=== dcache_line_xfer ===
dcache_line_xfer, cell classes on the final placement:
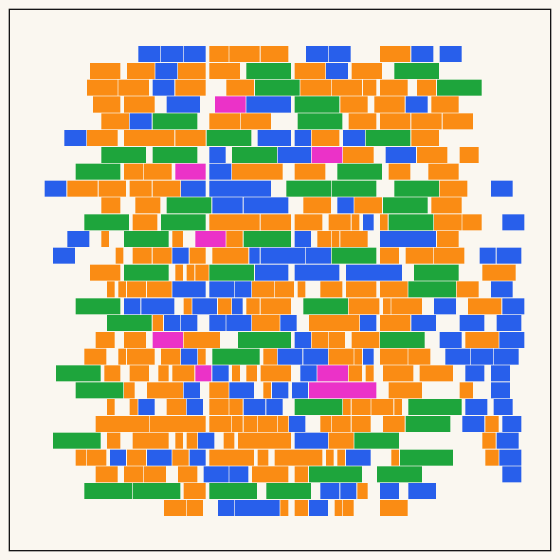

`src/rtl/dcache_line_xfer_pkg.sv`:
```
// Shared types and default constants for the dcache line transfer engine.
// The state enum, command bytes and line-size helper are used across the slice.
package dcache_line_xfer_pkg;

    typedef enum logic [2:0] {IDLE, CMD, ADDR, WAIT, DATA, END} xfer_state_t;

    localparam int DEF_LINE_LENGTH  = 4;
    localparam int DEF_PA           = 22;
    localparam int DEF_ADDR_NIBBLES = 6;
    localparam int DEF_READ_WAIT    = 6;

    localparam logic [7:0] DEF_CMD_READ  = 8'hEB;
    localparam logic [7:0] DEF_CMD_WRITE = 8'h38;

    function automatic int line_nibbles(input int line_length);
        return 2 * line_length;
    endfunction

    localparam int LINE_NIBBLES = line_nibbles(DEF_LINE_LENGTH);

endpackage

```
`src/rtl/dcache_line_xfer_shift_out.sv`:
```
// Command/address serializer: loads a wide word and presents its top nibble,
// shifting zeros in so the output settles to 0 once everything has been sent.
module xfer_shift_out
    import dcache_line_xfer_pkg::*;
#(
    parameter int WIDTH = 32
) (
    input  logic             clk,
    input  logic             reset,
    input  logic             load,
    input  logic             shift,
    input  logic [WIDTH-1:0] value,
    output logic [3:0]       nibble
);

    logic [WIDTH-1:0] data;

    always_ff @(posedge clk) begin
        if (reset) begin
            data <= '0;
        end else if (load) begin
            data <= value;
        end else if (shift) begin
            data <= {data[WIDTH-5:0], 4'h0};
        end
    end

    assign nibble = data[WIDTH-1 -: 4];

endmodule

```
`src/rtl/dcache_line_xfer.sv`:
```
// Moves one cache line between the dcache nibble port and a quad-nibble serial
// memory: pull fills the cache from memory, push writes a dirty line back.
module dcache_line_xfer
    import dcache_line_xfer_pkg::*;
#(
    parameter int         LINE_LENGTH  = DEF_LINE_LENGTH,
    parameter int         PA           = DEF_PA,
    parameter int         ADDR_NIBBLES = DEF_ADDR_NIBBLES,
    parameter int         READ_WAIT    = DEF_READ_WAIT,
    parameter logic [7:0] CMD_READ     = DEF_CMD_READ,
    parameter logic [7:0] CMD_WRITE    = DEF_CMD_WRITE
) (
    input  logic                                clk,
    input  logic                                reset,
    input  logic                                start,
    input  logic                                op_push,
    input  logic [PA-$clog2(LINE_LENGTH)-1:0]   tag,
    output logic                                busy,
    output logic                                done,
    output logic [3:0]                          dread,
    output logic                                wstrobe_d,
    input  logic [3:0]                          dwrite,
    output logic                                rstrobe_d,
    output logic                                mem_cs,
    output logic [3:0]                          mem_out,
    output logic                                mem_oe,
    input  logic [3:0]                          mem_in
);

    localparam int OFF_BITS = $clog2(LINE_LENGTH);
    localparam int AW       = ADDR_NIBBLES * 4;
    localparam int SW       = 8 + AW;
    localparam int LN       = line_nibbles(LINE_LENGTH);

    xfer_state_t state, next_state;
    logic [7:0]  count, next_count;
    logic        op_latched, next_push;
    logic        load;
    logic        shift_en;
    logic [3:0]  shift_nibble;
    logic [7:0]  cmd_byte;
    logic [AW-1:0] byte_addr;

    assign cmd_byte  = op_push ? CMD_WRITE : CMD_READ;
    assign byte_addr = AW'({tag, {OFF_BITS{1'b0}}});
    assign shift_en  = (state == CMD) || (state == ADDR);

    xfer_shift_out #(.WIDTH(SW)) u_shift (
        .clk    (clk),
        .reset  (reset),
        .load   (load),
        .shift  (shift_en),
        .value  ({cmd_byte, byte_addr}),
        .nibble (shift_nibble)
    );

    // Each state loads the counter with its length minus one on entry and
    // leaves when it reaches zero.
    always_comb begin
        next_state = state;
        next_count = count;
        next_push  = op_latched;
        load       = 1'b0;
        case (state)
            IDLE: begin
                if (start) begin
                    next_state = CMD;
                    next_count = 8'd1;
                    next_push  = op_push;
                    load       = 1'b1;
                end
            end
            CMD: begin
                if (count == 8'd0) begin
                    next_state = ADDR;
                    next_count = 8'(ADDR_NIBBLES - 1);
                end else begin
                    next_count = count - 8'd1;
                end
            end
            ADDR: begin
                if (count == 8'd0) begin
                    if (op_latched) begin
                        next_state = DATA;
                        next_count = 8'(LN - 1);
                    end else begin
                        next_state = WAIT;
                        next_count = 8'(READ_WAIT - 1);
                    end
                end else begin
                    next_count = count - 8'd1;
                end
            end
            WAIT: begin
                if (count == 8'd0) begin
                    next_state = DATA;
                    next_count = 8'(LN - 1);
                end else begin
                    next_count = count - 8'd1;
                end
            end
            DATA: begin
                if (count == 8'd0) begin
                    next_state = END;
                    next_count = 8'd0;
                end else begin
                    next_count = count - 8'd1;
                end
            end
            END: begin
                next_state = IDLE;
                next_count = 8'd0;
            end
            default: begin
                next_state = IDLE;
                next_count = 8'd0;
            end
        endcase
    end

    // Outputs are decoded from the next state so they line up with the state
    // register instead of lagging it by a cycle.
    always_ff @(posedge clk) begin
        if (reset) begin
            state      <= IDLE;
            count      <= 8'd0;
            op_latched <= 1'b0;
            busy       <= 1'b0;
            done       <= 1'b0;
            mem_cs     <= 1'b0;
            mem_oe     <= 1'b0;
            wstrobe_d  <= 1'b0;
            rstrobe_d  <= 1'b0;
        end else begin
            state      <= next_state;
            count      <= next_count;
            op_latched <= next_push;
            busy       <= (next_state == CMD) || (next_state == ADDR) ||
                          (next_state == WAIT) || (next_state == DATA);
            mem_cs     <= (next_state == CMD) || (next_state == ADDR) ||
                          (next_state == WAIT) || (next_state == DATA);
            done       <= (next_state == END);
            mem_oe     <= (next_state == CMD) || (next_state == ADDR) ||
                          ((next_state == DATA) && next_push);
            wstrobe_d  <= (next_state == DATA) && !next_push;
            rstrobe_d  <= (next_state == DATA) && next_push;
        end
    end

    // dwrite follows the cache offset, so it must pass straight through while
    // the push strobe is high; otherwise the drained shifter supplies zeros.
    assign mem_out = rstrobe_d ? dwrite : shift_nibble;
    assign dread   = wstrobe_d ? mem_in : 4'h0;

endmodule

```
`config.mk`:
```
export PLATFORM = sky130hd
export DESIGN_NAME = dcache_line_xfer
export DESIGN_NICKNAME = d
export VERILOG_FILES = /design/src/rtl/dcache_line_xfer_pkg.sv /design/src/rtl/dcache_line_xfer_shift_out.sv /design/src/rtl/dcache_line_xfer.sv
export SDC_FILE = /design/constraint.sdc
export NUM_CORES = 1
export LEC_CHECK = 0
export ABC_CLOCK_PERIOD_IN_PS = 1450
export CORE_MARGIN = 4
export CORE_UTILIZATION = 40
export CTS_CLUSTER_DIAMETER = 120
export DETAILED_ROUTE_END_ITERATION = 6
export GPL_TIMING_DRIVEN = 0
export PLACE_DENSITY = 0.66
export SYNTH_ARGS = -nofsm -noshare
export SYNTH_HDL_FRONTEND = slang
export SYNTH_HIERARCHICAL = 1
export SYNTH_SLANG_ARGS = --single-unit
```
`constraint.sdc`:
```
create_clock -name clk -period 1.45 [get_ports clk]
set_input_delay 0.29 -clock clk [delete_from_list [all_inputs] [get_ports clk]]
set_output_delay 0.29 -clock clk [all_outputs]
set_load 0.01 [all_outputs]
```
=== e15_param_core_flat ===
`src/rtl/e15_param_core_if.sv`:
```
// e15_param_core_if: run gate, program-load port and debug/status signals of the parameterised core.
interface e15_param_core_if #(
  parameter int DATA_W = 8,
  parameter int PC_W   = 4
);
  localparam int INSTR_W = 8 + DATA_W;
  logic               run;
  logic               prog_we;
  logic [PC_W-1:0]    prog_addr;
  logic [INSTR_W-1:0] prog_data;
  logic [1:0]         dbg_sel;
  logic [DATA_W-1:0]  dbg_data;
  logic [PC_W-1:0]    pc;
  logic               zflag;
  logic               cflag;
  logic               halted;
  modport master (
    output run, prog_we, prog_addr, prog_data, dbg_sel,
    input  dbg_data, pc, zflag, cflag, halted
  );
  modport slave (
    input  run, prog_we, prog_addr, prog_data, dbg_sel,
    output dbg_data, pc, zflag, cflag, halted
  );
endinterface

```
`src/rtl/e15_param_core.sv`:
```
// e15_param_core: four-register accumulator-style core with flags, relative jumps and a writable program memory.
module e15_param_core #(
  parameter int DATA_W = 8,
  parameter int PC_W   = 4
) (
  input logic             clk,
  input logic             rst_n,
  e15_param_core_if.slave bus
);
  localparam int INSTR_W = 8 + DATA_W;
  localparam int DEPTH   = 2 ** PC_W;
  localparam logic [3:0] OP_JMP = 4'b0000;
  localparam logic [3:0] OP_HLT = 4'b0001;
  localparam logic [3:0] OP_JZ  = 4'b0010;
  localparam logic [3:0] OP_JNZ = 4'b0011;
  localparam logic [3:0] OP_JC  = 4'b0100;
  localparam logic [3:0] OP_JNC = 4'b0101;
  logic [INSTR_W-1:0] mem [DEPTH];
  logic [DATA_W-1:0]  r [4];
  logic [PC_W-1:0]    pc, pc_next;
  logic               z, c, halted;
  logic [3:0]         op;
  logic [1:0]         src, dst;
  logic [DATA_W-1:0]  imm, a, b, res, wdata;
  logic               co, arith, sub, wr, taken, step;
  assign {op, src, dst, imm} = mem[pc];
  assign step = bus.run & ~halted;
  // 1010..1111 are the arithmetic group; bit 2 marks subtract-style, bit 0 the immediate form
  always_comb begin
    arith     = op[3] & (op[2] | op[1]);
    sub       = op[3] & op[2];
    a         = (arith & op[0]) ? imm : r[src];
    b         = r[dst];
    {co, res} = {1'b0, b} + {1'b0, sub ? ~a : a} + {{DATA_W{1'b0}}, sub};
    wr        = (arith & ~(op[2] & op[1])) | (op[3:1] == 3'b100);
    wdata     = arith ? res : op[0] ? imm : r[src];
    taken     = (op == OP_JMP) | (op == OP_JZ & z) | (op == OP_JNZ & ~z)
              | (op == OP_JC & c) | (op == OP_JNC & ~c);
    pc_next   = (op == OP_HLT) ? pc : taken ? pc + imm[PC_W-1:0] : pc + PC_W'(1);
  end
  always_ff @(posedge clk or negedge rst_n) begin
    if (!rst_n) begin
      pc     <= '0;
      z      <= 1'b0;
      c      <= 1'b0;
      halted <= 1'b0;
      r      <= '{default: '0};
    end else if (step) begin
      pc <= pc_next;
      if (arith) begin
        z <= (res == '0);
        c <= co;
      end
      if (wr) r[dst] <= wdata;
      if (op == OP_HLT) halted <= 1'b1;
    end
  end
  // program memory is outside the reset domain so a loaded program survives reset
  always_ff @(posedge clk) begin
    if (bus.prog_we) mem[bus.prog_addr] <= bus.prog_data;
  end
  assign bus.dbg_data = r[bus.dbg_sel];
  assign bus.pc       = pc;
  assign bus.zflag    = z;
  assign bus.cflag    = c;
  assign bus.halted   = halted;
endmodule

```
`src/flat_wrapper.sv`:
```
// flat-port wrapper written by rule: the top's interface ports become plain ports
module e15_param_core_flat 
#(
  parameter int DATA_W = 8,
  parameter int PC_W   = 4
)
  (clk, rst_n, bus_run, bus_prog_we, bus_prog_addr, bus_prog_data, bus_dbg_sel, bus_dbg_data, bus_pc, bus_zflag, bus_cflag, bus_halted);
  e15_param_core_if #(.DATA_W(DATA_W), .PC_W(PC_W)) bus_i ();
  input logic clk;
  input logic rst_n;
  input wire logic [$bits(bus_i.run)-1:0] bus_run;
  input wire logic [$bits(bus_i.prog_we)-1:0] bus_prog_we;
  input wire logic [$bits(bus_i.prog_addr)-1:0] bus_prog_addr;
  input wire logic [$bits(bus_i.prog_data)-1:0] bus_prog_data;
  input wire logic [$bits(bus_i.dbg_sel)-1:0] bus_dbg_sel;
  output wire logic [$bits(bus_i.dbg_data)-1:0] bus_dbg_data;
  output wire logic [$bits(bus_i.pc)-1:0] bus_pc;
  output wire logic [$bits(bus_i.zflag)-1:0] bus_zflag;
  output wire logic [$bits(bus_i.cflag)-1:0] bus_cflag;
  output wire logic [$bits(bus_i.halted)-1:0] bus_halted;
  assign bus_i.run = bus_run;
  assign bus_i.prog_we = bus_prog_we;
  assign bus_i.prog_addr = bus_prog_addr;
  assign bus_i.prog_data = bus_prog_data;
  assign bus_i.dbg_sel = bus_dbg_sel;
  assign bus_dbg_data = bus_i.dbg_data;
  assign bus_pc = bus_i.pc;
  assign bus_zflag = bus_i.zflag;
  assign bus_cflag = bus_i.cflag;
  assign bus_halted = bus_i.halted;
  e15_param_core #(.DATA_W(DATA_W), .PC_W(PC_W)) u_core (.clk(clk), .rst_n(rst_n), .bus(bus_i));
endmodule
```
`config.mk`:
```
export PLATFORM = sky130hd
export DESIGN_NAME = e15_param_core_flat
export DESIGN_NICKNAME = d
export VERILOG_FILES = /design/src/rtl/e15_param_core_if.sv /design/src/rtl/e15_param_core.sv /design/src/flat_wrapper.sv
export SDC_FILE = /design/constraint.sdc
export NUM_CORES = 1
export LEC_CHECK = 0
export CAP_MARGIN = 40
export CORE_ASPECT_RATIO = 1.1
export CORE_UTILIZATION = 40
export DETAILED_ROUTE_END_ITERATION = 10
export PLACE_DENSITY_LB_ADDON = 0.08
export SLEW_MARGIN = 20
export SYNTH_ARGS = -nofsm -noshare
export SYNTH_HDL_FRONTEND = slang
export SYNTH_SLANG_ARGS = --single-unit
```
`constraint.sdc`:
```
create_clock -name clk -period 6.4 [get_ports clk]
set_input_delay 1.28 -clock clk [delete_from_list [all_inputs] [get_ports clk]]
set_output_delay 1.28 -clock clk [all_outputs]
set_load 0.1 [all_outputs]
```
=== counter_param ===
`config.mk`:
```
export PLATFORM = sky130hd
export DESIGN_NAME = counter_param
export DESIGN_NICKNAME = d
export VERILOG_FILES = /design/src/rtl/counter_param.sv
export SDC_FILE = /design/constraint.sdc
export NUM_CORES = 1
export LEC_CHECK = 0
export ABC_AREA = 1
export CAP_MARGIN = 20
export CORE_MARGIN = 2
export CORE_UTILIZATION = 33
export DETAILED_ROUTE_END_ITERATION = 7
export GPL_TIMING_DRIVEN = 0
export PLACE_DENSITY_LB_ADDON = 0.05
export SLEW_MARGIN = 20
export SYNTH_ARGS = -nofsm -noshare
export SYNTH_HDL_FRONTEND = slang
export SYNTH_SLANG_ARGS = --single-unit
export TNS_END_PERCENT = 50
```
`constraint.sdc`:
```
create_clock -name clk -period 2.1 [get_ports clk]
set_clock_uncertainty 0.2 [all_clocks]
set_input_delay 0.42 -clock clk [delete_from_list [all_inputs] [get_ports clk]]
set_output_delay 0.42 -clock clk [all_outputs]
set_load 0.1 [all_outputs]
```
`src/rtl/counter_param.sv`:
```
// Parametrised multi-mode counter: +STEP / -1 / +1 / parallel load, optional saturation,
// with registered carry/borrow flag, load flag and output-valid flag.
module counter_param #(
  parameter int WIDTH    = 4,
  parameter int STEP     = 3,
  parameter bit SATURATE = 1'b0
) (
  input  logic             clk,
  input  logic             reset,
  input  logic             enable,
  input  logic [1:0]       mode,
  input  logic [WIDTH-1:0] D,
  output logic [WIDTH-1:0] Q,
  output logic             load,
  output logic             rco,
  output logic             valid
);

  typedef enum logic [1:0] {
    MODE_STEP = 2'b00,
    MODE_DEC  = 2'b01,
    MODE_INC  = 2'b10,
    MODE_LOAD = 2'b11
  } mode_e;

  localparam logic [WIDTH:0]   STEP_EXT = (WIDTH+1)'(STEP);
  localparam logic [WIDTH:0]   ONE_EXT  = (WIDTH+1)'(1);
  localparam logic [WIDTH-1:0] MAX_VAL  = {WIDTH{1'b1}};
  localparam logic [WIDTH-1:0] MIN_VAL  = '0;

  logic [WIDTH-1:0] q_q, q_d;
  logic             load_q, load_d;
  logic             rco_q, rco_d;
  logic             valid_q, valid_d;

  // Extended-width arithmetic: bit WIDTH carries the carry (add) or borrow (subtract).
  logic [WIDTH:0] sum_step;
  logic [WIDTH:0] sum_inc;
  logic [WIDTH:0] diff_dec;
  mode_e          mode_sel;

  assign sum_step = {1'b0, q_q} + STEP_EXT;
  assign sum_inc  = {1'b0, q_q} + ONE_EXT;
  assign diff_dec = {1'b0, q_q} - ONE_EXT;
  assign mode_sel = mode_e'(mode);

  always_comb begin
    q_d     = q_q;
    load_d  = 1'b0;
    rco_d   = 1'b0;
    valid_d = 1'b0;
    if (enable) begin
      valid_d = 1'b1;
      unique case (mode_sel)
        MODE_STEP: begin
          rco_d = sum_step[WIDTH];
          if (SATURATE && sum_step[WIDTH]) q_d = MAX_VAL;
          else                             q_d = sum_step[WIDTH-1:0];
        end
        MODE_DEC: begin
          rco_d = diff_dec[WIDTH];
          if (SATURATE && diff_dec[WIDTH]) q_d = MIN_VAL;
          else                             q_d = diff_dec[WIDTH-1:0];
        end
        MODE_INC: begin
          rco_d = sum_inc[WIDTH];
          if (SATURATE && sum_inc[WIDTH]) q_d = MAX_VAL;
          else                            q_d = sum_inc[WIDTH-1:0];
        end
        MODE_LOAD: begin
          q_d    = D;
          load_d = 1'b1;
        end
        default: q_d = q_q;
      endcase
    end
  end

  always_ff @(posedge clk) begin
    if (reset) begin
      q_q     <= '0;
      load_q  <= 1'b0;
      rco_q   <= 1'b0;
      valid_q <= 1'b0;
    end else begin
      q_q     <= q_d;
      load_q  <= load_d;
      rco_q   <= rco_d;
      valid_q <= valid_d;
    end
  end

  assign Q     = q_q;
  assign load  = load_q;
  assign rco   = rco_q;
  assign valid = valid_q;

endmodule

```
=== id_ex_ctrl_reg ===
===== src/rtl/pipe_pkg.sv =====
// Shared pipeline types: decoder control bundle and ALUOp encodings.
// Imported by the ID/EX register slice and its hazard detector.
package pipe_pkg;

  localparam logic [1:0] ALUOP_MEM = 2'b00;
  localparam logic [1:0] ALUOP_BR  = 2'b01;
  localparam logic [1:0] ALUOP_RI  = 2'b10;
  localparam logic [1:0] ALUOP_UJ  = 2'b11;

  typedef struct packed {
    logic       ALUSrc;
    logic       MemtoReg;
    logic       RegWrite;
    logic       MemRead;
    logic       MemWrite;
    logic [1:0] ALUOp;
    logic       Branch;
    logic       ForceBranch;
  } ctrl_t;

  localparam ctrl_t CTRL_NOP = '0;

endpackage


===== src/rtl/load_use_detect.sv =====
// Combinational load-use hazard compare between the EX load and ID reader.
// Ports: EX slot valid/MemRead/rd, ID valid, rs1/rs2 with used flags -> o_hazard.
module load_use_detect
  import pipe_pkg::*;
(
  input  logic       i_ex_valid,
  input  logic       i_ex_memread,
  input  logic [4:0] i_ex_rd,
  input  logic       i_id_valid,
  input  logic [4:0] i_rs1,
  input  logic       i_rs1_used,
  input  logic [4:0] i_rs2,
  input  logic       i_rs2_used,
  output logic       o_hazard
);

  logic w_ex_load;
  logic w_hit1;
  logic w_hit2;

  // x0 is hardwired, so a load targeting it never creates a dependency
  assign w_ex_load = i_ex_valid & i_ex_memread & (i_ex_rd != 5'd0);
  assign w_hit1    = i_rs1_used & (i_rs1 == i_ex_rd);
  assign w_hit2    = i_rs2_used & (i_rs2 == i_ex_rd);
  assign o_hazard  = w_ex_load & i_id_valid & (w_hit1 | w_hit2);

endmodule


===== src/rtl/id_ex_ctrl_reg.sv =====
// ID/EX control register with load-use stall, redirect flush and counters.
// Ports: clk/reset, ID bundle in, ex_redirect; EX bundle, stall, flush_ifid, counters out.
module id_ex_ctrl_reg
  import pipe_pkg::*;
#(
  parameter int CNT_W = 16
) (
  input  logic             clk,
  input  logic             reset,
  input  logic             id_valid,
  input  ctrl_t            id_ctrl,
  input  logic [4:0]       id_rs1,
  input  logic [4:0]       id_rs2,
  input  logic [4:0]       id_rd,
  input  logic             id_rs1_used,
  input  logic             id_rs2_used,
  input  logic             ex_redirect,
  output logic             ex_valid,
  output ctrl_t            ex_ctrl,
  output logic [4:0]       ex_rd,
  output logic             stall,
  output logic             flush_ifid,
  output logic [CNT_W-1:0] stall_cnt,
  output logic [CNT_W-1:0] flush_cnt
);

  logic             r_ex_valid;
  ctrl_t            r_ex_ctrl;
  logic [4:0]       r_ex_rd;
  logic [CNT_W-1:0] r_stall_cnt;
  logic [CNT_W-1:0] r_flush_cnt;

  logic w_hazard;
  logic w_stall;
  logic w_bubble;

  load_use_detect u_lud (
    .i_ex_valid   (r_ex_valid),
    .i_ex_memread (r_ex_ctrl.MemRead),
    .i_ex_rd      (r_ex_rd),
    .i_id_valid   (id_valid),
    .i_rs1        (id_rs1),
    .i_rs1_used   (id_rs1_used),
    .i_rs2        (id_rs2),
    .i_rs2_used   (id_rs2_used),
    .o_hazard     (w_hazard)
  );

  // redirect wins: the dependent instruction is squashed anyway
  assign w_stall  = w_hazard & ~ex_redirect;
  assign w_bubble = w_stall | ex_redirect;

  always_ff @(posedge clk) begin
    if (reset) begin
      r_ex_valid <= 1'b0;
      r_ex_ctrl  <= CTRL_NOP;
      r_ex_rd    <= 5'd0;
    end else if (w_bubble) begin
      r_ex_valid <= 1'b0;
      r_ex_ctrl  <= CTRL_NOP;
      r_ex_rd    <= 5'd0;
    end else begin
      r_ex_valid <= id_valid;
      // invalid slots must not carry write/memory side effects
      r_ex_ctrl  <= id_valid ? id_ctrl : CTRL_NOP;
      r_ex_rd    <= id_rd;
    end
  end

  always_ff @(posedge clk) begin
    if (reset) begin
      r_stall_cnt <= '0;
      r_flush_cnt <= '0;
    end else begin
      if (w_stall && (r_stall_cnt != '1))
        r_stall_cnt <= r_stall_cnt + CNT_W'(1);
      if (ex_redirect && (r_flush_cnt != '1))
        r_flush_cnt <= r_flush_cnt + CNT_W'(1);
    end
  end

  assign ex_valid   = r_ex_valid;
  assign ex_ctrl    = r_ex_ctrl;
  assign ex_rd      = r_ex_rd;
  assign stall      = w_stall;
  assign flush_ifid = ex_redirect;
  assign stall_cnt  = r_stall_cnt;
  assign flush_cnt  = r_flush_cnt;

endmodule


===== config.mk =====
export PLATFORM = sky130hd
export DESIGN_NAME = id_ex_ctrl_reg
export DESIGN_NICKNAME = d
export VERILOG_FILES = /design/src/rtl/pipe_pkg.sv /design/src/rtl/load_use_detect.sv /design/src/rtl/id_ex_ctrl_reg.sv
export SDC_FILE = /design/constraint.sdc
export NUM_CORES = 1
export LEC_CHECK = 0
export CORE_MARGIN = 8
export CORE_UTILIZATION = 45
export CTS_CLUSTER_DIAMETER = 150
export DETAILED_ROUTE_END_ITERATION = 8
export PLACE_DENSITY = 0.8
export SLEW_MARGIN = 20
export SYNTH_ARGS = -nofsm -noshare
export SYNTH_HDL_FRONTEND = slang
export SYNTH_SLANG_ARGS = --single-unit

===== constraint.sdc =====
create_clock -name clk -period 2.2 [get_ports clk]
set_input_delay 0.44 -clock clk [delete_from_list [all_inputs] [get_ports clk]]
set_output_delay 0.44 -clock clk [all_outputs]
set_load 0.05 [all_outputs]

e15_param_core_flat, the metal 4 layer:
Scale bar: 50 um. Supply wires on this layer in gray.
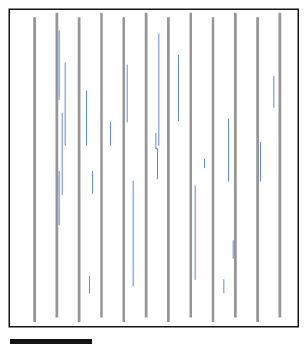
The layer holds 2.1% of the routed length. The longest straight run is 68.0 um. The wires run mostly vertical. The layer carries 644 um of wire.

==> metrics.yaml, e15_param_core_flat <==
status: "finished clean"
timing.hold.ws_ns: 0.4800
yosys_cells: 724
arrival_ns: 5.56
comb_cells: 389
cts_buffer_depth: 3
hold_buffers: 0
nClkBuffers: 42
worstSkewPairLatency_ns: 0.57
wl_met3_um: 1331
met3_usage_pct: 2.738
yosysTopAreaCell: "edfxtp_1"
final_layout_top_logic_cells: "edfxtp_1 (256), mux4_2 (84), mux2i_1 (46)"
ys_top_cells_by_count: "edfxtp_1 (256), mux4_2 (84), mux2i_1 (46)"
postCtsSetupRepairBufs: 0
worstHoldEndpoint: "u_core.bus.halted"
setup_slack_ns: 1.301
startpoint_type: "register"
die_w_um: 175.0
synthMuxAreaShare_pct: 20.69
cp_num_cells: 17
wirelength_met1_um: 12840
final_util_pct: 47.83
seq_area_frac_synth_pct: 65.82
drtAntennaViolNets: 0
critPathTopFamily: "multiplexers"
fp_util_pct: 40.66
fp.coreArea_sq_um: 32370
place_area_sq_um: 14420
ys.flops: 295
clk_pin_slew_ns: 0.07
regArea_sq_um: 8670
clockRootBuffer: "clkbuf_16"
reg2reg_to: "u_core.bus.zflag"
dp_cells: 1198
[e15_param_core_flat: worst reg2reg max path, stage by stage, from the launching register on]
cell	delay, ns
dfrtp_4	0.92
mux2i_1	0.16
mux4_2	0.57
mux2i_4	0.45
mux4_2	0.64
mux2i_1	0.20
xnor2_1	0.17
inv_1	0.08
fa_1	0.41
nor2b_1	0.12
o21ai_0	0.11
a21boi_0	0.20
o21a_1	0.13
nor2_1	0.06
xnor2_1	0.14
nor4_1	0.28
o21ai_0	0.16
o31ai_2	0.18
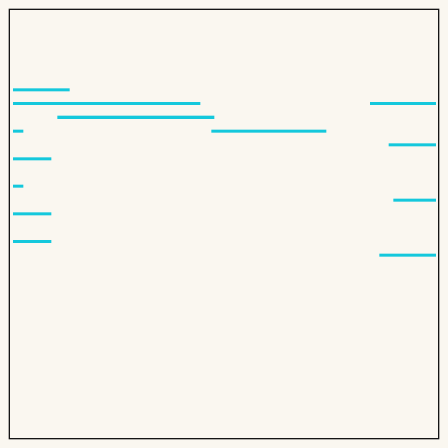
counter_param: signal wires on met3
The layer carries 81.2 um of wire. 12 nets have wire on it.

==> metrics.yaml, counter_param <==
fa_ha_area_share_pct: 5.195
wirelength_met1_um: 525
place_ws_ns: -0.1610
ys_top_cells_by_count: "nand2_1 (24), nand3_1 (10), inv_1 (9)"
whs_path_depth: 2
drt-total-wl_um: 1124
cp_num_cells: 1
stdcell_area_sq_um: 678.2
endpoint: "Q[2]"
ys.flop_type: "dfxtp_1"
status: "finished clean"
drive_above_1_share_pct: 17.17
diodes: 0
cp_data_required_time_ns: 1.48
drc: 0
worstRegToRegCells: 5
dp_cells: 110
startpoint_type: "register"
grt_busiest_layer: "met2"
grt_use_met2_pct: 22.46
drv_slew: 0
timing.critical_path.to_type: "primary output"
regArea_sq_um: 141.4
yosys_cells: 80
synthCells: 80
syn2layout_area_growth_pct: 40.78
top_layer: "met3"
ys.flops: 7
yosysMostFrequentCell: "nand2_1"
crit_type: "register to primary output"
crit_path_top_delay_cell: "clkdlybuf4s15_1"
fin_crit_sh_pct: 96.88
postCtsSetupRepairBufs: 0
crit_buf_inv: 1
comb_area_sq_um: 277.8
synthMuxAreaShare_pct: 0
max_stage_delay_ns: 0.82
fin_nets: 111
## counter_param: cell usage in the layout (no fill, tap or decap), types with 4 or more instances in the layout
cell type / instances
nand3_1: 10
o21ai_1: 4
clkdlybuf4s50_1: 8
dfxtp_1: 6
inv_2: 5
nor2_1: 6
inv_1: 9
nand2_1: 24
## counter_param: final cells by class
cell class	count	area share (%)
tap	15	2.768
clock buffer	4	3.875
inverter	14	7.749
sequential	7	20.85
timing repair buffer	15	22.14
buffer	1	1.661
multi-input combinational	58	40.96
## counter_param: sequential cells by signal (all words and copies together), names as in the netlist
signal / count
rco: 1
load: 1
valid: 1
Q: 4
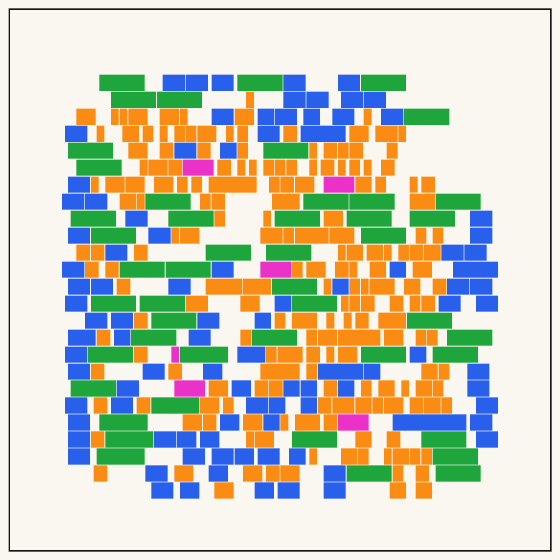
id_ex_ctrl_reg: cell classes on the final placement
Key: clock drivers and dummy loads = magenta [cells 6, share of their area 2.2%]; flops = green [cells 47, share of their area 29%]; combinational and other logic = orange [cells 188, share of their area 39%]; other buffers and delay cells = blue [cells 97, share of their area 30%]

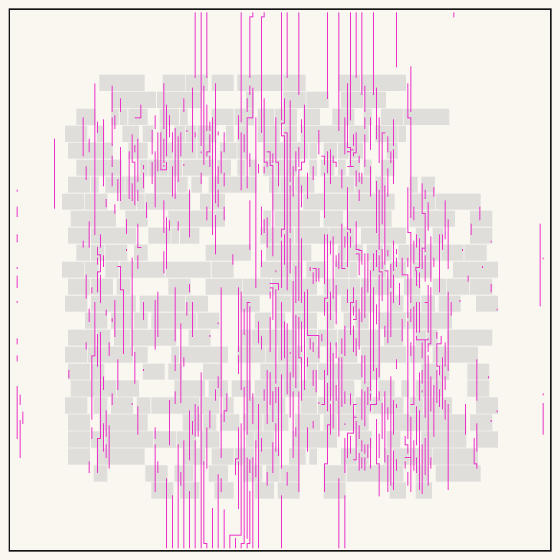
id_ex_ctrl_reg: signal wires on met2
Cells faint in the background.
The layer holds 48% of the routed length. The layer carries 2900 um of wire. The longest straight run is 28.1 um. 323 nets have wire on it.

==> metrics.yaml, id_ex_ctrl_reg <==
status: "finished clean"
critPathMaxFanout: 3
postCtsSetupRepairBufs: 5
drt-total-wl_um: 6033
met3_usage_pct: 7.750
cp_num_cells: 7
reg2reg_to: "stall_cnt[3]"
fmax_ghz: 0.4712
nonClkBufAreaFrac_pct: 29.24
worstHoldEndpoint: "stall_cnt[5]"
crit_type: "input pin to primary output"
wl_per_cell_um: 14.90
tightestPinTransition_ns: 0.6903
seq_area_frac_synth_pct: 42.13
ys_top_logic_family: "simple AND/OR/NAND/NOR gates"
syn2layout_area_growth_pct: 49.24
tritoncts.num_buffers: 5
path_cells: "dlygate4sd2_1, xnor2_1, nand4_1, o22a_4, buf_12, nor2_4, buf_12"
crit_path_top_delay_cell: "o22a_4"
[id_ex_ctrl_reg: per-stage QoR]
step	instances	area [sq um]	setup slack, ns
finish	405	3333	0.07784
global route	405	3333	0.007140
CTS	405	3302	0.001828
detailed placement	393	3171	-0.1994
global placement	393	3171	-0.1324
floorplan	248	2241	0.01046
[id_ex_ctrl_reg: sequential cells by signal (all words and copies together) (netlist names)]
| signal | cells |
|---|---|
| ex_ctrl | 9 |
| stall_cnt | 16 |
| ex_valid | 1 |
| flush_cnt | 16 |
| ex_rd | 5 |
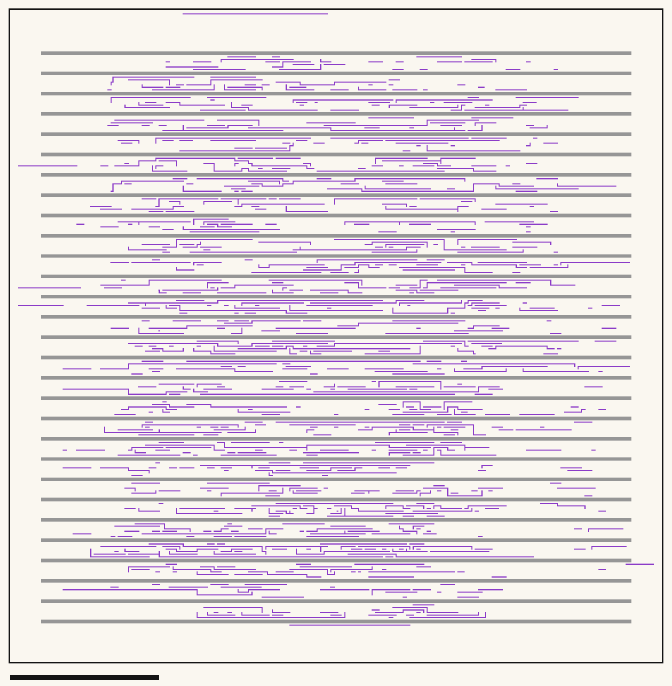
dcache_line_xfer: metal 1
Scale bar: 20 um. Supply wires on this layer in gray.
The layer carries 3750 um of wire. The layer holds 45% of the routed length. The wires run mostly horizontal. The longest straight run is 34.0 um.
met1 Track Usage GR: 26.10%
final wirelength: 8247 um
routed vias: 2400

About 'cell classes on the final placement' of dcache_line_xfer:
Key: flops = green [cells 49, share of their area 24%]; combinational and other logic = orange [cells 196, share of their area 47%]; other buffers and delay cells = blue [cells 109, share of their area 27%]; clock drivers and dummy loads = magenta [cells 8, share of their area 2.8%]
register fraction of the total cell area: 23.09%
site row count: 28
core area: 6026 sq um
fin area: 4362 sq um

==> metrics.yaml, dcache_line_xfer <==
die-area_sq_um: 7634
async_reset_ff_share_pct: 0
hold_viol_final: 0
status: "finished with violations"
die_h_um: 87.37
setup_slack_ns: -0.2724
buffers: 109
wl_per_cell_um: 18.87
drc: 0
cts_tree: "done"
cp_num_cells: 7
largest_reg_flops: 32
grt_max_degree: 16
inv_count: 6
drive_above_1_share_pct: 55.80
setup_viol: 49
violations: "negative setup slack"
## dcache_line_xfer: cells in the final DEF (no fill, tap or decap), types with 6 or more instances in the layout
master,count
nor2_1,7
conb_1,7
buf_4,29
a211oi_2,27
clkdlybuf4s50_1,30
a21oi_2,6
mux2i_1,9
a21oi_1,6
buf_8,7
dlygate4sd2_1,10
buf_6,18
nor2b_2,6
clkbuf_8,8
nor2b_4,19
dfxtp_1,36
mux2i_2,17
dfxtp_2,9
nand2_1,9

=== axi_byte_slave_mem ===
**src/rtl/axi_byte_slave_mem.sv**
```systemverilog
// Byte-wide burst target memory: AR/R read bursts and AW/W/B write bursts served
// by two independent FSMs sharing one storage array (read-before-write on collision).
module axi_byte_slave_mem #(
   parameter int ADDR_W    = 8,
   parameter int MAX_BEATS = 16
) (
   input  logic        clk,
   input  logic        rst,
   input  logic        ARVALID,
   input  logic [15:0] ARIN,
   output logic        ARREADY,
   output logic        RVALID,
   output logic [8:0]  RDOUT,
   output logic        RLAST,
   input  logic        RREADY,
   input  logic        AWVALID,
   input  logic [11:0] AWIN,
   output logic        AWREADY,
   input  logic        WVALID,
   input  logic [7:0]  WDATA,
   input  logic        WLAST,
   output logic        WREADY,
   output logic        BVALID,
   output logic [4:0]  BRESP,
   input  logic        BREADY
);
   typedef enum logic       {R_IDLE, R_DATA} r_state_t;
   typedef enum logic [1:0] {W_IDLE, W_DATA, W_RESP} w_state_t;

   localparam logic [4:0] MAX_BEATS_C = MAX_BEATS[4:0];

   logic [7:0]        mem_q [2**ADDR_W];

   r_state_t          r_state_q;
   logic [ADDR_W-1:0] raddr_q, raddr_d, ar_addr;
   logic [3:0]        rlen_q;
   logic [4:0]        rcnt_q, rcnt_d;
   logic              ar_ready_q, r_valid_q, r_last_q;
   logic [8:0]        r_dout_q;

   w_state_t          w_state_q;
   logic [ADDR_W-1:0] waddr_q;
   logic [3:0]        wid_q;
   logic [4:0]        wcnt_q;
   logic              werr_q, werr_d;
   logic              aw_ready_q, w_ready_q, b_valid_q;
   logic [4:0]        b_resp_q;
   logic              w_beat, w_store;

   // The read ID has no return channel; fold it away explicitly.
   logic              unused_arid;
   assign unused_arid = ^ARIN[3:0];

   assign ar_addr = ARIN[8 +: ADDR_W];
   assign raddr_d = raddr_q + ADDR_W'(1);
   assign rcnt_d  = rcnt_q + 5'd1;

   // WREADY is high for the whole of W_DATA, so WVALID alone marks a beat there.
   assign w_beat  = (w_state_q == W_DATA) && WVALID;
   assign w_store = w_beat && (wcnt_q < MAX_BEATS_C);
   assign werr_d  = werr_q | (w_beat & ~w_store);

   always_ff @(posedge clk) begin
      if (w_store) mem_q[waddr_q] <= WDATA;
   end

   always_ff @(posedge clk or posedge rst) begin
      if (rst) begin
         r_state_q  <= R_IDLE;
         raddr_q    <= '0;
         rlen_q     <= '0;
         rcnt_q     <= '0;
         ar_ready_q <= 1'b1;
         r_valid_q  <= 1'b0;
         r_last_q   <= 1'b0;
         r_dout_q   <= '0;
      end else begin
         case (r_state_q)
            R_IDLE: begin
               if (ARVALID) begin
                  raddr_q    <= ar_addr;
                  rlen_q     <= ARIN[7:4];
                  rcnt_q     <= '0;
                  r_dout_q   <= {mem_q[ar_addr], 1'b0};
                  r_last_q   <= (ARIN[7:4] == 4'd0);
                  r_valid_q  <= 1'b1;
                  ar_ready_q <= 1'b0;
                  r_state_q  <= R_DATA;
               end
            end
            R_DATA: begin
               if (RREADY) begin
                  if (r_last_q) begin
                     r_valid_q  <= 1'b0;
                     r_last_q   <= 1'b0;
                     ar_ready_q <= 1'b1;
                     r_state_q  <= R_IDLE;
                  end else begin
                     raddr_q  <= raddr_d;
                     rcnt_q   <= rcnt_d;
                     r_dout_q <= {mem_q[raddr_d], 1'b0};
                     r_last_q <= (rcnt_d == {1'b0, rlen_q});
                  end
               end
            end
            default: r_state_q <= R_IDLE;
         endcase
      end
   end

   always_ff @(posedge clk or posedge rst) begin
      if (rst) begin
         w_state_q  <= W_IDLE;
         waddr_q    <= '0;
         wid_q      <= '0;
         wcnt_q     <= '0;
         werr_q     <= 1'b0;
         aw_ready_q <= 1'b1;
         w_ready_q  <= 1'b0;
         b_valid_q  <= 1'b0;
         b_resp_q   <= '0;
      end else begin
         case (w_state_q)
            W_IDLE: begin
               if (AWVALID) begin
                  waddr_q    <= AWIN[4 +: ADDR_W];
                  wid_q      <= AWIN[3:0];
                  wcnt_q     <= '0;
                  werr_q     <= 1'b0;
                  aw_ready_q <= 1'b0;
                  w_ready_q  <= 1'b1;
                  w_state_q  <= W_DATA;
               end
            end
            W_DATA: begin
               if (WVALID) begin
                  // Overflow beats are dropped without advancing the address.
                  if (w_store) begin
                     waddr_q <= waddr_q + ADDR_W'(1);
                     wcnt_q  <= wcnt_q + 5'd1;
                  end
                  werr_q <= werr_d;
                  if (WLAST) begin
                     w_ready_q <= 1'b0;
                     b_valid_q <= 1'b1;
                     b_resp_q  <= {wid_q, werr_d};
                     w_state_q <= W_RESP;
                  end
               end
            end
            W_RESP: begin
               if (BREADY) begin
                  b_valid_q  <= 1'b0;
                  b_resp_q   <= '0;
                  aw_ready_q <= 1'b1;
                  w_state_q  <= W_IDLE;
               end
            end
            default: w_state_q <= W_IDLE;
         endcase
      end
   end

   assign ARREADY = ar_ready_q;
   assign RVALID  = r_valid_q;
   assign RDOUT   = r_dout_q;
   assign RLAST   = r_last_q;
   assign AWREADY = aw_ready_q;
   assign WREADY  = w_ready_q;
   assign BVALID  = b_valid_q;
   assign BRESP   = b_resp_q;
endmodule

```
**config.mk**
```make
export PLATFORM = sky130hd
export DESIGN_NAME = axi_byte_slave_mem
export DESIGN_NICKNAME = d
export VERILOG_FILES = /design/src/rtl/axi_byte_slave_mem.sv
export SDC_FILE = /design/constraint.sdc
export NUM_CORES = 2
export LEC_CHECK = 0
export CORE_ASPECT_RATIO = 1.1
export CORE_MARGIN = 1.5
export CORE_UTILIZATION = 55
export DETAILED_ROUTE_END_ITERATION = 12
export PLACE_DENSITY_LB_ADDON = 0.08
export SLEW_MARGIN = 20
export SYNTH_ARGS = -nofsm -noshare
export SYNTH_HDL_FRONTEND = slang
export SYNTH_SLANG_ARGS = --single-unit
```
**constraint.sdc**
```tcl
create_clock -name clk -period 4.5 [get_ports clk]
set_clock_uncertainty 0.15 [all_clocks]
set_input_delay 0.9 -clock clk [delete_from_list [all_inputs] [get_ports clk]]
set_output_delay 0.9 -clock clk [all_outputs]
set_load 0.01 [all_outputs]
```
=== jump_issuer ===
### src/rtl/jump_issuer.sv
// rtl/jump_issuer.sv - jump request initiator into the program counter
// Accepts decoded instructions, issues one held jump request per taken jump, then flushes fetch.
module jump_issuer #(
  parameter int PC_W      = 2,
  parameter int INSTR_W   = 8,
  parameter int FLUSH_CYC = 2,
  parameter int CNT_W     = 4
) (
  input  logic               clk,
  input  logic               rst,
  input  logic               instr_valid,
  output logic               instr_ready,
  input  logic [INSTR_W-1:0] instr,
  input  logic               status,
  output logic               jump_req,
  output logic [PC_W-1:0]    jump_target,
  input  logic               jump_ack,
  output logic               flush,
  output logic [CNT_W-1:0]   taken_cnt
);

  typedef enum logic [1:0] {
    IDLE  = 2'd0,
    REQ   = 2'd1,
    FLUSH = 2'd2
  } state_t;

  localparam logic [3:0]       FLUSH_INIT = FLUSH_CYC[3:0];
  localparam logic [CNT_W-1:0] CNT_MAX    = {CNT_W{1'b1}};

  state_t             state_q, state_d;
  logic [PC_W-1:0]    target_q, target_d;
  logic [CNT_W-1:0]   cnt_q, cnt_d;
  logic [3:0]         fcnt_q, fcnt_d;
  logic               accept;
  logic               taken;
  logic [1:0]         opcode;
  logic               unused_instr;

  assign opcode       = instr[INSTR_W-1:INSTR_W-2];
  assign unused_instr = ^instr[INSTR_W-3:PC_W];
  assign accept       = instr_valid && instr_ready;

  always_comb begin
    taken = 1'b0;
    case (opcode)
      2'b01:   taken = 1'b1;
      2'b10:   taken = !status;
      2'b11:   taken = status;
      default: taken = 1'b0;
    endcase
  end

  always_ff @(posedge clk or posedge rst) begin
    if (rst) begin
      state_q  <= IDLE;
      target_q <= '0;
      cnt_q    <= '0;
      fcnt_q   <= '0;
    end else begin
      state_q  <= state_d;
      target_q <= target_d;
      cnt_q    <= cnt_d;
      fcnt_q   <= fcnt_d;
    end
  end

  always_comb begin
    state_d = state_q;
    case (state_q)
      IDLE:    if (accept && taken) state_d = REQ;
      REQ:     if (jump_ack) state_d = (FLUSH_CYC == 0) ? IDLE : FLUSH;
      FLUSH:   if (fcnt_q <= 4'd1) state_d = IDLE;
      default: state_d = IDLE;
    endcase
  end

  // Target only loads on an accepted taken jump, so an X on an idle bus never reaches it.
  always_comb begin
    target_d = target_q;
    cnt_d    = cnt_q;
    fcnt_d   = fcnt_q;
    if (state_q == IDLE && accept && taken) begin
      target_d = instr[PC_W-1:0];
    end
    if (state_q == REQ && jump_ack) begin
      fcnt_d = FLUSH_INIT;
      if (cnt_q != CNT_MAX) cnt_d = cnt_q + 1'b1;
    end else if (state_q == FLUSH && fcnt_q != 4'd0) begin
      fcnt_d = fcnt_q - 4'd1;
    end
  end

  always_comb begin
    instr_ready = (state_q == IDLE) && !rst;
    jump_req    = (state_q == REQ);
    flush       = (state_q == FLUSH);
    jump_target = target_q;
    taken_cnt   = cnt_q;
  end

endmodule

### config.mk
export PLATFORM = sky130hd
export DESIGN_NAME = jump_issuer
export DESIGN_NICKNAME = d
export VERILOG_FILES = /design/src/rtl/jump_issuer.sv
export SDC_FILE = /design/constraint.sdc
export NUM_CORES = 1
export LEC_CHECK = 0
export CAP_MARGIN = 20
export CORE_MARGIN = 3
export CORE_UTILIZATION = 46
export DETAILED_ROUTE_END_ITERATION = 6
export PLACE_DENSITY = 0.76
export SYNTH_ARGS = -nofsm -noshare
export SYNTH_HDL_FRONTEND = slang
export SYNTH_SLANG_ARGS = --single-unit
### constraint.sdc
create_clock -name clk -period 2.4 [get_ports clk]
set_clock_uncertainty 0.05 [all_clocks]
set_input_delay 0.48 -clock clk [delete_from_list [all_inputs] [get_ports clk]]
set_output_delay 0.48 -clock clk [all_outputs]
set_load 0.02 [all_outputs]
=== grid_planner ===
**config.mk**
```make
export PLATFORM = sky130hd
export DESIGN_NAME = grid_planner
export DESIGN_NICKNAME = d
export VERILOG_FILES = /design/src/rtl/grid_planner.sv
export SDC_FILE = /design/constraint.sdc
export NUM_CORES = 1
export LEC_CHECK = 0
export ABC_CLOCK_PERIOD_IN_PS = 2400
export CORE_ASPECT_RATIO = 1.5
export CORE_MARGIN = 2
export CORE_UTILIZATION = 49
export CTS_BUF_LIST = sky130_fd_sc_hd__clkbuf_8 sky130_fd_sc_hd__clkbuf_16
export DETAILED_ROUTE_END_ITERATION = 10
export HOLD_SLACK_MARGIN = 0.12
export PLACE_DENSITY = 0.84
export SYNTH_ARGS = -nofsm -noshare
export SYNTH_HDL_FRONTEND = slang
export SYNTH_SLANG_ARGS = --single-unit
export TNS_END_PERCENT = 5
```
**constraint.sdc**
```tcl
create_clock -name clk -period 2.4 [get_ports clk]
set_input_delay 0.72 -clock clk [delete_from_list [all_inputs] [get_ports clk]]
set_output_delay 0.72 -clock clk [all_outputs]
set_load 0.02 [all_outputs]
```
**src/rtl/grid_planner.sv**
```systemverilog
// Closed-loop move planner: issues tracker move words until the reported
// position (cx, cy) matches the latched target, correcting X before Y.
module grid_planner #(
   parameter int unsigned SETTLE   = 4,
   parameter int unsigned MAX_STEP = 3
) (
   input  logic       clk,
   input  logic       rst_n,
   input  logic       start,
   input  logic [3:0] tx,
   input  logic [3:0] ty,
   input  logic [3:0] cx,
   input  logic [3:0] cy,
   output logic [3:0] cmd,
   output logic       cmd_strobe,
   output logic       busy,
   output logic       done,
   output logic       error,
   output logic [3:0] moves
);

   localparam int unsigned CW = (SETTLE > 1) ? $clog2(SETTLE) : 1;
   localparam logic [4:0]  MAXS = 5'(MAX_STEP);

   localparam logic [1:0] DIR_N = 2'b00;
   localparam logic [1:0] DIR_E = 2'b01;
   localparam logic [1:0] DIR_S = 2'b10;
   localparam logic [1:0] DIR_W = 2'b11;

   typedef enum logic [2:0] {
      S_IDLE,
      S_EVAL,
      S_ISSUE,
      S_SETTLE,
      S_DONE,
      S_ERR
   } state_t;

   state_t          state_q, state_d;
   logic [3:0]      gx_q, gx_d;
   logic [3:0]      gy_q, gy_d;
   logic [3:0]      px_q, px_d;
   logic [3:0]      py_q, py_d;
   logic [3:0]      cmd_q, cmd_d;
   logic [3:0]      moves_q, moves_d;
   logic            error_q, error_d;
   logic [CW-1:0]   cnt_q, cnt_d;

   logic [4:0] dist_x, dist_y;
   logic [1:0] mag_x, mag_y;

   // 5-bit distances so the magnitude clamp never sees a wrapped value
   always_comb begin
      dist_x = (gx_q > cx) ? ({1'b0, gx_q} - {1'b0, cx}) : ({1'b0, cx} - {1'b0, gx_q});
      dist_y = (gy_q > cy) ? ({1'b0, gy_q} - {1'b0, cy}) : ({1'b0, cy} - {1'b0, gy_q});
      mag_x  = (dist_x > MAXS) ? MAXS[1:0] : dist_x[1:0];
      mag_y  = (dist_y > MAXS) ? MAXS[1:0] : dist_y[1:0];
   end

   always_comb begin
      state_d = state_q;
      gx_d    = gx_q;
      gy_d    = gy_q;
      px_d    = px_q;
      py_d    = py_q;
      cmd_d   = cmd_q;
      moves_d = moves_q;
      error_d = error_q;
      cnt_d   = cnt_q;
      case (state_q)
         S_IDLE: begin
            if (start) begin
               gx_d    = tx;
               gy_d    = ty;
               error_d = 1'b0;
               moves_d = '0;
               state_d = S_EVAL;
            end
         end
         S_EVAL: begin
            if (cx != gx_q) begin
               cmd_d   = {mag_x, (gx_q > cx) ? DIR_E : DIR_W};
               state_d = S_ISSUE;
            end else if (cy != gy_q) begin
               cmd_d   = {mag_y, (gy_q > cy) ? DIR_N : DIR_S};
               state_d = S_ISSUE;
            end else begin
               state_d = S_DONE;
            end
         end
         S_ISSUE: begin
            px_d    = cx;
            py_d    = cy;
            if (moves_q != '1) moves_d = moves_q + 4'd1;
            cnt_d   = CW'(SETTLE - 1);
            state_d = S_SETTLE;
         end
         S_SETTLE: begin
            if (cnt_q == '0) begin
               if ((cx == px_q) && (cy == py_q)) begin
                  error_d = 1'b1;
                  state_d = S_ERR;
               end else begin
                  state_d = S_EVAL;
               end
            end else begin
               cnt_d = cnt_q - 1'b1;
            end
         end
         S_DONE:  state_d = S_IDLE;
         S_ERR:   state_d = S_IDLE;
         default: state_d = S_IDLE;
      endcase
   end

   always_ff @(posedge clk) begin
      if (!rst_n) begin
         state_q <= S_IDLE;
         gx_q    <= '0;
         gy_q    <= '0;
         px_q    <= '0;
         py_q    <= '0;
         cmd_q   <= '0;
         moves_q <= '0;
         error_q <= 1'b0;
         cnt_q   <= '0;
      end else begin
         state_q <= state_d;
         gx_q    <= gx_d;
         gy_q    <= gy_d;
         px_q    <= px_d;
         py_q    <= py_d;
         cmd_q   <= cmd_d;
         moves_q <= moves_d;
         error_q <= error_d;
         cnt_q   <= cnt_d;
      end
   end

   assign cmd        = cmd_q;
   assign cmd_strobe = (state_q == S_ISSUE);
   assign busy       = (state_q == S_EVAL) || (state_q == S_ISSUE) || (state_q == S_SETTLE);
   assign done       = (state_q == S_DONE);
   assign error      = error_q;
   assign moves      = moves_q;

endmodule

```
=== grabbable_object_bank ===
File: src/rtl/grabbable_object_bank.sv
// rtl/grabbable_object_bank.sv - multi-slot grabbable object drawer with double-buffered slots and 3-clock pixel pipeline
module grabbable_object_bank #(
  parameter int NUM_SLOTS = 8,
  parameter int OBJ_W = 32,
  parameter int OBJ_H = 32,
  parameter int TYPE_W = 4,
  parameter logic [7:0] TRANSPARENT = 8'hFF,
  localparam int SW = $clog2(NUM_SLOTS),
  localparam int RW = $clog2(OBJ_H),
  localparam int CW = $clog2(OBJ_W)
) (
  input  logic              clk,
  input  logic              resetN,
  input  logic [10:0]       pixelX,
  input  logic [10:0]       pixelY,
  input  logic              startOfFrame,
  input  logic              wrEn,
  input  logic [SW-1:0]     wrSlot,
  input  logic [10:0]       wrTopLeftX,
  input  logic [10:0]       wrTopLeftY,
  input  logic [TYPE_W-1:0] wrType,
  input  logic              wrMirror,
  input  logic              clearAll,
  output logic [TYPE_W-1:0] romType,
  output logic [RW-1:0]     romRow,
  output logic [CW-1:0]     romCol,
  input  logic [7:0]        romData,
  output logic [7:0]        RGBout,
  output logic              dr,
  output logic [SW-1:0]     hitSlot
);

  logic [10:0]       sh_x [NUM_SLOTS];
  logic [10:0]       sh_y [NUM_SLOTS];
  logic [TYPE_W-1:0] sh_t [NUM_SLOTS];
  logic              sh_m [NUM_SLOTS];
  logic [10:0]       act_x [NUM_SLOTS];
  logic [10:0]       act_y [NUM_SLOTS];
  logic [TYPE_W-1:0] act_t [NUM_SLOTS];
  logic              act_m [NUM_SLOTS];

  logic [10:0]       sh_x_n [NUM_SLOTS];
  logic [10:0]       sh_y_n [NUM_SLOTS];
  logic [TYPE_W-1:0] sh_t_n [NUM_SLOTS];
  logic              sh_m_n [NUM_SLOTS];

  // Next shadow state; commit copies this so a same-cycle write is included
  always_comb begin
    for (int i = 0; i < NUM_SLOTS; i++) begin
      sh_x_n[i] = sh_x[i];
      sh_y_n[i] = sh_y[i];
      sh_t_n[i] = clearAll ? '0 : sh_t[i];
      sh_m_n[i] = sh_m[i];
    end
    if (wrEn && (int'(wrSlot) < NUM_SLOTS)) begin
      sh_x_n[wrSlot] = wrTopLeftX;
      sh_y_n[wrSlot] = wrTopLeftY;
      sh_t_n[wrSlot] = wrType;
      sh_m_n[wrSlot] = wrMirror;
    end
  end

  logic [NUM_SLOTS-1:0] hit_vec;
  logic                 any_hit;
  logic [SW-1:0]        win;

  // 12-bit bounds so boxes near the right/bottom edge clip instead of wrapping
  always_comb begin
    for (int i = 0; i < NUM_SLOTS; i++) begin
      hit_vec[i] = (act_t[i] != '0)
                && ({1'b0, pixelX} >= {1'b0, act_x[i]})
                && ({1'b0, pixelX} <  ({1'b0, act_x[i]} + 12'(OBJ_W)))
                && ({1'b0, pixelY} >= {1'b0, act_y[i]})
                && ({1'b0, pixelY} <  ({1'b0, act_y[i]} + 12'(OBJ_H)));
    end
    any_hit = |hit_vec;
    win = '0;
    for (int i = NUM_SLOTS - 1; i >= 0; i--) begin
      if (hit_vec[i]) win = SW'(i);
    end
  end

  logic [CW-1:0] off_x;
  logic [RW-1:0] off_y;
  logic [RW-1:0] row_c;
  logic [CW-1:0] col_c;

  assign off_x = pixelX[CW-1:0] - act_x[win][CW-1:0];
  assign off_y = pixelY[RW-1:0] - act_y[win][RW-1:0];
  assign row_c = RW'(OBJ_H - 1) - off_y;
  assign col_c = act_m[win] ? off_x : (CW'(OBJ_W - 1) - off_x);

  logic          s1_hit, s2_hit;
  logic [SW-1:0] s1_win, s2_win;

  always_ff @(posedge clk or negedge resetN) begin
    if (!resetN) begin
      for (int i = 0; i < NUM_SLOTS; i++) begin
        sh_x[i]  <= '0;
        sh_y[i]  <= '0;
        sh_t[i]  <= '0;
        sh_m[i]  <= 1'b0;
        act_x[i] <= '0;
        act_y[i] <= '0;
        act_t[i] <= '0;
        act_m[i] <= 1'b0;
      end
      s1_hit  <= 1'b0;
      s1_win  <= '0;
      romType <= '0;
      romRow  <= '0;
      romCol  <= '0;
      s2_hit  <= 1'b0;
      s2_win  <= '0;
      RGBout  <= TRANSPARENT;
      dr      <= 1'b0;
      hitSlot <= '0;
    end else begin
      for (int i = 0; i < NUM_SLOTS; i++) begin
        sh_x[i] <= sh_x_n[i];
        sh_y[i] <= sh_y_n[i];
        sh_t[i] <= sh_t_n[i];
        sh_m[i] <= sh_m_n[i];
      end
      if (startOfFrame) begin
        for (int i = 0; i < NUM_SLOTS; i++) begin
          act_x[i] <= sh_x_n[i];
          act_y[i] <= sh_y_n[i];
          act_t[i] <= sh_t_n[i];
          act_m[i] <= sh_m_n[i];
        end
      end
      s1_hit  <= any_hit;
      s1_win  <= win;
      romType <= any_hit ? act_t[win] : '0;
      romRow  <= any_hit ? row_c : '0;
      romCol  <= any_hit ? col_c : '0;
      // Hit/winner travel alongside the one-clock ROM read
      s2_hit  <= s1_hit;
      s2_win  <= s1_win;
      if (s2_hit && (romData != TRANSPARENT)) begin
        RGBout  <= romData;
        dr      <= 1'b1;
        hitSlot <= s2_win;
      end else begin
        RGBout  <= TRANSPARENT;
        dr      <= 1'b0;
        hitSlot <= '0;
      end
    end
  end

endmodule
File: config.mk
export PLATFORM = sky130hd
export DESIGN_NAME = grabbable_object_bank
export DESIGN_NICKNAME = d
export VERILOG_FILES = /design/src/rtl/grabbable_object_bank.sv
export SDC_FILE = /design/constraint.sdc
export NUM_CORES = 1
export LEC_CHECK = 0
export ABC_AREA = 1
export CAP_MARGIN = 0
export CORE_MARGIN = 3
export CORE_UTILIZATION = 60
export DETAILED_ROUTE_END_ITERATION = 10
export PLACE_DENSITY_LB_ADDON = 0.2
export RECOVER_POWER = 25
export SLEW_MARGIN = 15
export SYNTH_ARGS = -nofsm -noshare
export SYNTH_HDL_FRONTEND = slang
export SYNTH_SLANG_ARGS = --single-unit
File: constraint.sdc
create_clock -name clk -period 5.1 [get_ports clk]
set_input_delay 1.02 -clock clk [delete_from_list [all_inputs] [get_ports clk]]
set_output_delay 1.02 -clock clk [all_outputs]
set_load 0.05 [all_outputs]
axi_byte_slave_mem, routing congestion:
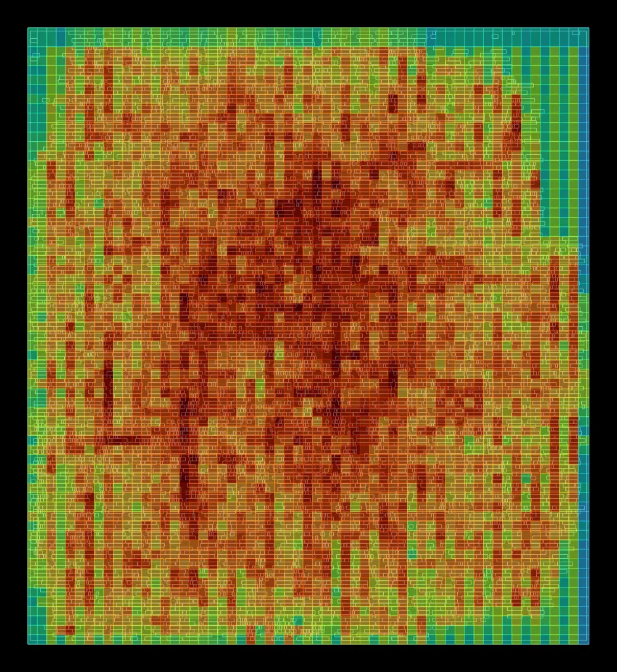
met1 Track Usage GR: 50.97%
wire length per cell: 39.98 um

==> metrics.yaml, axi_byte_slave_mem <==
largestClassByArea: "sequential cells"
ys.flop_type: "edfxtp_1"
topCellsByArea: "edfxtp_1 (62%), mux4_2 (20%), mux2i_1 (2.5%)"
ys_top_logic_family: "multiplexers"
comb_area_sq_um: 33980
xor_area_share_pct: 0.1400
grt_max_degree: 158
track_usage_pct: 39.03
vias: 65193
met3_usage_pct: 12.94
htree_levels: 4
setup_viol: 0
endpoint: "RDOUT[7]"
r2r_slack_ns: 0.12
tightestPinTransition_ns: 1.222
async_reset_ff_share_pct: 2.708
ys_warn_count: 0
seqPwrFrac_pct: 30.4
lay_top_count: "edfxtp_1"
status: "finished clean"
diodes: 18
fin_crit_ns: 4.385
relSlewSlack_pct: 18.52
top_layer: "met5"
synth.avg_cell_area_sq_um: 17.10
p_sw_mw: 28.59
floorplan.nets: 5852
drive_above_1_share_pct: 30.66
worstReg2RegStart: "raddr_q[1]"
comb_cell_power_mw: 33.2
cap_violations: 0
synthCells: 5801
edf_count: 2048
top_cell_area_share_pct: 61.98
clockNetworkAreaShare_pct: 5.985
worstRegToRegCells: 9
regArea_sq_um: 62930
ff_count: 2105
hold_class: "input pin to register"
aoi_share_pct: 4.639
hpwlAfterDp_um: 241800
syn2layout_area_growth_pct: 14.89
fp_util_pct: 55.35
ys_top_cells_by_count: "edfxtp_1 (2048), mux4_2 (895), nand2_1 (633)"
nClkBuffers: 261
axi_byte_slave_mem: worst max-delay path: stages (launching register included):
cell	delay (ns)
dfrtp_1	0.45
nand3_2	0.34
nor3_1	0.52
nor2_4	0.25
buf_12	0.27
buf_4	0.24
o311ai_1	1.03
a21oi_1	0.33
or4_1	0.58
nand3_1	0.10
axi_byte_slave_mem: registers in the layout, indices dropped and copies added (netlist names), 4 cells and up:
signal and cells:
mem_q 2048, waddr_q 8, wid_q 4, RDOUT 8, rlen_q 4, rcnt_q 5
BRESP 5, wcnt_q 5, raddr_q 8
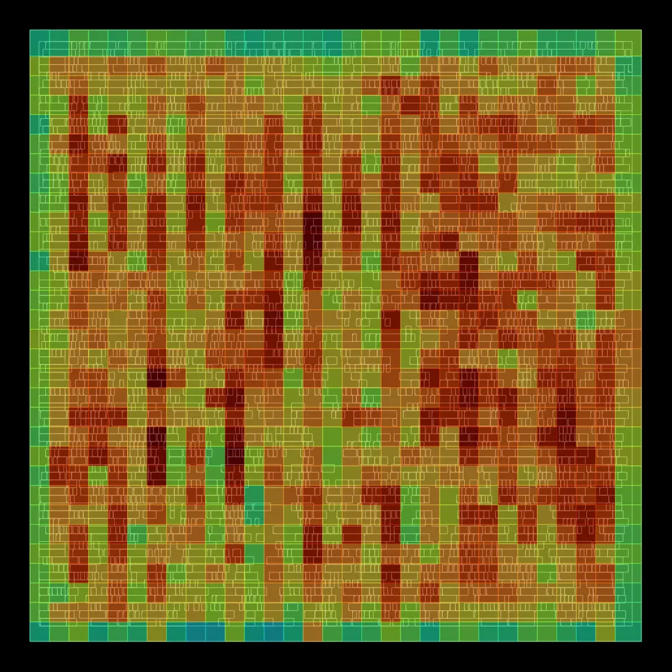
grabbable_object_bank: routing congestion
GR Layer Usage met3: 5.328%
met2 Usage GRT: 62.30%
global-route usage over all layers: 35.79%
met1 Track Usage GR: 43.17%

==> metrics.yaml, grabbable_object_bank <==
cts_buffer_depth: 3
synthCells: 3169
synth.distinct_cells: 50
yosysMostFrequentCell: "nand2_1"
setup_slack_ns: 0.2595
netSwitchingFraction_pct: 34.18
wl_met3_um: 5048
pin_count: 91
crit_type: "input pin to register"
place_ws_ns: -0.3589
final_util_pct: 72.08
fin_skew_ns: 0.04322
grt_pass1_vias: 23743
powerSeq_mw: 4.64
inv_count: 362
drc: 0
comb_cells: 2234
simple_gate_area_share_pct: 17.56
syn2layout_area_growth_pct: 17.84
violations: "max-capacitance violations, max-slew violations"
status: "finished with violations"
nonClkBufAreaFrac_pct: 7.698
ys_top_cells_by_count: "nand2_1 (718), o21ai_0 (480), dfrtp_1 (458)"
edf_count: 0
cts_tree: "done"
cap_violations: 1
portBuffers: 90
power_leader: "sequential cells"
ys_top_logic_family: "simple AND/OR/NAND/NOR gates"
firstDrtPassIters: 7
drv_slew: 77
vias_per_cell: 5.848
dr.first_iter.drc_count: 2006
fmax_ghz: 0.2066
setup_tns_ns: 0
netlist_area_sq_um: 26520
drtAntennaViolNets: 0
grabbable_object_bank: critical path, stage by stage:
cell and delay (ns):
clkdlybuf4s50_1 0.56, clkinvlp_4 0.30, ha_1 0.37, nand2_1 0.04, nor4_1 0.27, nand4_1 0.15, nand4_1 0.15, o21ai_0 0.11
nor2_1 0.14, nand3_2 0.11, nand2_1 0.12, inv_2 0.06, nand2_4 0.13, buf_6 0.18, buf_4 0.19, o211ai_1 0.10
nand3_1 0.09, nand2_1 0.09, fa_1 0.43, nand2_1 0.12, a21oi_1 0.09, nor2_1 0.13, xnor2_1 0.15, inv_1 0.06
nand3_1 0.08, a21oi_1 0.08
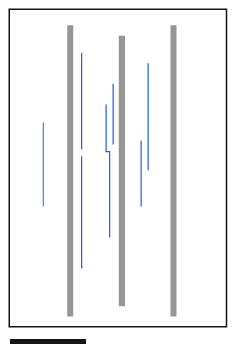
grid_planner: the metal 4 layer
Scale bar: 20 um. Supply wires on this layer in gray.
The layer holds 3.2% of the routed length. The layer carries 172 um of wire. The longest straight run is 29.2 um.

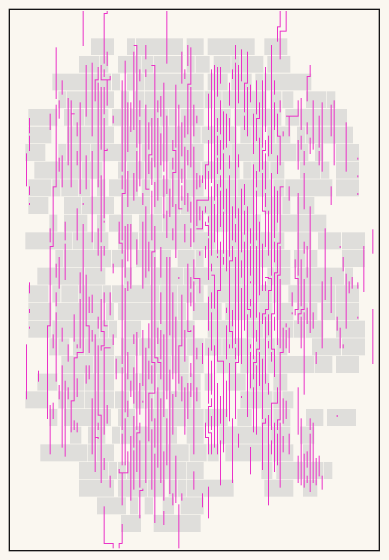
grid_planner: signal wires on met2
Cells faint in the background.
The layer carries 2850 um of wire. 319 nets have wire on it.
final wirelength: 5408 um
routed vias: 2063

==> metrics.yaml, grid_planner <==
status: "finished clean"
antenna_found_initial: 0
relSlewSlack_pct: 77.69
p_leak_nw: 1.245
total_power_mw: 1.459
worstHoldEndpoint: "gy_q[0]"
tritoncts.num_buffers: 5
seq-cell-share_pct: 20.84
cts.sinks: 30
fp.coreArea_sq_um: 3994
portBuffers: 30
final_layout_top_logic_cells: "buf_4 (38), nand2_1 (30), dfxtp_1 (29)"
ys.flop_type: "dfxtp_1"
cap_violations: 0
fp_util_pct: 51.25
seq_area_frac_synth_pct: 29.34
taps: 45
fin_nets: 364
dp_cells: 358
clockNetworkAreaShare_pct: 2.730
grt_pass1_vias: 2084
yosysTopAreaCell: "dfxtp_1"
netlist_area_sq_um: 2047
topCellsByArea: "dfxtp_1 (29%), ha_1 (11%), nand2_1 (5.5%)"
ys.flops: 30
route.met2.wl_um: 2854
r2r_slack_ns: 0.41
lay_top_count: "buf_4"
fin_crit_ns: 2.372
grid_planner: worst min-delay path, cell delays in order (launching register included):
cell and delay, ns:
dfxtp_1 0.33, nand2_1 0.07, a21oi_1 0.06
grid_planner: logic make-up after synthesis:
group / count (synthesis) / synth area share (%)
compound gates: 45 / 13.75
xor+xnor: 10 / 4.279
fa+ha+maj: 22 / 14.91
buf+inv: 38 / 7.152
flops: 30 / 29.34
mux: 12 / 5.929
simple gates: 101 / 24.63
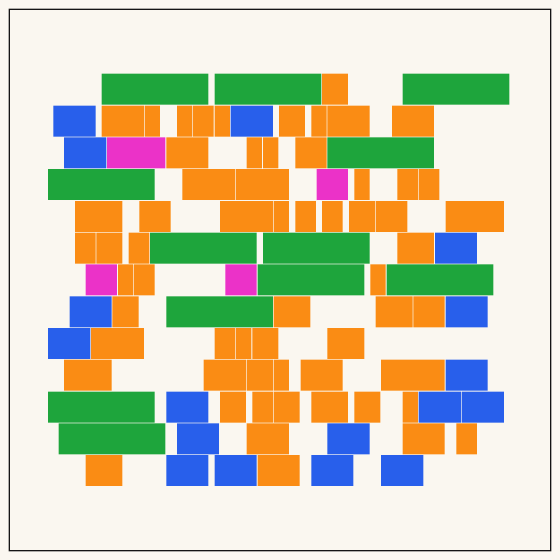
jump_issuer: cell classes on the final placement
Key: combinational and other logic = orange [cells 61, share of their area 46%]; flops = green [cells 12, share of their area 32%]; clock drivers and dummy loads = magenta [cells 4, share of their area 3.8%]; other buffers and delay cells = blue [cells 17, share of their area 18%]

==> metrics.yaml, jump_issuer <==
diodes: 0
worstSetupStartpoint: "rst"
taps: 15
yosysTopAreaCell: "dfrtp_1"
clk_pin_slew_ns: 0.08
firstDrtPassIters: 4
die_w_um: 46.23
lay_top_count: "clkdlybuf4s50_1"
htree_levels: 1
netlist_area_sq_um: 744.5
ys_top_cells_by_count: "dfrtp_1 (12), inv_1 (6), nand2_1 (5)"
synth.avg_cell_area_sq_um: 10.06
simple_gate_area_share_pct: 32.44
reg2reg_to: "fcnt_q[2]"
aoi_share_pct: 8.908
drive_above_1_share_pct: 12.77
timing.hold.ws_ns: 0.4737
nonClkBufAreaFrac_pct: 17.62
tritoncts.num_buffers: 3
path_cells: "clkdlybuf4s50_1, nor3_1, clkdlybuf4s50_1"
comb_area_sq_um: 417.9
startpoint_type: "input pin"
hold_class: "register to register"
die_h_um: 46.23
nClkBuffers: 4
vias: 627
stdcell_count: 109
xor_area_share_pct: 2.353
syn2layout_area_growth_pct: 29.75
dr.first_iter.drc_count: 17
ys_top_logic_family: "simple AND/OR/NAND/NOR gates"
endpoint: "instr_ready"
status: "finished clean"
critPathTopFamily: "buffers and inverters"
largestClassByArea: "multi-input combinational cells"
wirelength_met1_um: 712
fmax_ghz: 0.4459
worstReg2RegStart: "fcnt_q[0]"
top_cell_area_share_pct: 40.34
fin_nets: 112
setup_viol: 0
fp.coreArea_sq_um: 1399
## jump_issuer: power groups by stage
stage                     clock network [mW]  registers [mW]  logic, mW
final                                  0.165           0.385      0.482
after global routing                   0.178           0.403      0.535
after CTS                              0.169           0.387      0.486
after floorplan                            0           0.416      0.270
after detailed placement                   0           0.388      0.483
after global placement                     0           0.383      0.476
## jump_issuer: worst reg2reg max path: cells and delay by family, from the launching register on
family,cells,cell delay [ns]
buffers and inverters,2,0.15
DFF,1,0.43
adders and majority gates,1,0.18
and+or+nand+nor,1,0.51
AOI/OAI and AO/OA,1,0.14

=== mem_req_ctrl ===
mem_req_ctrl, metal 1:
Scale bar: 20 um. Supply wires on this layer in gray.
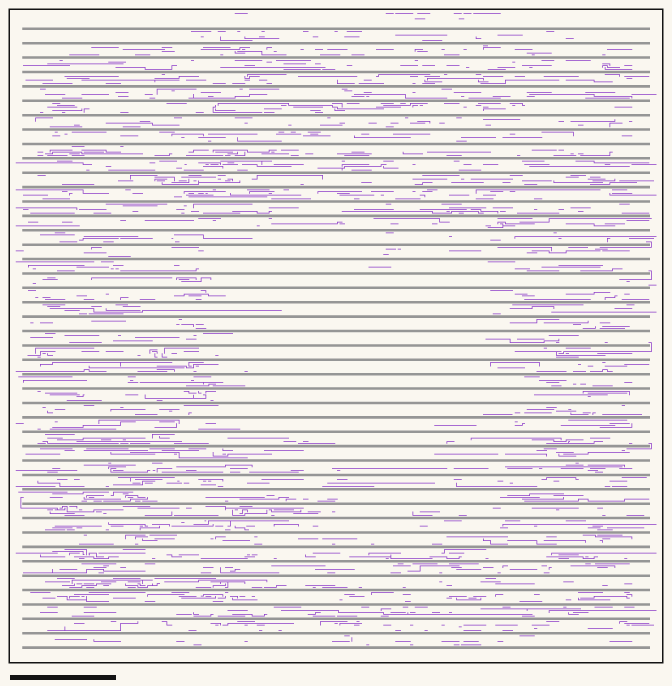

File: src/rtl/mem_req_ctrl_pkg.sv
// Shared definitions for the MEM-stage memory request controller:
// state encoding and the word-align mask applied to the request address.
package mem_req_defs;

  typedef enum logic [2:0] {
    S_IDLE    = 3'd0,
    S_RD_REQ  = 3'd1,
    S_RD_WAIT = 3'd2,
    S_WR_REQ  = 3'd3,
    S_FIN     = 3'd4
  } state_e;

  localparam logic [31:0] WORD_ALIGN_MASK = 32'hFFFF_FFFC;

endpackage

File: src/rtl/mem_req_ctrl.sv
// Multicycle memory-access controller: latches a load/store request, runs the
// valid/ready handshake with memory, captures the load word, counts busy cycles.
module mem_req_ctrl
  import mem_req_defs::*;
(
  input  logic        clk,
  input  logic        rst,
  input  logic        start,
  input  logic        is_load,
  input  logic        is_store,
  input  logic [31:0] addr,
  input  logic [31:0] wdata,
  input  logic [3:0]  wstrb,
  output logic [31:0] Address,
  output logic        MemRead,
  output logic        MemWrite,
  output logic [31:0] Write_data,
  output logic [3:0]  Write_strb,
  input  logic        Mem_Req_Ready,
  input  logic [31:0] Read_data,
  input  logic        Read_data_Valid,
  output logic        Read_data_Ready,
  output logic [31:0] load_word,
  output logic [1:0]  ea,
  output logic        busy,
  output logic        done,
  output logic [31:0] busy_cycles
);

  state_e      state_q, state_d;
  logic [31:0] addr_q, addr_d;
  logic [31:0] wdata_q, wdata_d;
  logic [3:0]  wstrb_q, wstrb_d;
  logic [31:0] load_word_q, load_word_d;
  logic [31:0] busy_cycles_q, busy_cycles_d;

  always_comb begin
    state_d       = state_q;
    addr_d        = addr_q;
    wdata_d       = wdata_q;
    wstrb_d       = wstrb_q;
    load_word_d   = load_word_q;
    busy_cycles_d = (state_q != S_IDLE) ? busy_cycles_q + 32'd1 : busy_cycles_q;
    case (state_q)
      S_IDLE: begin
        if (start) begin
          addr_d  = addr;
          wdata_d = wdata;
          wstrb_d = wstrb;
          // store has priority when both flags are set
          if (is_store)     state_d = S_WR_REQ;
          else if (is_load) state_d = S_RD_REQ;
          else              state_d = S_FIN;
        end
      end
      S_RD_REQ:  if (Mem_Req_Ready) state_d = S_RD_WAIT;
      S_RD_WAIT: begin
        if (Read_data_Valid) begin
          load_word_d = Read_data;
          state_d     = S_FIN;
        end
      end
      S_WR_REQ:  if (Mem_Req_Ready) state_d = S_FIN;
      S_FIN:     state_d = S_IDLE;
      default:   state_d = S_IDLE;
    endcase
  end

  always_ff @(posedge clk or posedge rst) begin
    if (rst) begin
      state_q       <= S_IDLE;
      addr_q        <= '0;
      wdata_q       <= '0;
      wstrb_q       <= '0;
      load_word_q   <= '0;
      busy_cycles_q <= '0;
    end else begin
      state_q       <= state_d;
      addr_q        <= addr_d;
      wdata_q       <= wdata_d;
      wstrb_q       <= wstrb_d;
      load_word_q   <= load_word_d;
      busy_cycles_q <= busy_cycles_d;
    end
  end

  // Moore outputs straight off the state register, so reset clears them at once
  assign MemRead         = (state_q == S_RD_REQ);
  assign MemWrite        = (state_q == S_WR_REQ);
  assign Read_data_Ready = (state_q == S_RD_WAIT);
  assign done            = (state_q == S_FIN);
  assign busy            = (state_q != S_IDLE);
  assign Address         = addr_q & WORD_ALIGN_MASK;
  assign Write_data      = wdata_q;
  assign Write_strb      = wstrb_q;
  assign ea              = addr_q[1:0];
  assign load_word       = load_word_q;
  assign busy_cycles     = busy_cycles_q;

endmodule
File: config.mk
export PLATFORM = sky130hd
export DESIGN_NAME = mem_req_ctrl
export DESIGN_NICKNAME = d
export VERILOG_FILES = /design/src/rtl/mem_req_ctrl_pkg.sv /design/src/rtl/mem_req_ctrl.sv
export SDC_FILE = /design/constraint.sdc
export NUM_CORES = 1
export LEC_CHECK = 0
export CAP_MARGIN = 10
export CORE_MARGIN = 2
export CORE_UTILIZATION = 38
export CTS_CLUSTER_SIZE = 12
export DETAILED_ROUTE_END_ITERATION = 8
export PLACE_DENSITY = 0.75
export SYNTH_ARGS = -nofsm -noshare
export SYNTH_HDL_FRONTEND = slang
export SYNTH_SLANG_ARGS = --single-unit
File: constraint.sdc
create_clock -name clk -period 4.1 [get_ports clk]
set_input_delay 0.41 -clock clk [delete_from_list [all_inputs] [get_ports clk]]
set_output_delay 0.41 -clock clk [all_outputs]
set_load 0.02 [all_outputs]
=== rom_port_arbiter ===
## config.mk

```make
export PLATFORM = sky130hd
export DESIGN_NAME = rom_port_arbiter
export DESIGN_NICKNAME = d
export VERILOG_FILES = /design/src/rtl/rom_arb_pkg.sv /design/src/rtl/rom_arb_apb_fsm.sv /design/src/rtl/rom_port_arbiter.sv
export SDC_FILE = /design/constraint.sdc
export NUM_CORES = 1
export LEC_CHECK = 0
export CORE_UTILIZATION = 30
export DETAILED_ROUTE_END_ITERATION = 8
export PLACE_DENSITY = 0.65
export SETUP_SLACK_MARGIN = 0.3
export SYNTH_ARGS = -nofsm -noshare
export SYNTH_HDL_FRONTEND = slang
export SYNTH_SLANG_ARGS = --single-unit
```

## constraint.sdc

```tcl
create_clock -name clk -period 2.1 [get_ports clk]
set_clock_uncertainty 0.05 [all_clocks]
set_input_delay 0.42 -clock clk [delete_from_list [all_inputs] [get_ports clk]]
set_output_delay 0.42 -clock clk [all_outputs]
set_load 0.01 [all_outputs]
```

## src/rtl/rom_arb_pkg.sv

```systemverilog
`default_nettype none
// ============================================================================
// Module   : rom_arb_pkg
// Brief    : Shared types and constants for the instruction-ROM port arbiter.
// Revision : 1.0 - initial release
// ============================================================================
package rom_arb_pkg;

  // APB slave handshake states
  typedef enum logic [1:0] {
    A_IDLE = 2'd0,
    A_WAIT = 2'd1,
    A_DONE = 2'd2
  } apb_state_e;

  // Performance counter addresses, only decoded when the perf build is enabled
  localparam logic [11:0] PERF_FGNT_ADDR  = 12'hF00;
  localparam logic [11:0] PERF_AWAIT_ADDR = 12'hF04;

  // addi x0,x0,0
  localparam logic [31:0] RV32I_NOP = 32'h0000_0013;

endpackage
`default_nettype wire

```

## src/rtl/rom_arb_apb_fsm.sv

```systemverilog
`default_nettype none
// ============================================================================
// Module   : rom_arb_apb_fsm
// Brief    : APB slave handshake for the ROM arbiter. Tracks setup/wait/done,
//            captures read data and error when the arbiter grants APB, and
//            holds the response until the next capture.
// Revision : 1.0 - initial release
// ============================================================================
module rom_arb_apb_fsm
  import rom_arb_pkg::*;
(
  input  logic        clk,
  input  logic        rst_n,
  input  logic        psel,
  input  logic        penable,
  input  logic        apb_win,
  input  logic [31:0] rd_data,
  input  logic        rd_err,
  output apb_state_e  state,
  output logic        pready,
  output logic [31:0] prdata,
  output logic        pslverr
);

  apb_state_e  r_state;
  apb_state_e  w_next;
  logic [31:0] r_prdata;
  logic        r_pslverr;

  // State register
  always_ff @(posedge clk or negedge rst_n) begin
    if (!rst_n) r_state <= A_IDLE;
    else        r_state <= w_next;
  end

  // Next-state: setup opens a transfer, a grant completes it, dropping PSEL abandons it
  always_comb begin
    w_next = r_state;
    case (r_state)
      A_IDLE: if (psel && !penable) w_next = A_WAIT;
      A_WAIT: begin
        if (!psel)        w_next = A_IDLE;
        else if (apb_win) w_next = A_DONE;
      end
      A_DONE:  w_next = A_IDLE;
      default: w_next = A_IDLE;
    endcase
  end

  // Response capture on the granted wait cycle; held otherwise
  always_ff @(posedge clk or negedge rst_n) begin
    if (!rst_n) begin
      r_prdata  <= '0;
      r_pslverr <= 1'b0;
    end else if (apb_win) begin
      r_prdata  <= rd_data;
      r_pslverr <= rd_err;
    end
  end

  assign state   = r_state;
  assign pready  = (r_state == A_DONE);
  assign prdata  = r_prdata;
  assign pslverr = r_pslverr;

endmodule
`default_nettype wire

```

## src/rtl/rom_port_arbiter.sv

```systemverilog
`default_nettype none
// ============================================================================
// Module   : rom_port_arbiter
// Brief    : Shares a single-read-port instruction ROM between the fetch path
//            (fixed priority) and an APB debug/readback port. A starvation
//            counter forces an APB grant after STARVE_MAX consecutive fetch
//            wins. Read data is registered: one cycle latency for both sides.
//            Optional build macro ROM_ARB_PERF_EN adds fetch-grant and
//            APB-wait performance counters at 0xF00 / 0xF04.
// Revision : 1.0 - initial release
// ============================================================================
module rom_port_arbiter
  import rom_arb_pkg::*;
#(
  parameter int          ROM_DEPTH  = 62,
  parameter int          STARVE_MAX = 4,
  parameter logic [31:0] NOP_INSTR  = RV32I_NOP
) (
  input  logic        clk,
  input  logic        reset_n,
  input  logic        f_req,
  input  logic [31:0] f_addr,
  output logic        f_gnt,
  output logic        f_rvalid,
  output logic [31:0] f_rdata,
  output logic        f_fault,
  input  logic        PSEL,
  input  logic        PENABLE,
  input  logic [11:0] PADDR,
  output logic        PREADY,
  output logic [31:0] PRDATA,
  output logic        PSLVERR,
  output logic [31:0] rom_addr,
  input  logic [31:0] rom_data
);

  localparam logic [31:0]      ROM_BYTES  = 32'(ROM_DEPTH * 4);
  localparam int               CNT_W      = $clog2(STARVE_MAX + 1);
  localparam logic [CNT_W-1:0] STARVE_LIM = CNT_W'(STARVE_MAX);

  apb_state_e       w_apb_state;
  logic             w_apb_req;
  logic             w_apb_win;
  logic             w_f_win;
  logic             w_f_oor;
  logic [31:0]      w_apb_addr;
  logic [31:0]      w_apb_rdata;
  logic             w_apb_err;
  logic [CNT_W-1:0] r_starve;
  logic             r_f_rvalid;
  logic [31:0]      r_f_rdata;
  logic             r_f_fault;

  assign w_apb_addr = {20'b0, PADDR};
  assign w_apb_req  = PSEL & PENABLE & (w_apb_state == A_WAIT);
  assign w_apb_win  = w_apb_req & (!f_req | (r_starve == STARVE_LIM));
  // Gated with reset so no grant is advertised while the block is held in reset
  assign w_f_win    = reset_n & f_req & !w_apb_win;
  assign w_f_oor    = (f_addr >= ROM_BYTES);

  assign f_gnt    = w_f_win;
  assign rom_addr = w_apb_win ? w_apb_addr : (w_f_win ? f_addr : 32'b0);

  // Fetch response: one-cycle valid pulse per accepted request
  always_ff @(posedge clk or negedge reset_n) begin
    if (!reset_n) begin
      r_f_rvalid <= 1'b0;
      r_f_rdata  <= '0;
      r_f_fault  <= 1'b0;
    end else begin
      r_f_rvalid <= w_f_win;
      if (w_f_win) begin
        r_f_rdata <= w_f_oor ? NOP_INSTR : rom_data;
        r_f_fault <= w_f_oor;
      end
    end
  end

  assign f_rvalid = r_f_rvalid;
  assign f_rdata  = r_f_rdata;
  assign f_fault  = r_f_fault;

  // Starvation counter: counts fetch wins while APB is waiting, saturating
  always_ff @(posedge clk or negedge reset_n) begin
    if (!reset_n)                 r_starve <= '0;
    else if (w_f_win && w_apb_req) begin
      if (r_starve != STARVE_LIM) r_starve <= r_starve + 1'b1;
    end else                      r_starve <= '0;
  end

`ifdef ROM_ARB_PERF_EN
  logic [31:0] r_perf_fgnt;
  logic [31:0] r_perf_await;

  // Wrapping performance counters: fetch grants and cycles spent in A_WAIT
  always_ff @(posedge clk or negedge reset_n) begin
    if (!reset_n) begin
      r_perf_fgnt  <= '0;
      r_perf_await <= '0;
    end else begin
      if (w_f_win)                 r_perf_fgnt  <= r_perf_fgnt + 32'd1;
      if (w_apb_state == A_WAIT)   r_perf_await <= r_perf_await + 32'd1;
    end
  end
`endif

  // APB address decode: ROM window, optional perf registers, error elsewhere
  always_comb begin
    w_apb_rdata = '0;
    w_apb_err   = 1'b1;
    if (w_apb_addr < ROM_BYTES) begin
      w_apb_rdata = rom_data;
      w_apb_err   = 1'b0;
    end
`ifdef ROM_ARB_PERF_EN
    else if (PADDR == PERF_FGNT_ADDR) begin
      w_apb_rdata = r_perf_fgnt;
      w_apb_err   = 1'b0;
    end else if (PADDR == PERF_AWAIT_ADDR) begin
      w_apb_rdata = r_perf_await;
      w_apb_err   = 1'b0;
    end
`endif
  end

  rom_arb_apb_fsm u_apb_fsm (
    .clk     (clk),
    .rst_n   (reset_n),
    .psel    (PSEL),
    .penable (PENABLE),
    .apb_win (w_apb_win),
    .rd_data (w_apb_rdata),
    .rd_err  (w_apb_err),
    .state   (w_apb_state),
    .pready  (PREADY),
    .prdata  (PRDATA),
    .pslverr (PSLVERR)
  );

endmodule
`default_nettype wire
```

mem_req_ctrl, the metal 4 layer:
Scale bar: 20 um. Supply wires on this layer in gray.
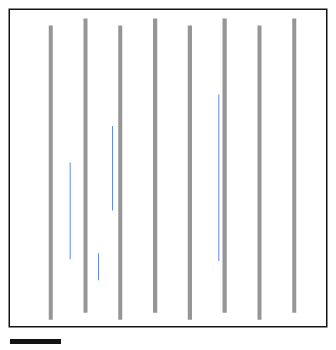
The layer holds 1.1% of the routed length. The longest straight run is 64.6 um. The layer carries 145 um of wire.
final wirelength: 13470 um
routed vias: 3833

## Picture notes: 'metal 1' of mem_req_ctrl
The layer holds 38% of the routed length. The layer carries 5080 um of wire.
met1 Track Usage GR: 19.15%

==> metrics.yaml, mem_req_ctrl <==
status: "finished clean"
async_reset_ff_share_pct: 100.0
route.met2.wl_um: 6905
topCellsByArea: "dfrtp_1 (63%), mux2_2 (17%), xnor2_1 (4.4%)"
fmax_ghz: 0.3996
crit_buf_inv: 2
die_w_um: 123.2
simple_gate_area_share_pct: 7.781
reg2reg_to: "addr_q[1]"
cap_violations: 0
grt_overflow_total: 0
arrival_ns: 2.09
place.gp.congestion: 0.7672
setup_slack_ns: 1.598
p_leak_nw: 3.546
lay_top_count: "clkdlybuf4s50_1"
ir_drop_mv: 0.3928
netlist_area_sq_um: 5403
fin_nets: 722
met3_usage_pct: 7.426
cp_num_cells: 3
hold_viol_final: 0
place_area_sq_um: 7990
r2r_slack_ns: 1.70
final_layout_top_logic_cells: "clkdlybuf4s50_1 (243), dfrtp_1 (135), mux2_2 (82)"
tightestPinTransition_ns: 0.8774
rsz0062_at_grt: "false"
pin_count: 246
synthMuxAreaShare_pct: 20.84
endpoint: "busy"
grt_pass1_wl_um: 20360
postCtsResizedCells: 0
diodes: 0
top_cell_area_share_pct: 62.53
hold_class: "register to register"
whs_path_depth: 1
stdcell_count: 806
timing.critical_path.to_type: "primary output"
mem_req_ctrl: power by group:
group	internal, mW	leakage [nW]	switching (mW)	total (mW)
Clock	0.981	0.286	0.536	1.52
Sequential	1.90	1.65	0.353	2.25
Combinational	1.59	1.61	1.37	2.96
mem_req_ctrl: cell type report:
class                           count  area [sq um]
Clock buffer                       22         464.2
Sequential cell                   135          3378
Timing Repair Buffer              246          2455
Clock inverter                      9         125.1
Multi-Input combinational cell    210          1912
Tap cell                          180         225.2
Inverter                            4         20.02
Fill cell                        1088          5301
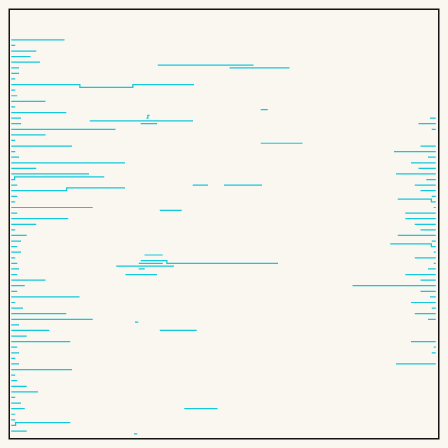
rom_port_arbiter: signal wires on met3
The wires run mostly horizontal. 124 nets have wire on it. The layer carries 820 um of wire.

==> metrics.yaml, rom_port_arbiter <==
status: "finished with violations"
violations: "negative setup slack"
ir_drop_mv: 0.3824
cts_tree: "done"
max_stage_delay_ns: 0.40
final_util_pct: 61.30
powerSeq_mw: 1.44
timing.hold.ws_ns: 0.2583
topCellsByArea: "dfrtp_1 (58%), a22o_2 (8.9%), nand2_1 (7.3%)"
grt_pass1_wl_um: 17790
hpwlAfterDp_um: 7303
antenna_found_initial: 0
ys_top_logic_family: "AND-OR/OR-AND gates"
drv_slew: 0
arrival_ns: 1.78
setup_viol: 53
relSlewSlack_pct: 38.80
hold_class: "input pin to async pin"
place_ws_ns: -0.6204
fmax_ghz: 0.4453
wl_met3_um: 820
synthMuxAreaShare_pct: 0.3596
dp_cells: 606
cap_violations: 0
met3_usage_pct: 6.830
worstReg2RegStart: "r_starve[1]"
seqPwrFrac_pct: 46.1
vias: 3139
top_cell_area_share_pct: 57.53
largestClassByArea: "buffers"
timing.critical_path.to_type: "primary output"
ys.flops: 72
drt-total-wl_um: 11160
async_reset_ff_share_pct: 100.0
tritoncts.num_buffers: 9
place_area_sq_um: 5276
n_fill_cell: 817
simple_gate_area_share_pct: 16.86
path_cells: "inv_2, ha_4, nand2_4, a21o_4, inv_4, buf_12, buf_4, a22o_1, buf_2"
setup_slack_ns: -0.1458
cts_buffer_depth: 2
yosys_cells: 285
## rom_port_arbiter: worst paths after layout
check,depth (start not counted),endpoint
setup reg to reg,12,u_apb_fsm.prdata[12]
hold reg to reg,2,f_rdata[20]
setup / recovery,9,rom_addr[1]
max in group asynchronous,2,f_rdata[29]
min in group clk,4,r_starve[0]
hold / removal,2,f_rdata[4]
## rom_port_arbiter: sequential cells by signal, summed over array words and instances, names as in the netlist
name               count
r_starve               3
f_rvalid               1
f_rdata               32
u_apb_fsm.state        2
u_apb_fsm.prdata      32
u_apb_fsm.pslverr      1
f_fault                1

=== tick_pulse_gen ===
tick_pulse_gen, signal wires on met3:
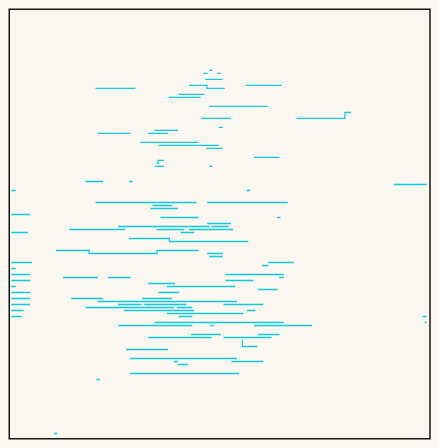

<file path="src/rtl/tick_pulse_gen.sv">
// tick_pulse_gen
//   Programmable timer that produces the single-cycle tick strobe for the LED
//   pattern logic. A prescaler divides clk into a clock-enable (ce). A
//   down-counter counts ce strobes and issues one tick at the end of each
//   period. The timer runs either periodic (auto-reload) or one-shot.
//
//   Ports:
//     clk        system clock
//     rst        synchronous reset, active-low
//     start      begin counting, or restart while running (level-sampled)
//     stop       abort counting and return to idle; wins over start
//     periodic   mode sampled on an accepted start: 1 = auto-reload, 0 = one-shot
//     load       write load_val into the period register (a zero value is ignored)
//     load_val   new period in ce units
//     tick       registered one-cycle pulse at the end of each period
//     busy       high while running
//     cnt_now    current down-counter value (0 when idle)
//     tick_count 8-bit wrapping tick counter, cleared on start
//                (present only when TICK_PULSE_GEN_TICK_COUNT_EN is defined)
//
//   Optional feature macro: TICK_PULSE_GEN_TICK_COUNT_EN
module tick_pulse_gen #(
    parameter int unsigned PRESCALE       = 50_000_000,
    parameter int unsigned COUNT_W        = 16,
    parameter int unsigned DEFAULT_PERIOD = 2
) (
    input  logic               clk,
    input  logic               rst,
    input  logic               start,
    input  logic               stop,
    input  logic               periodic,
    input  logic               load,
    input  logic [COUNT_W-1:0] load_val,
    output logic               tick,
    output logic               busy,
    output logic [COUNT_W-1:0] cnt_now
`ifdef TICK_PULSE_GEN_TICK_COUNT_EN
    ,
    output logic [7:0]         tick_count
`endif
);

    // A one-bit prescaler is kept for PRESCALE=1; it simply sits at 0.
    localparam int unsigned PRE_W = (PRESCALE > 1) ? $clog2(PRESCALE) : 1;
    localparam logic [PRE_W-1:0]   PRE_MAX    = PRE_W'(PRESCALE - 1);
    localparam logic [COUNT_W-1:0] PERIOD_RST = COUNT_W'(DEFAULT_PERIOD);
    localparam logic [COUNT_W-1:0] CNT_ONE    = COUNT_W'(1);

    typedef enum logic {
        IDLE = 1'b0,
        RUN  = 1'b1
    } state_e;

    state_e             state_q, state_d;
    logic [PRE_W-1:0]   pre_q, pre_d;
    logic [COUNT_W-1:0] cnt_q, cnt_d;
    logic [COUNT_W-1:0] period_q, period_d;
    logic               mode_q, mode_d;
    logic               tick_q, tick_d;

    logic               ce;
    logic               load_ok;
    logic [COUNT_W-1:0] eff_period;
    logic               accept;     // start accepted this cycle (from IDLE or restart)

    // NOTE: every signal written here gets a default first, so no path can
    // leave it unassigned and infer a latch.
    always_comb begin
        load_ok    = load && (load_val != '0);
        // A start in the same cycle as a valid load uses the new value at once.
        eff_period = load_ok ? load_val : period_q;
        ce         = (state_q == RUN) && (pre_q == PRE_MAX);

        state_d  = state_q;
        pre_d    = pre_q;
        cnt_d    = cnt_q;
        period_d = load_ok ? load_val : period_q;
        mode_d   = mode_q;
        tick_d   = 1'b0;
        accept   = 1'b0;

        case (state_q)
            IDLE: begin
                if (start && !stop) begin
                    state_d = RUN;
                    pre_d   = '0;
                    cnt_d   = eff_period;
                    mode_d  = periodic;
                    accept  = 1'b1;
                end
            end
            RUN: begin
                if (stop) begin
                    // Stop beats both a restart and a terminal ce on this edge.
                    state_d = IDLE;
                    pre_d   = '0;
                    cnt_d   = '0;
                end else if (start) begin
                    // Restart discards any terminal ce pending on this edge.
                    pre_d  = '0;
                    cnt_d  = eff_period;
                    mode_d = periodic;
                    accept = 1'b1;
                end else begin
                    pre_d = ce ? '0 : pre_q + 1'b1;
                    if (ce) begin
                        if (cnt_q > CNT_ONE) begin
                            cnt_d = cnt_q - CNT_ONE;
                        end else begin
                            tick_d = 1'b1;
                            if (mode_q) begin
                                // Reload from the register so a load made
                                // mid-period takes effect here.
                                cnt_d = period_q;
                            end else begin
                                state_d = IDLE;
                                cnt_d   = '0;
                            end
                        end
                    end
                end
            end
            default: begin
                state_d = IDLE;
                pre_d   = '0;
                cnt_d   = '0;
            end
        endcase
    end

    // NOTE: state registers use non-blocking assignments so every flop samples
    // the pre-edge values regardless of statement order.
    always_ff @(posedge clk) begin
        if (!rst) begin
            state_q  <= IDLE;
            pre_q    <= '0;
            cnt_q    <= '0;
            period_q <= PERIOD_RST;
            mode_q   <= 1'b1;
            tick_q   <= 1'b0;
        end else begin
            state_q  <= state_d;
            pre_q    <= pre_d;
            cnt_q    <= cnt_d;
            period_q <= period_d;
            mode_q   <= mode_d;
            tick_q   <= tick_d;
        end
    end

    assign tick    = tick_q;
    assign busy    = (state_q == RUN);
    assign cnt_now = cnt_q;

`ifdef TICK_PULSE_GEN_TICK_COUNT_EN
    logic [7:0] tick_count_q, tick_count_d;

    always_comb begin
        tick_count_d = tick_count_q;
        if (accept) begin
            tick_count_d = '0;
        end else if (tick_d) begin
            tick_count_d = tick_count_q + 8'd1;
        end
    end

    always_ff @(posedge clk) begin
        if (!rst) begin
            tick_count_q <= '0;
        end else begin
            tick_count_q <= tick_count_d;
        end
    end

    assign tick_count = tick_count_q;
`endif

endmodule

</file>
<file path="config.mk">
export PLATFORM = sky130hd
export DESIGN_NAME = tick_pulse_gen
export DESIGN_NICKNAME = d
export VERILOG_FILES = /design/src/rtl/tick_pulse_gen.sv
export SDC_FILE = /design/constraint.sdc
export NUM_CORES = 1
export LEC_CHECK = 0
export CORE_AREA = 2 2 93 95
export CTS_CLUSTER_DIAMETER = 200
export DETAILED_ROUTE_END_ITERATION = 12
export DIE_AREA = 0 0 95 97
export HOLD_SLACK_MARGIN = 0.12
export PLACE_DENSITY = 0.71
export SLEW_MARGIN = 10
export SYNTH_ARGS = -nofsm -noshare
export SYNTH_HDL_FRONTEND = slang
export SYNTH_SLANG_ARGS = --single-unit
export TNS_END_PERCENT = 100
</file>
<file path="constraint.sdc">
create_clock -name clk -period 6.04 [get_ports clk]
set_clock_uncertainty 0.05 [all_clocks]
set_input_delay 1.51 -clock clk [delete_from_list [all_inputs] [get_ports clk]]
set_output_delay 1.51 -clock clk [all_outputs]
set_load 0.02 [all_outputs]
</file>
=== clk_div_bank ===
===== src/rtl/clk_div_bank.sv =====
// clk_div_bank: a bank of independent programmable clock dividers, all on one clock.
// Each channel produces a registered divided clock, a one-cycle tick on every rising
// edge of that clock, and status flags. Divisor changes and enable changes take
// effect only where a period starts or ends, so no output ever shows a runt pulse.
// sync_restart is the only path that can cut a high phase short.
module clk_div_bank #(
  parameter int                      NUM_CH   = 4,
  parameter int                      DIV_W    = 8,
  parameter logic [NUM_CH*DIV_W-1:0] DIV_INIT = {8'd24, 8'd16, 8'd2, 8'd4}
) (
  input  logic                    clk,
  input  logic                    rst_n,
  input  logic [NUM_CH-1:0]       en,
  input  logic [NUM_CH*DIV_W-1:0] div_val,
  input  logic [NUM_CH-1:0]       div_load,
  input  logic                    sync_restart,
  output logic [NUM_CH-1:0]       clk_out,
  output logic [NUM_CH-1:0]       tick,
  output logic [NUM_CH-1:0]       pending,
  output logic [NUM_CH-1:0]       running
);

  typedef enum logic {ST_STOP = 1'b0, ST_RUN = 1'b1} state_t;

  localparam logic [DIV_W-1:0] ONE = DIV_W'(1);
  localparam logic [DIV_W-1:0] TWO = DIV_W'(2);

  // Divisors 0 and 1 cannot form a clock, so they behave as divide-by-2.
  function automatic logic [DIV_W-1:0] eff_div(input logic [DIV_W-1:0] d);
    return (d < TWO) ? TWO : d;
  endfunction

  for (genvar g = 0; g < NUM_CH; g++) begin : g_ch
    state_t           state;
    logic [DIV_W-1:0] div_cur;
    logic [DIV_W-1:0] shadow;
    logic [DIV_W-1:0] cnt;
    logic             clk_r;
    logic             tick_r;
    logic             pend_r;

    logic [DIV_W-1:0] load_val;
    logic [DIV_W-1:0] next_div;
    logic [DIV_W-1:0] n_eff;
    logic [DIV_W-1:0] h_eff;
    logic [DIV_W-1:0] cnt_inc;
    logic             has_new;
    logic             at_bnd;
    logic             take;

    // Period bookkeeping; a same-cycle load overrides the shadow so it can be applied at once.
    always_comb begin
      load_val = div_val[g*DIV_W +: DIV_W];
      next_div = div_load[g] ? load_val : shadow;
      has_new  = div_load[g] | pend_r;
      n_eff    = eff_div(div_cur);
      h_eff    = n_eff >> 1;
      cnt_inc  = cnt + ONE;
      at_bnd   = (state == ST_RUN) && (cnt == (n_eff - ONE));
      // Edges where a period may start or stop: restart, idle, or end of period.
      take     = sync_restart | (state == ST_STOP) | at_bnd;
    end

    // Channel state, divisor shadowing and registered outputs.
    always_ff @(posedge clk or negedge rst_n) begin
      if (!rst_n) begin
        state   <= ST_STOP;
        div_cur <= DIV_INIT[g*DIV_W +: DIV_W];
        shadow  <= DIV_INIT[g*DIV_W +: DIV_W];
        cnt     <= DIV_INIT[g*DIV_W +: DIV_W] - ONE;
        clk_r   <= 1'b0;
        tick_r  <= 1'b0;
        pend_r  <= 1'b0;
      end else begin
        if (div_load[g]) shadow <= load_val;

        if (take && has_new) begin
          div_cur <= next_div;
          pend_r  <= 1'b0;
        end else if (div_load[g]) begin
          pend_r  <= 1'b1;
        end

        if (take) begin
          if (en[g]) begin
            state  <= ST_RUN;
            cnt    <= '0;
            clk_r  <= 1'b1;
            tick_r <= 1'b1;
          end else begin
            // cnt holds so a stopped channel sits at its period end.
            state  <= ST_STOP;
            clk_r  <= 1'b0;
            tick_r <= 1'b0;
          end
        end else begin
          cnt    <= cnt_inc;
          clk_r  <= (cnt_inc < h_eff);
          tick_r <= 1'b0;
        end
      end
    end

    assign clk_out[g] = clk_r;
    assign tick[g]    = tick_r;
    assign pending[g] = pend_r;
    assign running[g] = (state == ST_RUN);
  end

endmodule

===== config.mk =====
export PLATFORM = sky130hd
export DESIGN_NAME = clk_div_bank
export DESIGN_NICKNAME = d
export VERILOG_FILES = /design/src/rtl/clk_div_bank.sv
export SDC_FILE = /design/constraint.sdc
export NUM_CORES = 1
export LEC_CHECK = 0
export CORE_AREA = 2 2 114 116
export CTS_BUF_LIST = sky130_fd_sc_hd__clkbuf_4 sky130_fd_sc_hd__clkbuf_8
export CTS_CLUSTER_SIZE = 24
export DETAILED_ROUTE_END_ITERATION = 6
export DIE_AREA = 0 0 116 118
export PLACE_DENSITY_LB_ADDON = 0.2
export SETUP_SLACK_MARGIN = 0.15
export SLEW_MARGIN = 20
export SYNTH_ARGS = -nofsm -noshare
export SYNTH_HDL_FRONTEND = slang
export SYNTH_SLANG_ARGS = --single-unit

===== constraint.sdc =====
create_clock -name clk -period 6.7 [get_ports clk]
set_clock_uncertainty 0.15 [all_clocks]
set_input_delay 1.34 -clock clk [delete_from_list [all_inputs] [get_ports clk]]
set_output_delay 1.34 -clock clk [all_outputs]
set_load 0.01 [all_outputs]

=== ru_update_pipe ===
### config.mk
export PLATFORM = sky130hd
export DESIGN_NAME = ru_update_pipe
export DESIGN_NICKNAME = d
export VERILOG_FILES = /design/src/rtl/ru_pkg.sv /design/src/rtl/ru_reduce_op.sv /design/src/rtl/ru_update_pipe.sv
export SDC_FILE = /design/constraint.sdc
export NUM_CORES = 1
export LEC_CHECK = 0
export ABC_AREA = 1
export CAP_MARGIN = 5
export CORE_AREA = 2 2 236 191
export DETAILED_ROUTE_END_ITERATION = 10
export DIE_AREA = 0 0 238 193
export SKIP_LAST_GASP = 1
export SLEW_MARGIN = 30
export SYNTH_ARGS = -nofsm -noshare
export SYNTH_HDL_FRONTEND = slang
export SYNTH_SLANG_ARGS = --single-unit
### constraint.sdc
create_clock -name clk -period 9.5 [get_ports clk]
set_input_delay 1.9 -clock clk [delete_from_list [all_inputs] [get_ports clk]]
set_output_delay 1.9 -clock clk [all_outputs]
set_load 0.02 [all_outputs]
### src/rtl/ru_pkg.sv
// Shared types for the vertex feature read-modify-write pipeline.
package ru_pkg;

  localparam int RU_ADDRW = 16;
  localparam int RU_WL    = 32;

  typedef enum logic [1:0] {
    RU_ADD     = 2'd0,
    RU_MAX     = 2'd1,
    RU_MIN     = 2'd2,
    RU_REPLACE = 2'd3
  } ru_mode_e;

  typedef struct packed {
    logic                valid;
    logic [RU_ADDRW-1:0] dst;
    logic [RU_WL-1:0]    value;
    ru_mode_e            mode;
  } ru_stage_t;

endpackage

### src/rtl/ru_reduce_op.sv
// Reduce operator: combines feature and value, then OPLAT ce-gated stages.
module ru_reduce_op
  import ru_pkg::*;
#(
  parameter int ADDRW = RU_ADDRW,
  parameter int WL    = RU_WL,
  parameter int OPLAT = 3
) (
  input  logic                        clk,
  input  logic                        rst,
  input  logic                        ce,
  input  logic                        v_i,
  input  logic [ADDRW-1:0]            dst_i,
  input  logic [WL-1:0]               a_i,
  input  logic [WL-1:0]               b_i,
  input  ru_mode_e                    mode_i,
  output logic [OPLAT-1:0]            v_o,
  output logic [OPLAT-1:0][ADDRW-1:0] dst_o,
  output logic [WL-1:0]               res_o
);

  logic [WL-1:0]               res_d;
  logic [OPLAT-1:0]            v_q;
  logic [OPLAT-1:0][ADDRW-1:0] dst_q;
  logic [OPLAT-1:0][WL-1:0]    res_q;

  // ties in max/min keep the stored feature (a_i)
  always_comb begin
    res_d = a_i;
    unique case (mode_i)
      RU_ADD:     res_d = a_i + b_i;
      RU_MAX:     res_d = ($signed(b_i) > $signed(a_i)) ? b_i : a_i;
      RU_MIN:     res_d = ($signed(b_i) < $signed(a_i)) ? b_i : a_i;
      RU_REPLACE: res_d = b_i;
      default:    res_d = a_i;
    endcase
  end

  always_ff @(posedge clk) begin
    if (rst) begin
      v_q   <= '0;
      dst_q <= '0;
      res_q <= '0;
    end else if (ce) begin
      v_q[0]   <= v_i;
      dst_q[0] <= dst_i;
      res_q[0] <= res_d;
      for (int i = 1; i < OPLAT; i++) begin
        v_q[i]   <= v_q[i-1];
        dst_q[i] <= dst_q[i-1];
        res_q[i] <= res_q[i-1];
      end
    end
  end

  assign v_o   = v_q;
  assign dst_o = dst_q;
  assign res_o = res_q[OPLAT-1];

endmodule

### src/rtl/ru_update_pipe.sv
// Vertex feature update pipeline: read, reduce, write with RAW interlock.
module ru_update_pipe
  import ru_pkg::*;
#(
  parameter int ADDRW = RU_ADDRW,
  parameter int WL    = RU_WL,
  parameter int RDLAT = 2,
  parameter int OPLAT = 3,
  parameter int CNTW  = 32
) (
  input  logic             clk,
  input  logic             rst,
  input  logic             ena,
  input  logic             stall,
  input  logic             wr_stall,
  input  logic [1:0]       mode,
  input  logic             in_valid,
  output logic             in_ready,
  input  logic [ADDRW-1:0] in_dst,
  input  logic [WL-1:0]    in_value,
  output logic [ADDRW-1:0] rd_addr,
  output logic             rd_en,
  output logic             rd_ce,
  input  logic [WL-1:0]    rd_data,
  output logic             wr_en,
  output logic [ADDRW-1:0] wr_addr,
  output logic [WL-1:0]    wr_data,
  output logic [CNTW-1:0]  hazard_cnt
);

  typedef struct packed {
    logic             valid;
    logic [ADDRW-1:0] dst;
    logic [WL-1:0]    value;
    ru_mode_e         mode;
  } stg_t;

  logic                        adv;
  logic                        hit;
  logic                        hz;
  stg_t                        stg_d;
  stg_t                        stg_q [1:RDLAT];
  logic [OPLAT-1:0]            op_v;
  logic [OPLAT-1:0][ADDRW-1:0] op_dst;
  logic [WL-1:0]               op_res;
  logic [CNTW-1:0]             cnt_q;
  logic [CNTW-1:0]             cnt_d;

  assign adv = ena & ~stall & ~wr_stall & ~rst;

  // every in-flight stage, including the one writing now, blocks its dst
  always_comb begin
    hit = 1'b0;
    for (int k = 1; k <= RDLAT; k++) begin
      hit = hit | (stg_q[k].valid && stg_q[k].dst == in_dst);
    end
    for (int j = 0; j < OPLAT; j++) begin
      hit = hit | (op_v[j] && op_dst[j] == in_dst);
    end
  end

  assign hz       = in_valid & hit;
  assign in_ready = adv & ~hz;
  assign rd_en    = in_valid & in_ready;
  assign rd_addr  = in_dst;
  assign rd_ce    = adv;

  assign stg_d = '{
    valid: rd_en,
    dst:   in_dst,
    value: in_value,
    mode:  ru_mode_e'(mode)
  };

  always_ff @(posedge clk) begin
    if (rst) begin
      for (int k = 1; k <= RDLAT; k++) begin
        stg_q[k] <= '0;
      end
    end else if (adv) begin
      stg_q[1] <= stg_d;
      for (int k = 2; k <= RDLAT; k++) begin
        stg_q[k] <= stg_q[k-1];
      end
    end
  end

  ru_reduce_op #(
    .ADDRW (ADDRW),
    .WL    (WL),
    .OPLAT (OPLAT)
  ) u_op (
    .clk    (clk),
    .rst    (rst),
    .ce     (adv),
    .v_i    (stg_q[RDLAT].valid),
    .dst_i  (stg_q[RDLAT].dst),
    .a_i    (rd_data),
    .b_i    (stg_q[RDLAT].value),
    .mode_i (stg_q[RDLAT].mode),
    .v_o    (op_v),
    .dst_o  (op_dst),
    .res_o  (op_res)
  );

  assign wr_en   = op_v[OPLAT-1] & adv;
  assign wr_addr = op_dst[OPLAT-1];
  assign wr_data = op_res;

  assign cnt_d = (adv & hz) ? cnt_q + CNTW'(1) : cnt_q;

  always_ff @(posedge clk) begin
    if (rst) begin
      cnt_q <= '0;
    end else begin
      cnt_q <= cnt_d;
    end
  end

  assign hazard_cnt = cnt_q;

endmodule


## Gallery

Signal wires on met2.
Cells faint in the background.
Plate I
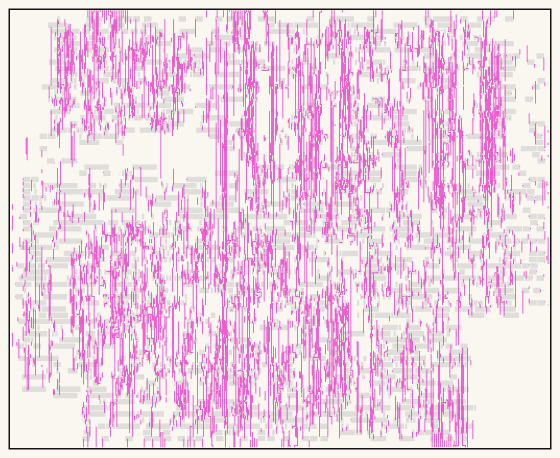
Plate II
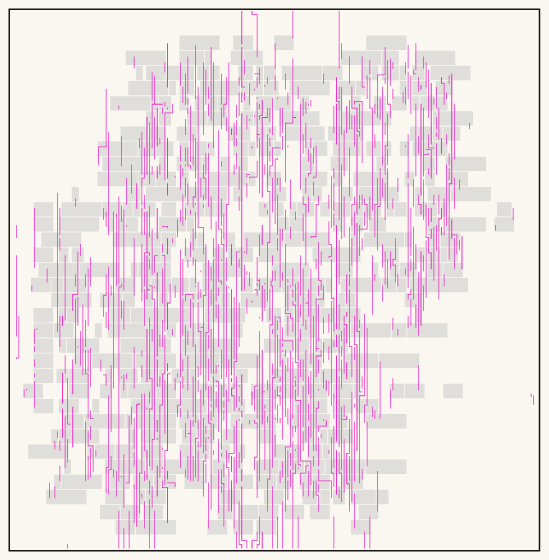
Plate III
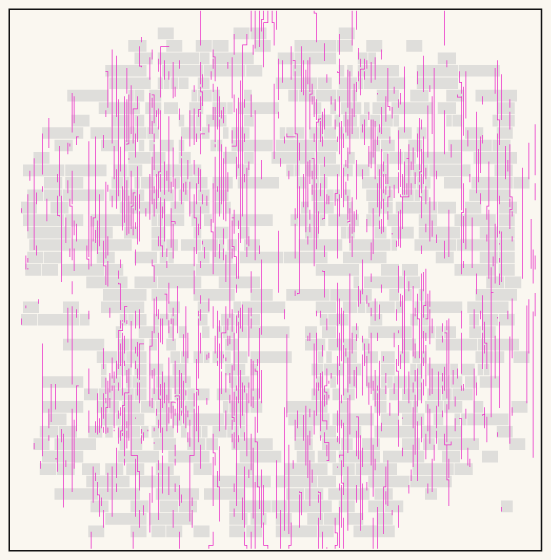
Plate I: ru_update_pipe
Plate II: tick_pulse_gen
Plate III: clk_div_bank

ru_update_pipe, routing congestion:
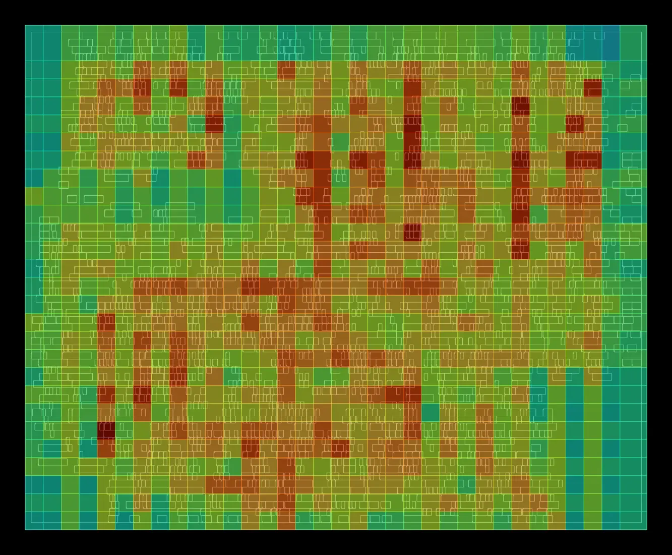
final core area utilization: 46.16%
global-route usage over all layers: 23.43%
met2 Usage GRT: 32.77%
met1 Track Usage GR: 36.24%
GR Layer Usage met3: 4.371%

==> metrics.yaml, ru_update_pipe <==
synth.avg_cell_area_sq_um: 6.931
cts_tree: "done"
hold_buffers: 0
endpoint: "rd_ce"
worstRegToRegCells: 17
fin_crit_ns: 6.640
fp.coreArea_sq_um: 43860
setup_tns_ns: 0
top_layer: "met5"
portBuffers: 187
timing.hold.ws_ns: 0.4490
taps: 568
cp_data_required_time_ns: 7.60
seq_area_frac_synth_pct: 38.56
row_count: 69
crit_buf_inv: 3
yosysTopAreaCell: "dfxtp_1"
postCtsSetupRepairBufs: 0
drt-total-wl_um: 54160
simple_gate_area_share_pct: 30.08
ys_top_logic_family: "simple AND/OR/NAND/NOR gates"
fp_util_pct: 39.30
status: "finished clean"
tightestPinTransition_ns: 0.9863
worstHoldEndpoint: "u_op.res_q[20]"
p_leak_nw: 8.959
ru_update_pipe: registers in the layout (all words and copies together), names as in the netlist:
name,count
stg_q,102
u_op.res_q,64
u_op.dst_o,48
hazard_cnt,32
u_op.res_o,32
u_op.v_o,3
ru_update_pipe: power breakdown:
| group | switching, mW | internal, mW | leakage (nW) |
|---|---|---|---|
| logic | 0.310 | 0.149 | 5.91 |
| registers | 0.0214 | 1.29 | 2.50 |
| clock network | 0.547 | 0.806 | 0.553 |
| total | 0.878 | 2.24 | 8.96 |
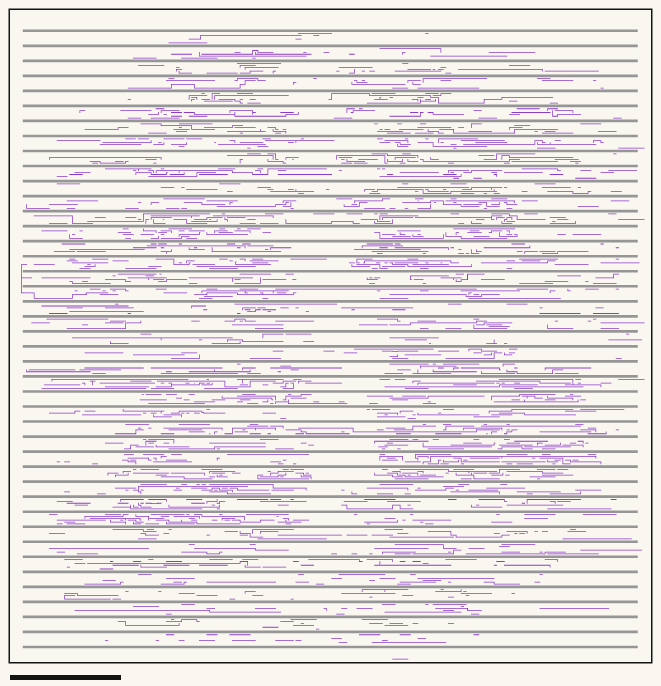
clk_div_bank: metal 1
Scale bar: 20 um. Supply wires on this layer in gray.
The longest straight run is 36.3 um. The layer carries 5630 um of wire. The layer holds 48% of the routed length.

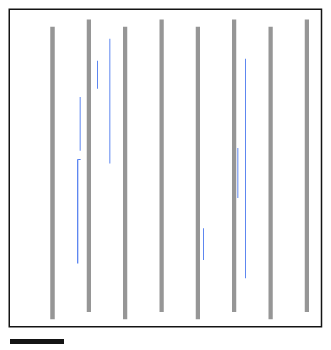
clk_div_bank: the metal 4 layer
Scale bar: 20 um. Supply wires on this layer in gray.
5 nets have wire on it. The wires run mostly vertical. The layer carries 227 um of wire.

==> metrics.yaml, clk_div_bank <==
vias_per_cell: 5.316
stdcell_area_sq_um: 7173
htree_levels: 3
ys.flops: 112
whs_path_depth: 1
die_w_um: 116
reg_top3: "g_ch.cnt: 32 flops, g_ch.div_cur: 32 flops, g_ch.shadow: 32 flops"
diodes: 0
grt_busiest_layer: "met2"
cts.sinks: 112
floorplan.nets: 673
reg2reg_to: "g_ch[0].div_cur[7]"
startpoint_type: "register"
setup_slack_ns: 2.566
grt_pass1_wl_um: 20600
netlist_area_sq_um: 6382
drtAntennaViolNets: 0
seq_area_frac_synth_pct: 44.32
wl_per_cell_um: 14.56
total_power_mw: 1.781
track_usage_pct: 18.62
postCtsResizedCells: 0
critPathMaxFanout: 16
wirelength_met1_um: 5631
yosys_cells: 598
fp.coreArea_sq_um: 12410
fin_nets: 707
ir_drop_mv: 0.1157
hold_class: "register to register"
status: "finished clean"
cp_num_cells: 10
==> clk_div_bank: final cells by class <==
type | count | area, sq um
Clock buffer | 12 | 152.6
Clock inverter | 4 | 37.54
Fill cell | 1085 | 5241
Inverter | 33 | 123.9
Multi-Input combinational cell | 416 | 3222
Sequential cell | 112 | 2829
Tap cell | 172 | 215.2
Timing Repair Buffer | 60 | 593.1
==> clk_div_bank: where the power goes <==
part,internal [mW],switching (mW),leakage (nW)
clock,0.159,0.232,0.0999
sequential,0.781,0.109,1.33
combinational,0.261,0.238,1.67
total,1.20,0.580,3.10
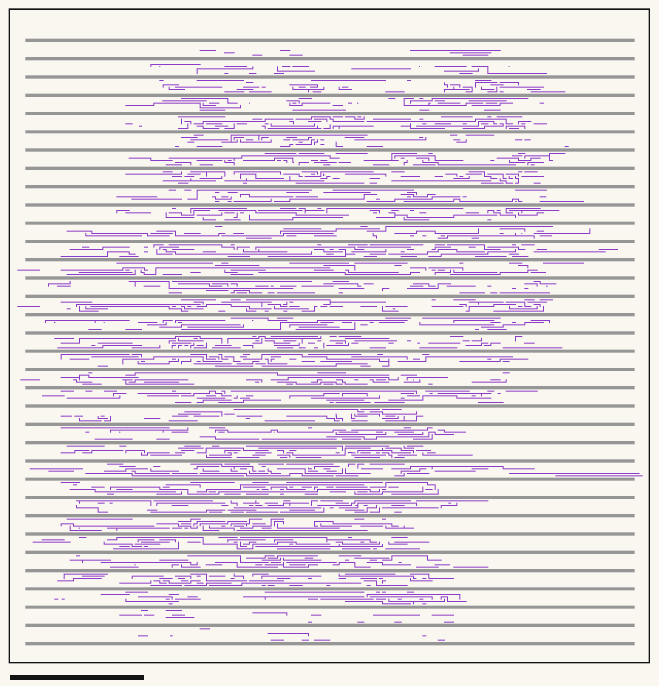
tick_pulse_gen: metal 1
Scale bar: 20 um. Supply wires on this layer in gray.
The layer carries 4820 um of wire. The wires run mostly horizontal. The longest straight run is 27.6 um.
met1 Track Usage GR: 33.25%
routed vias: 3672
final wirelength: 10360 um

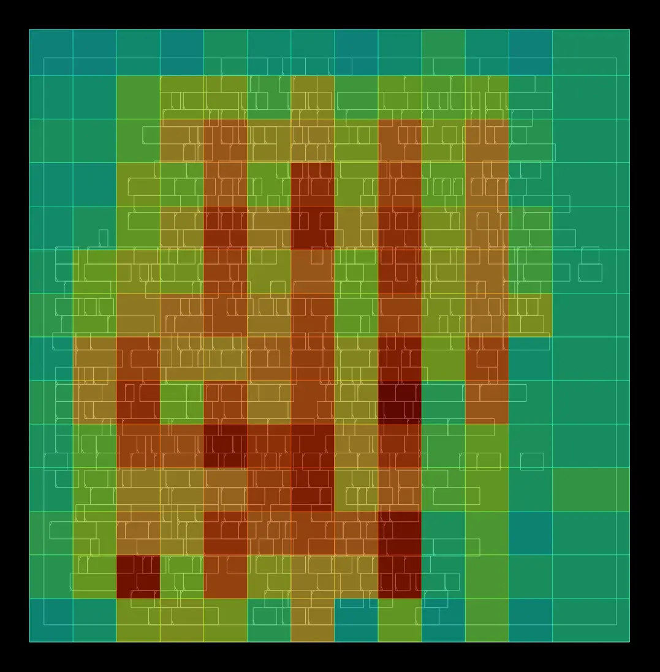
tick_pulse_gen: routing congestion
global-route usage over all layers: 23.13%
grt peak-use layer: met1
final core area utilization: 52.18%

Notes on 'signal wires on met3' of tick_pulse_gen above:
The longest straight run is 31.3 um. The layer carries 729 um of wire. The wires run mostly horizontal. 73 nets have wire on it. The layer holds 7.0% of the routed length.

==> metrics.yaml, tick_pulse_gen <==
fp_util_pct: 44.44
fmax_ghz: 0.2518
cts.sinks: 61
hold_buffers: 0
taps: 105
critPathTopFamily: "AND-OR/OR-AND gates"
nClkBuffers: 11
p_leak_nw: 1.418
largest-register: "pre_q"
whs_path_depth: 2
netlist_area_sq_um: 3615
ys.flops: 61
clockRootBuffer: "clkbuf_8"
wl_per_cell_um: 18.12
cp_data_required_time_ns: 6.22
combPwrFrac_pct: 20.1
stdcell_area_sq_um: 4244
synth.distinct_cells: 68
async_reset_ff_share_pct: 0
antenna_found_initial: 0
setup_tns_ns: 0
comb_cell_power_uw: 207
seq-cell-share_pct: 28.77
place_ws_ns: 1.791
worstReg2RegStart: "pre_q[0]"
status: "finished clean"
p_clk_share_pct: 36.6
crit_buf_inv: 1
arrival_ns: 4.15
==> tick_pulse_gen: cells in the mapped netlist, types with 9 or more instances <==
cell / number
dfxtp_1: 61
nor2_1: 42
nand2_1: 37
a21oi_1: 20
nand3_1: 20
nor3_1: 20
a211oi_1: 19
clkbuf_1: 19
mux2i_1: 14
nand4_1: 10
o21ai_0: 10
a311oi_1: 9
nor4_1: 9
o211ai_1: 9
==> tick_pulse_gen: logic make-up after synthesis <==
logic type / share of synthesized area [%]
buf+inv: 4.846
mux: 4.811
compound gates: 27.03
xor+xnor: 1.938
simple gates: 26.55
flops: 33.78
fa+ha+maj: 1.039


==> gallery <==
Signal wires on met2.
Cells faint in the background.
panel A
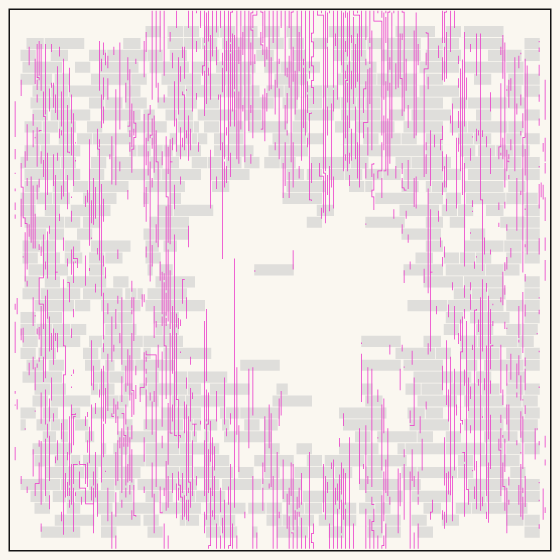
panel B
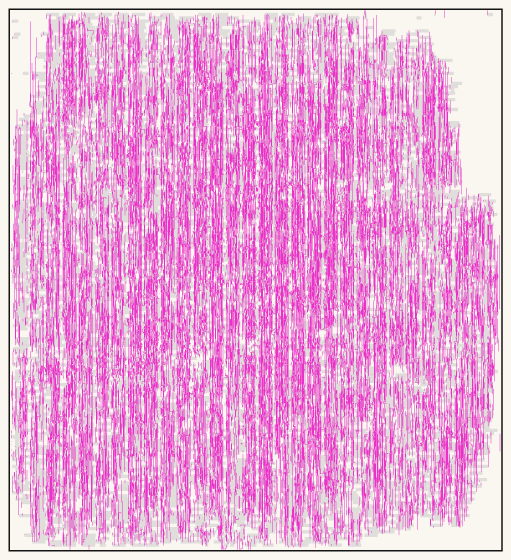
panel C
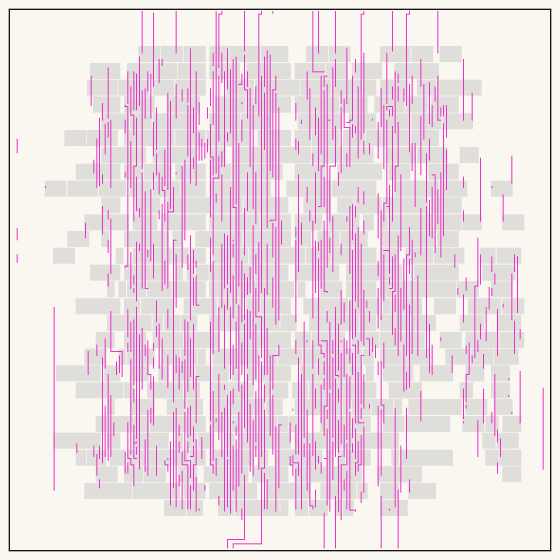
panel D
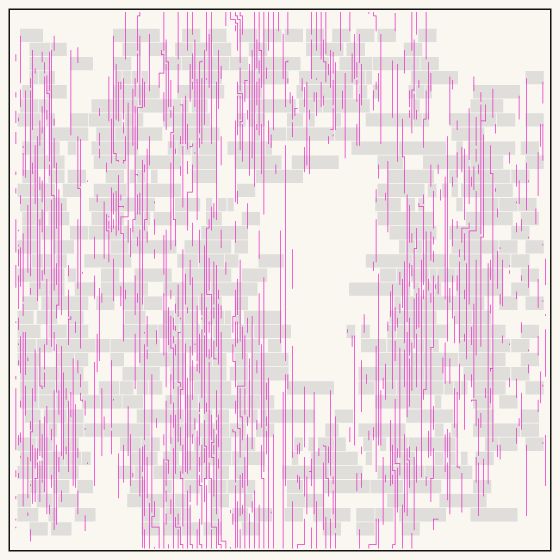
panel E
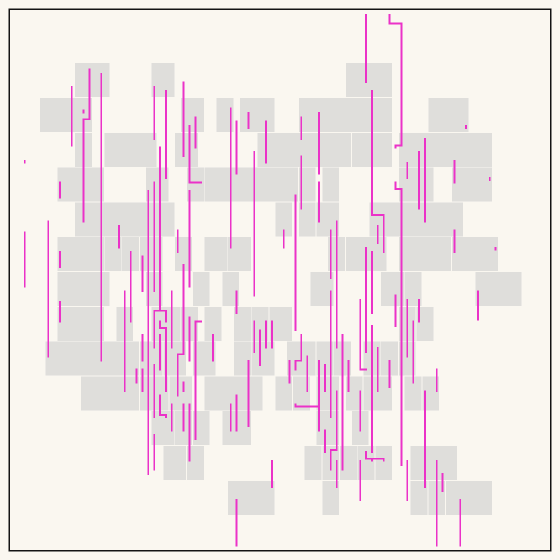
panel F
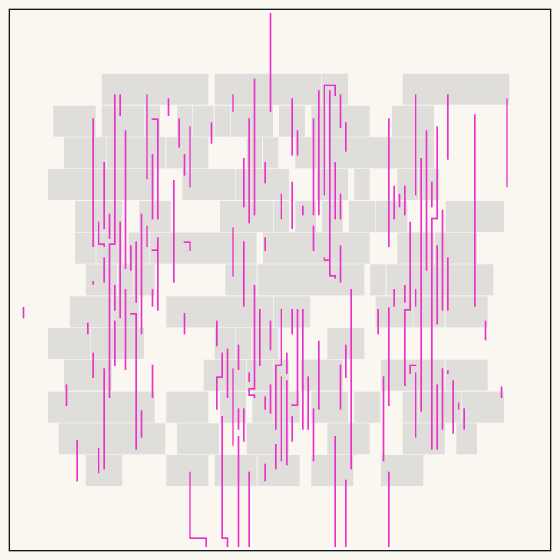
| from | picture |
|---|---|
| axi_byte_slave_mem | panel B |
| dcache_line_xfer | panel C |
| rom_port_arbiter | panel D |
| counter_param | panel E |
| mem_req_ctrl | panel A |
| jump_issuer | panel F |


==> gallery <==
Signal wires on met3.
picture 1
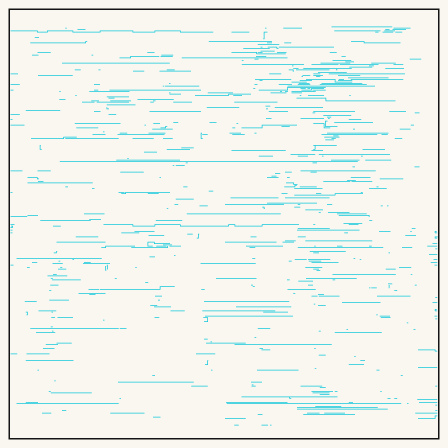
picture 2
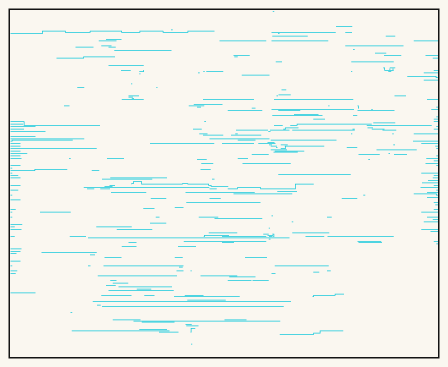
picture 3
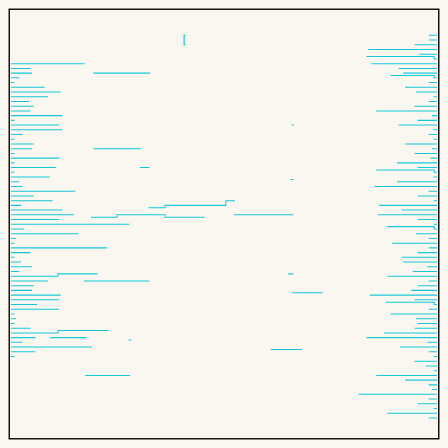
picture 4
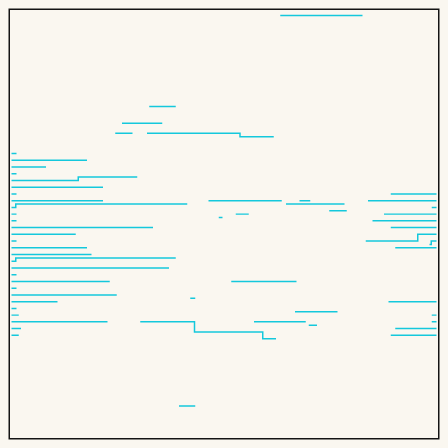
picture 5
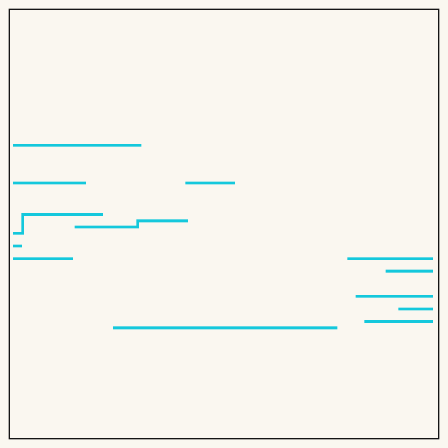
picture 6
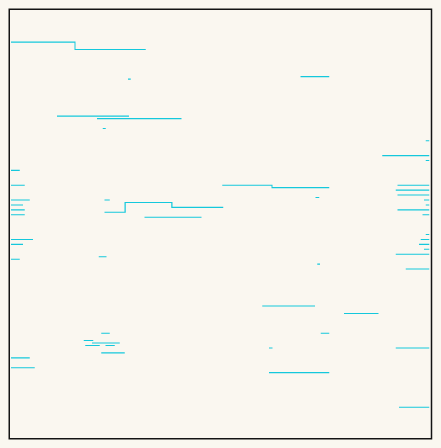
picture 5: jump_issuer
picture 1: grabbable_object_bank
picture 6: clk_div_bank
picture 2: ru_update_pipe
picture 3: mem_req_ctrl
picture 4: id_ex_ctrl_reg

Key to picture 2:
The wires run mostly horizontal. The layer carries 3830 um of wire.

Power is estimated from default activity; no workload was simulated.
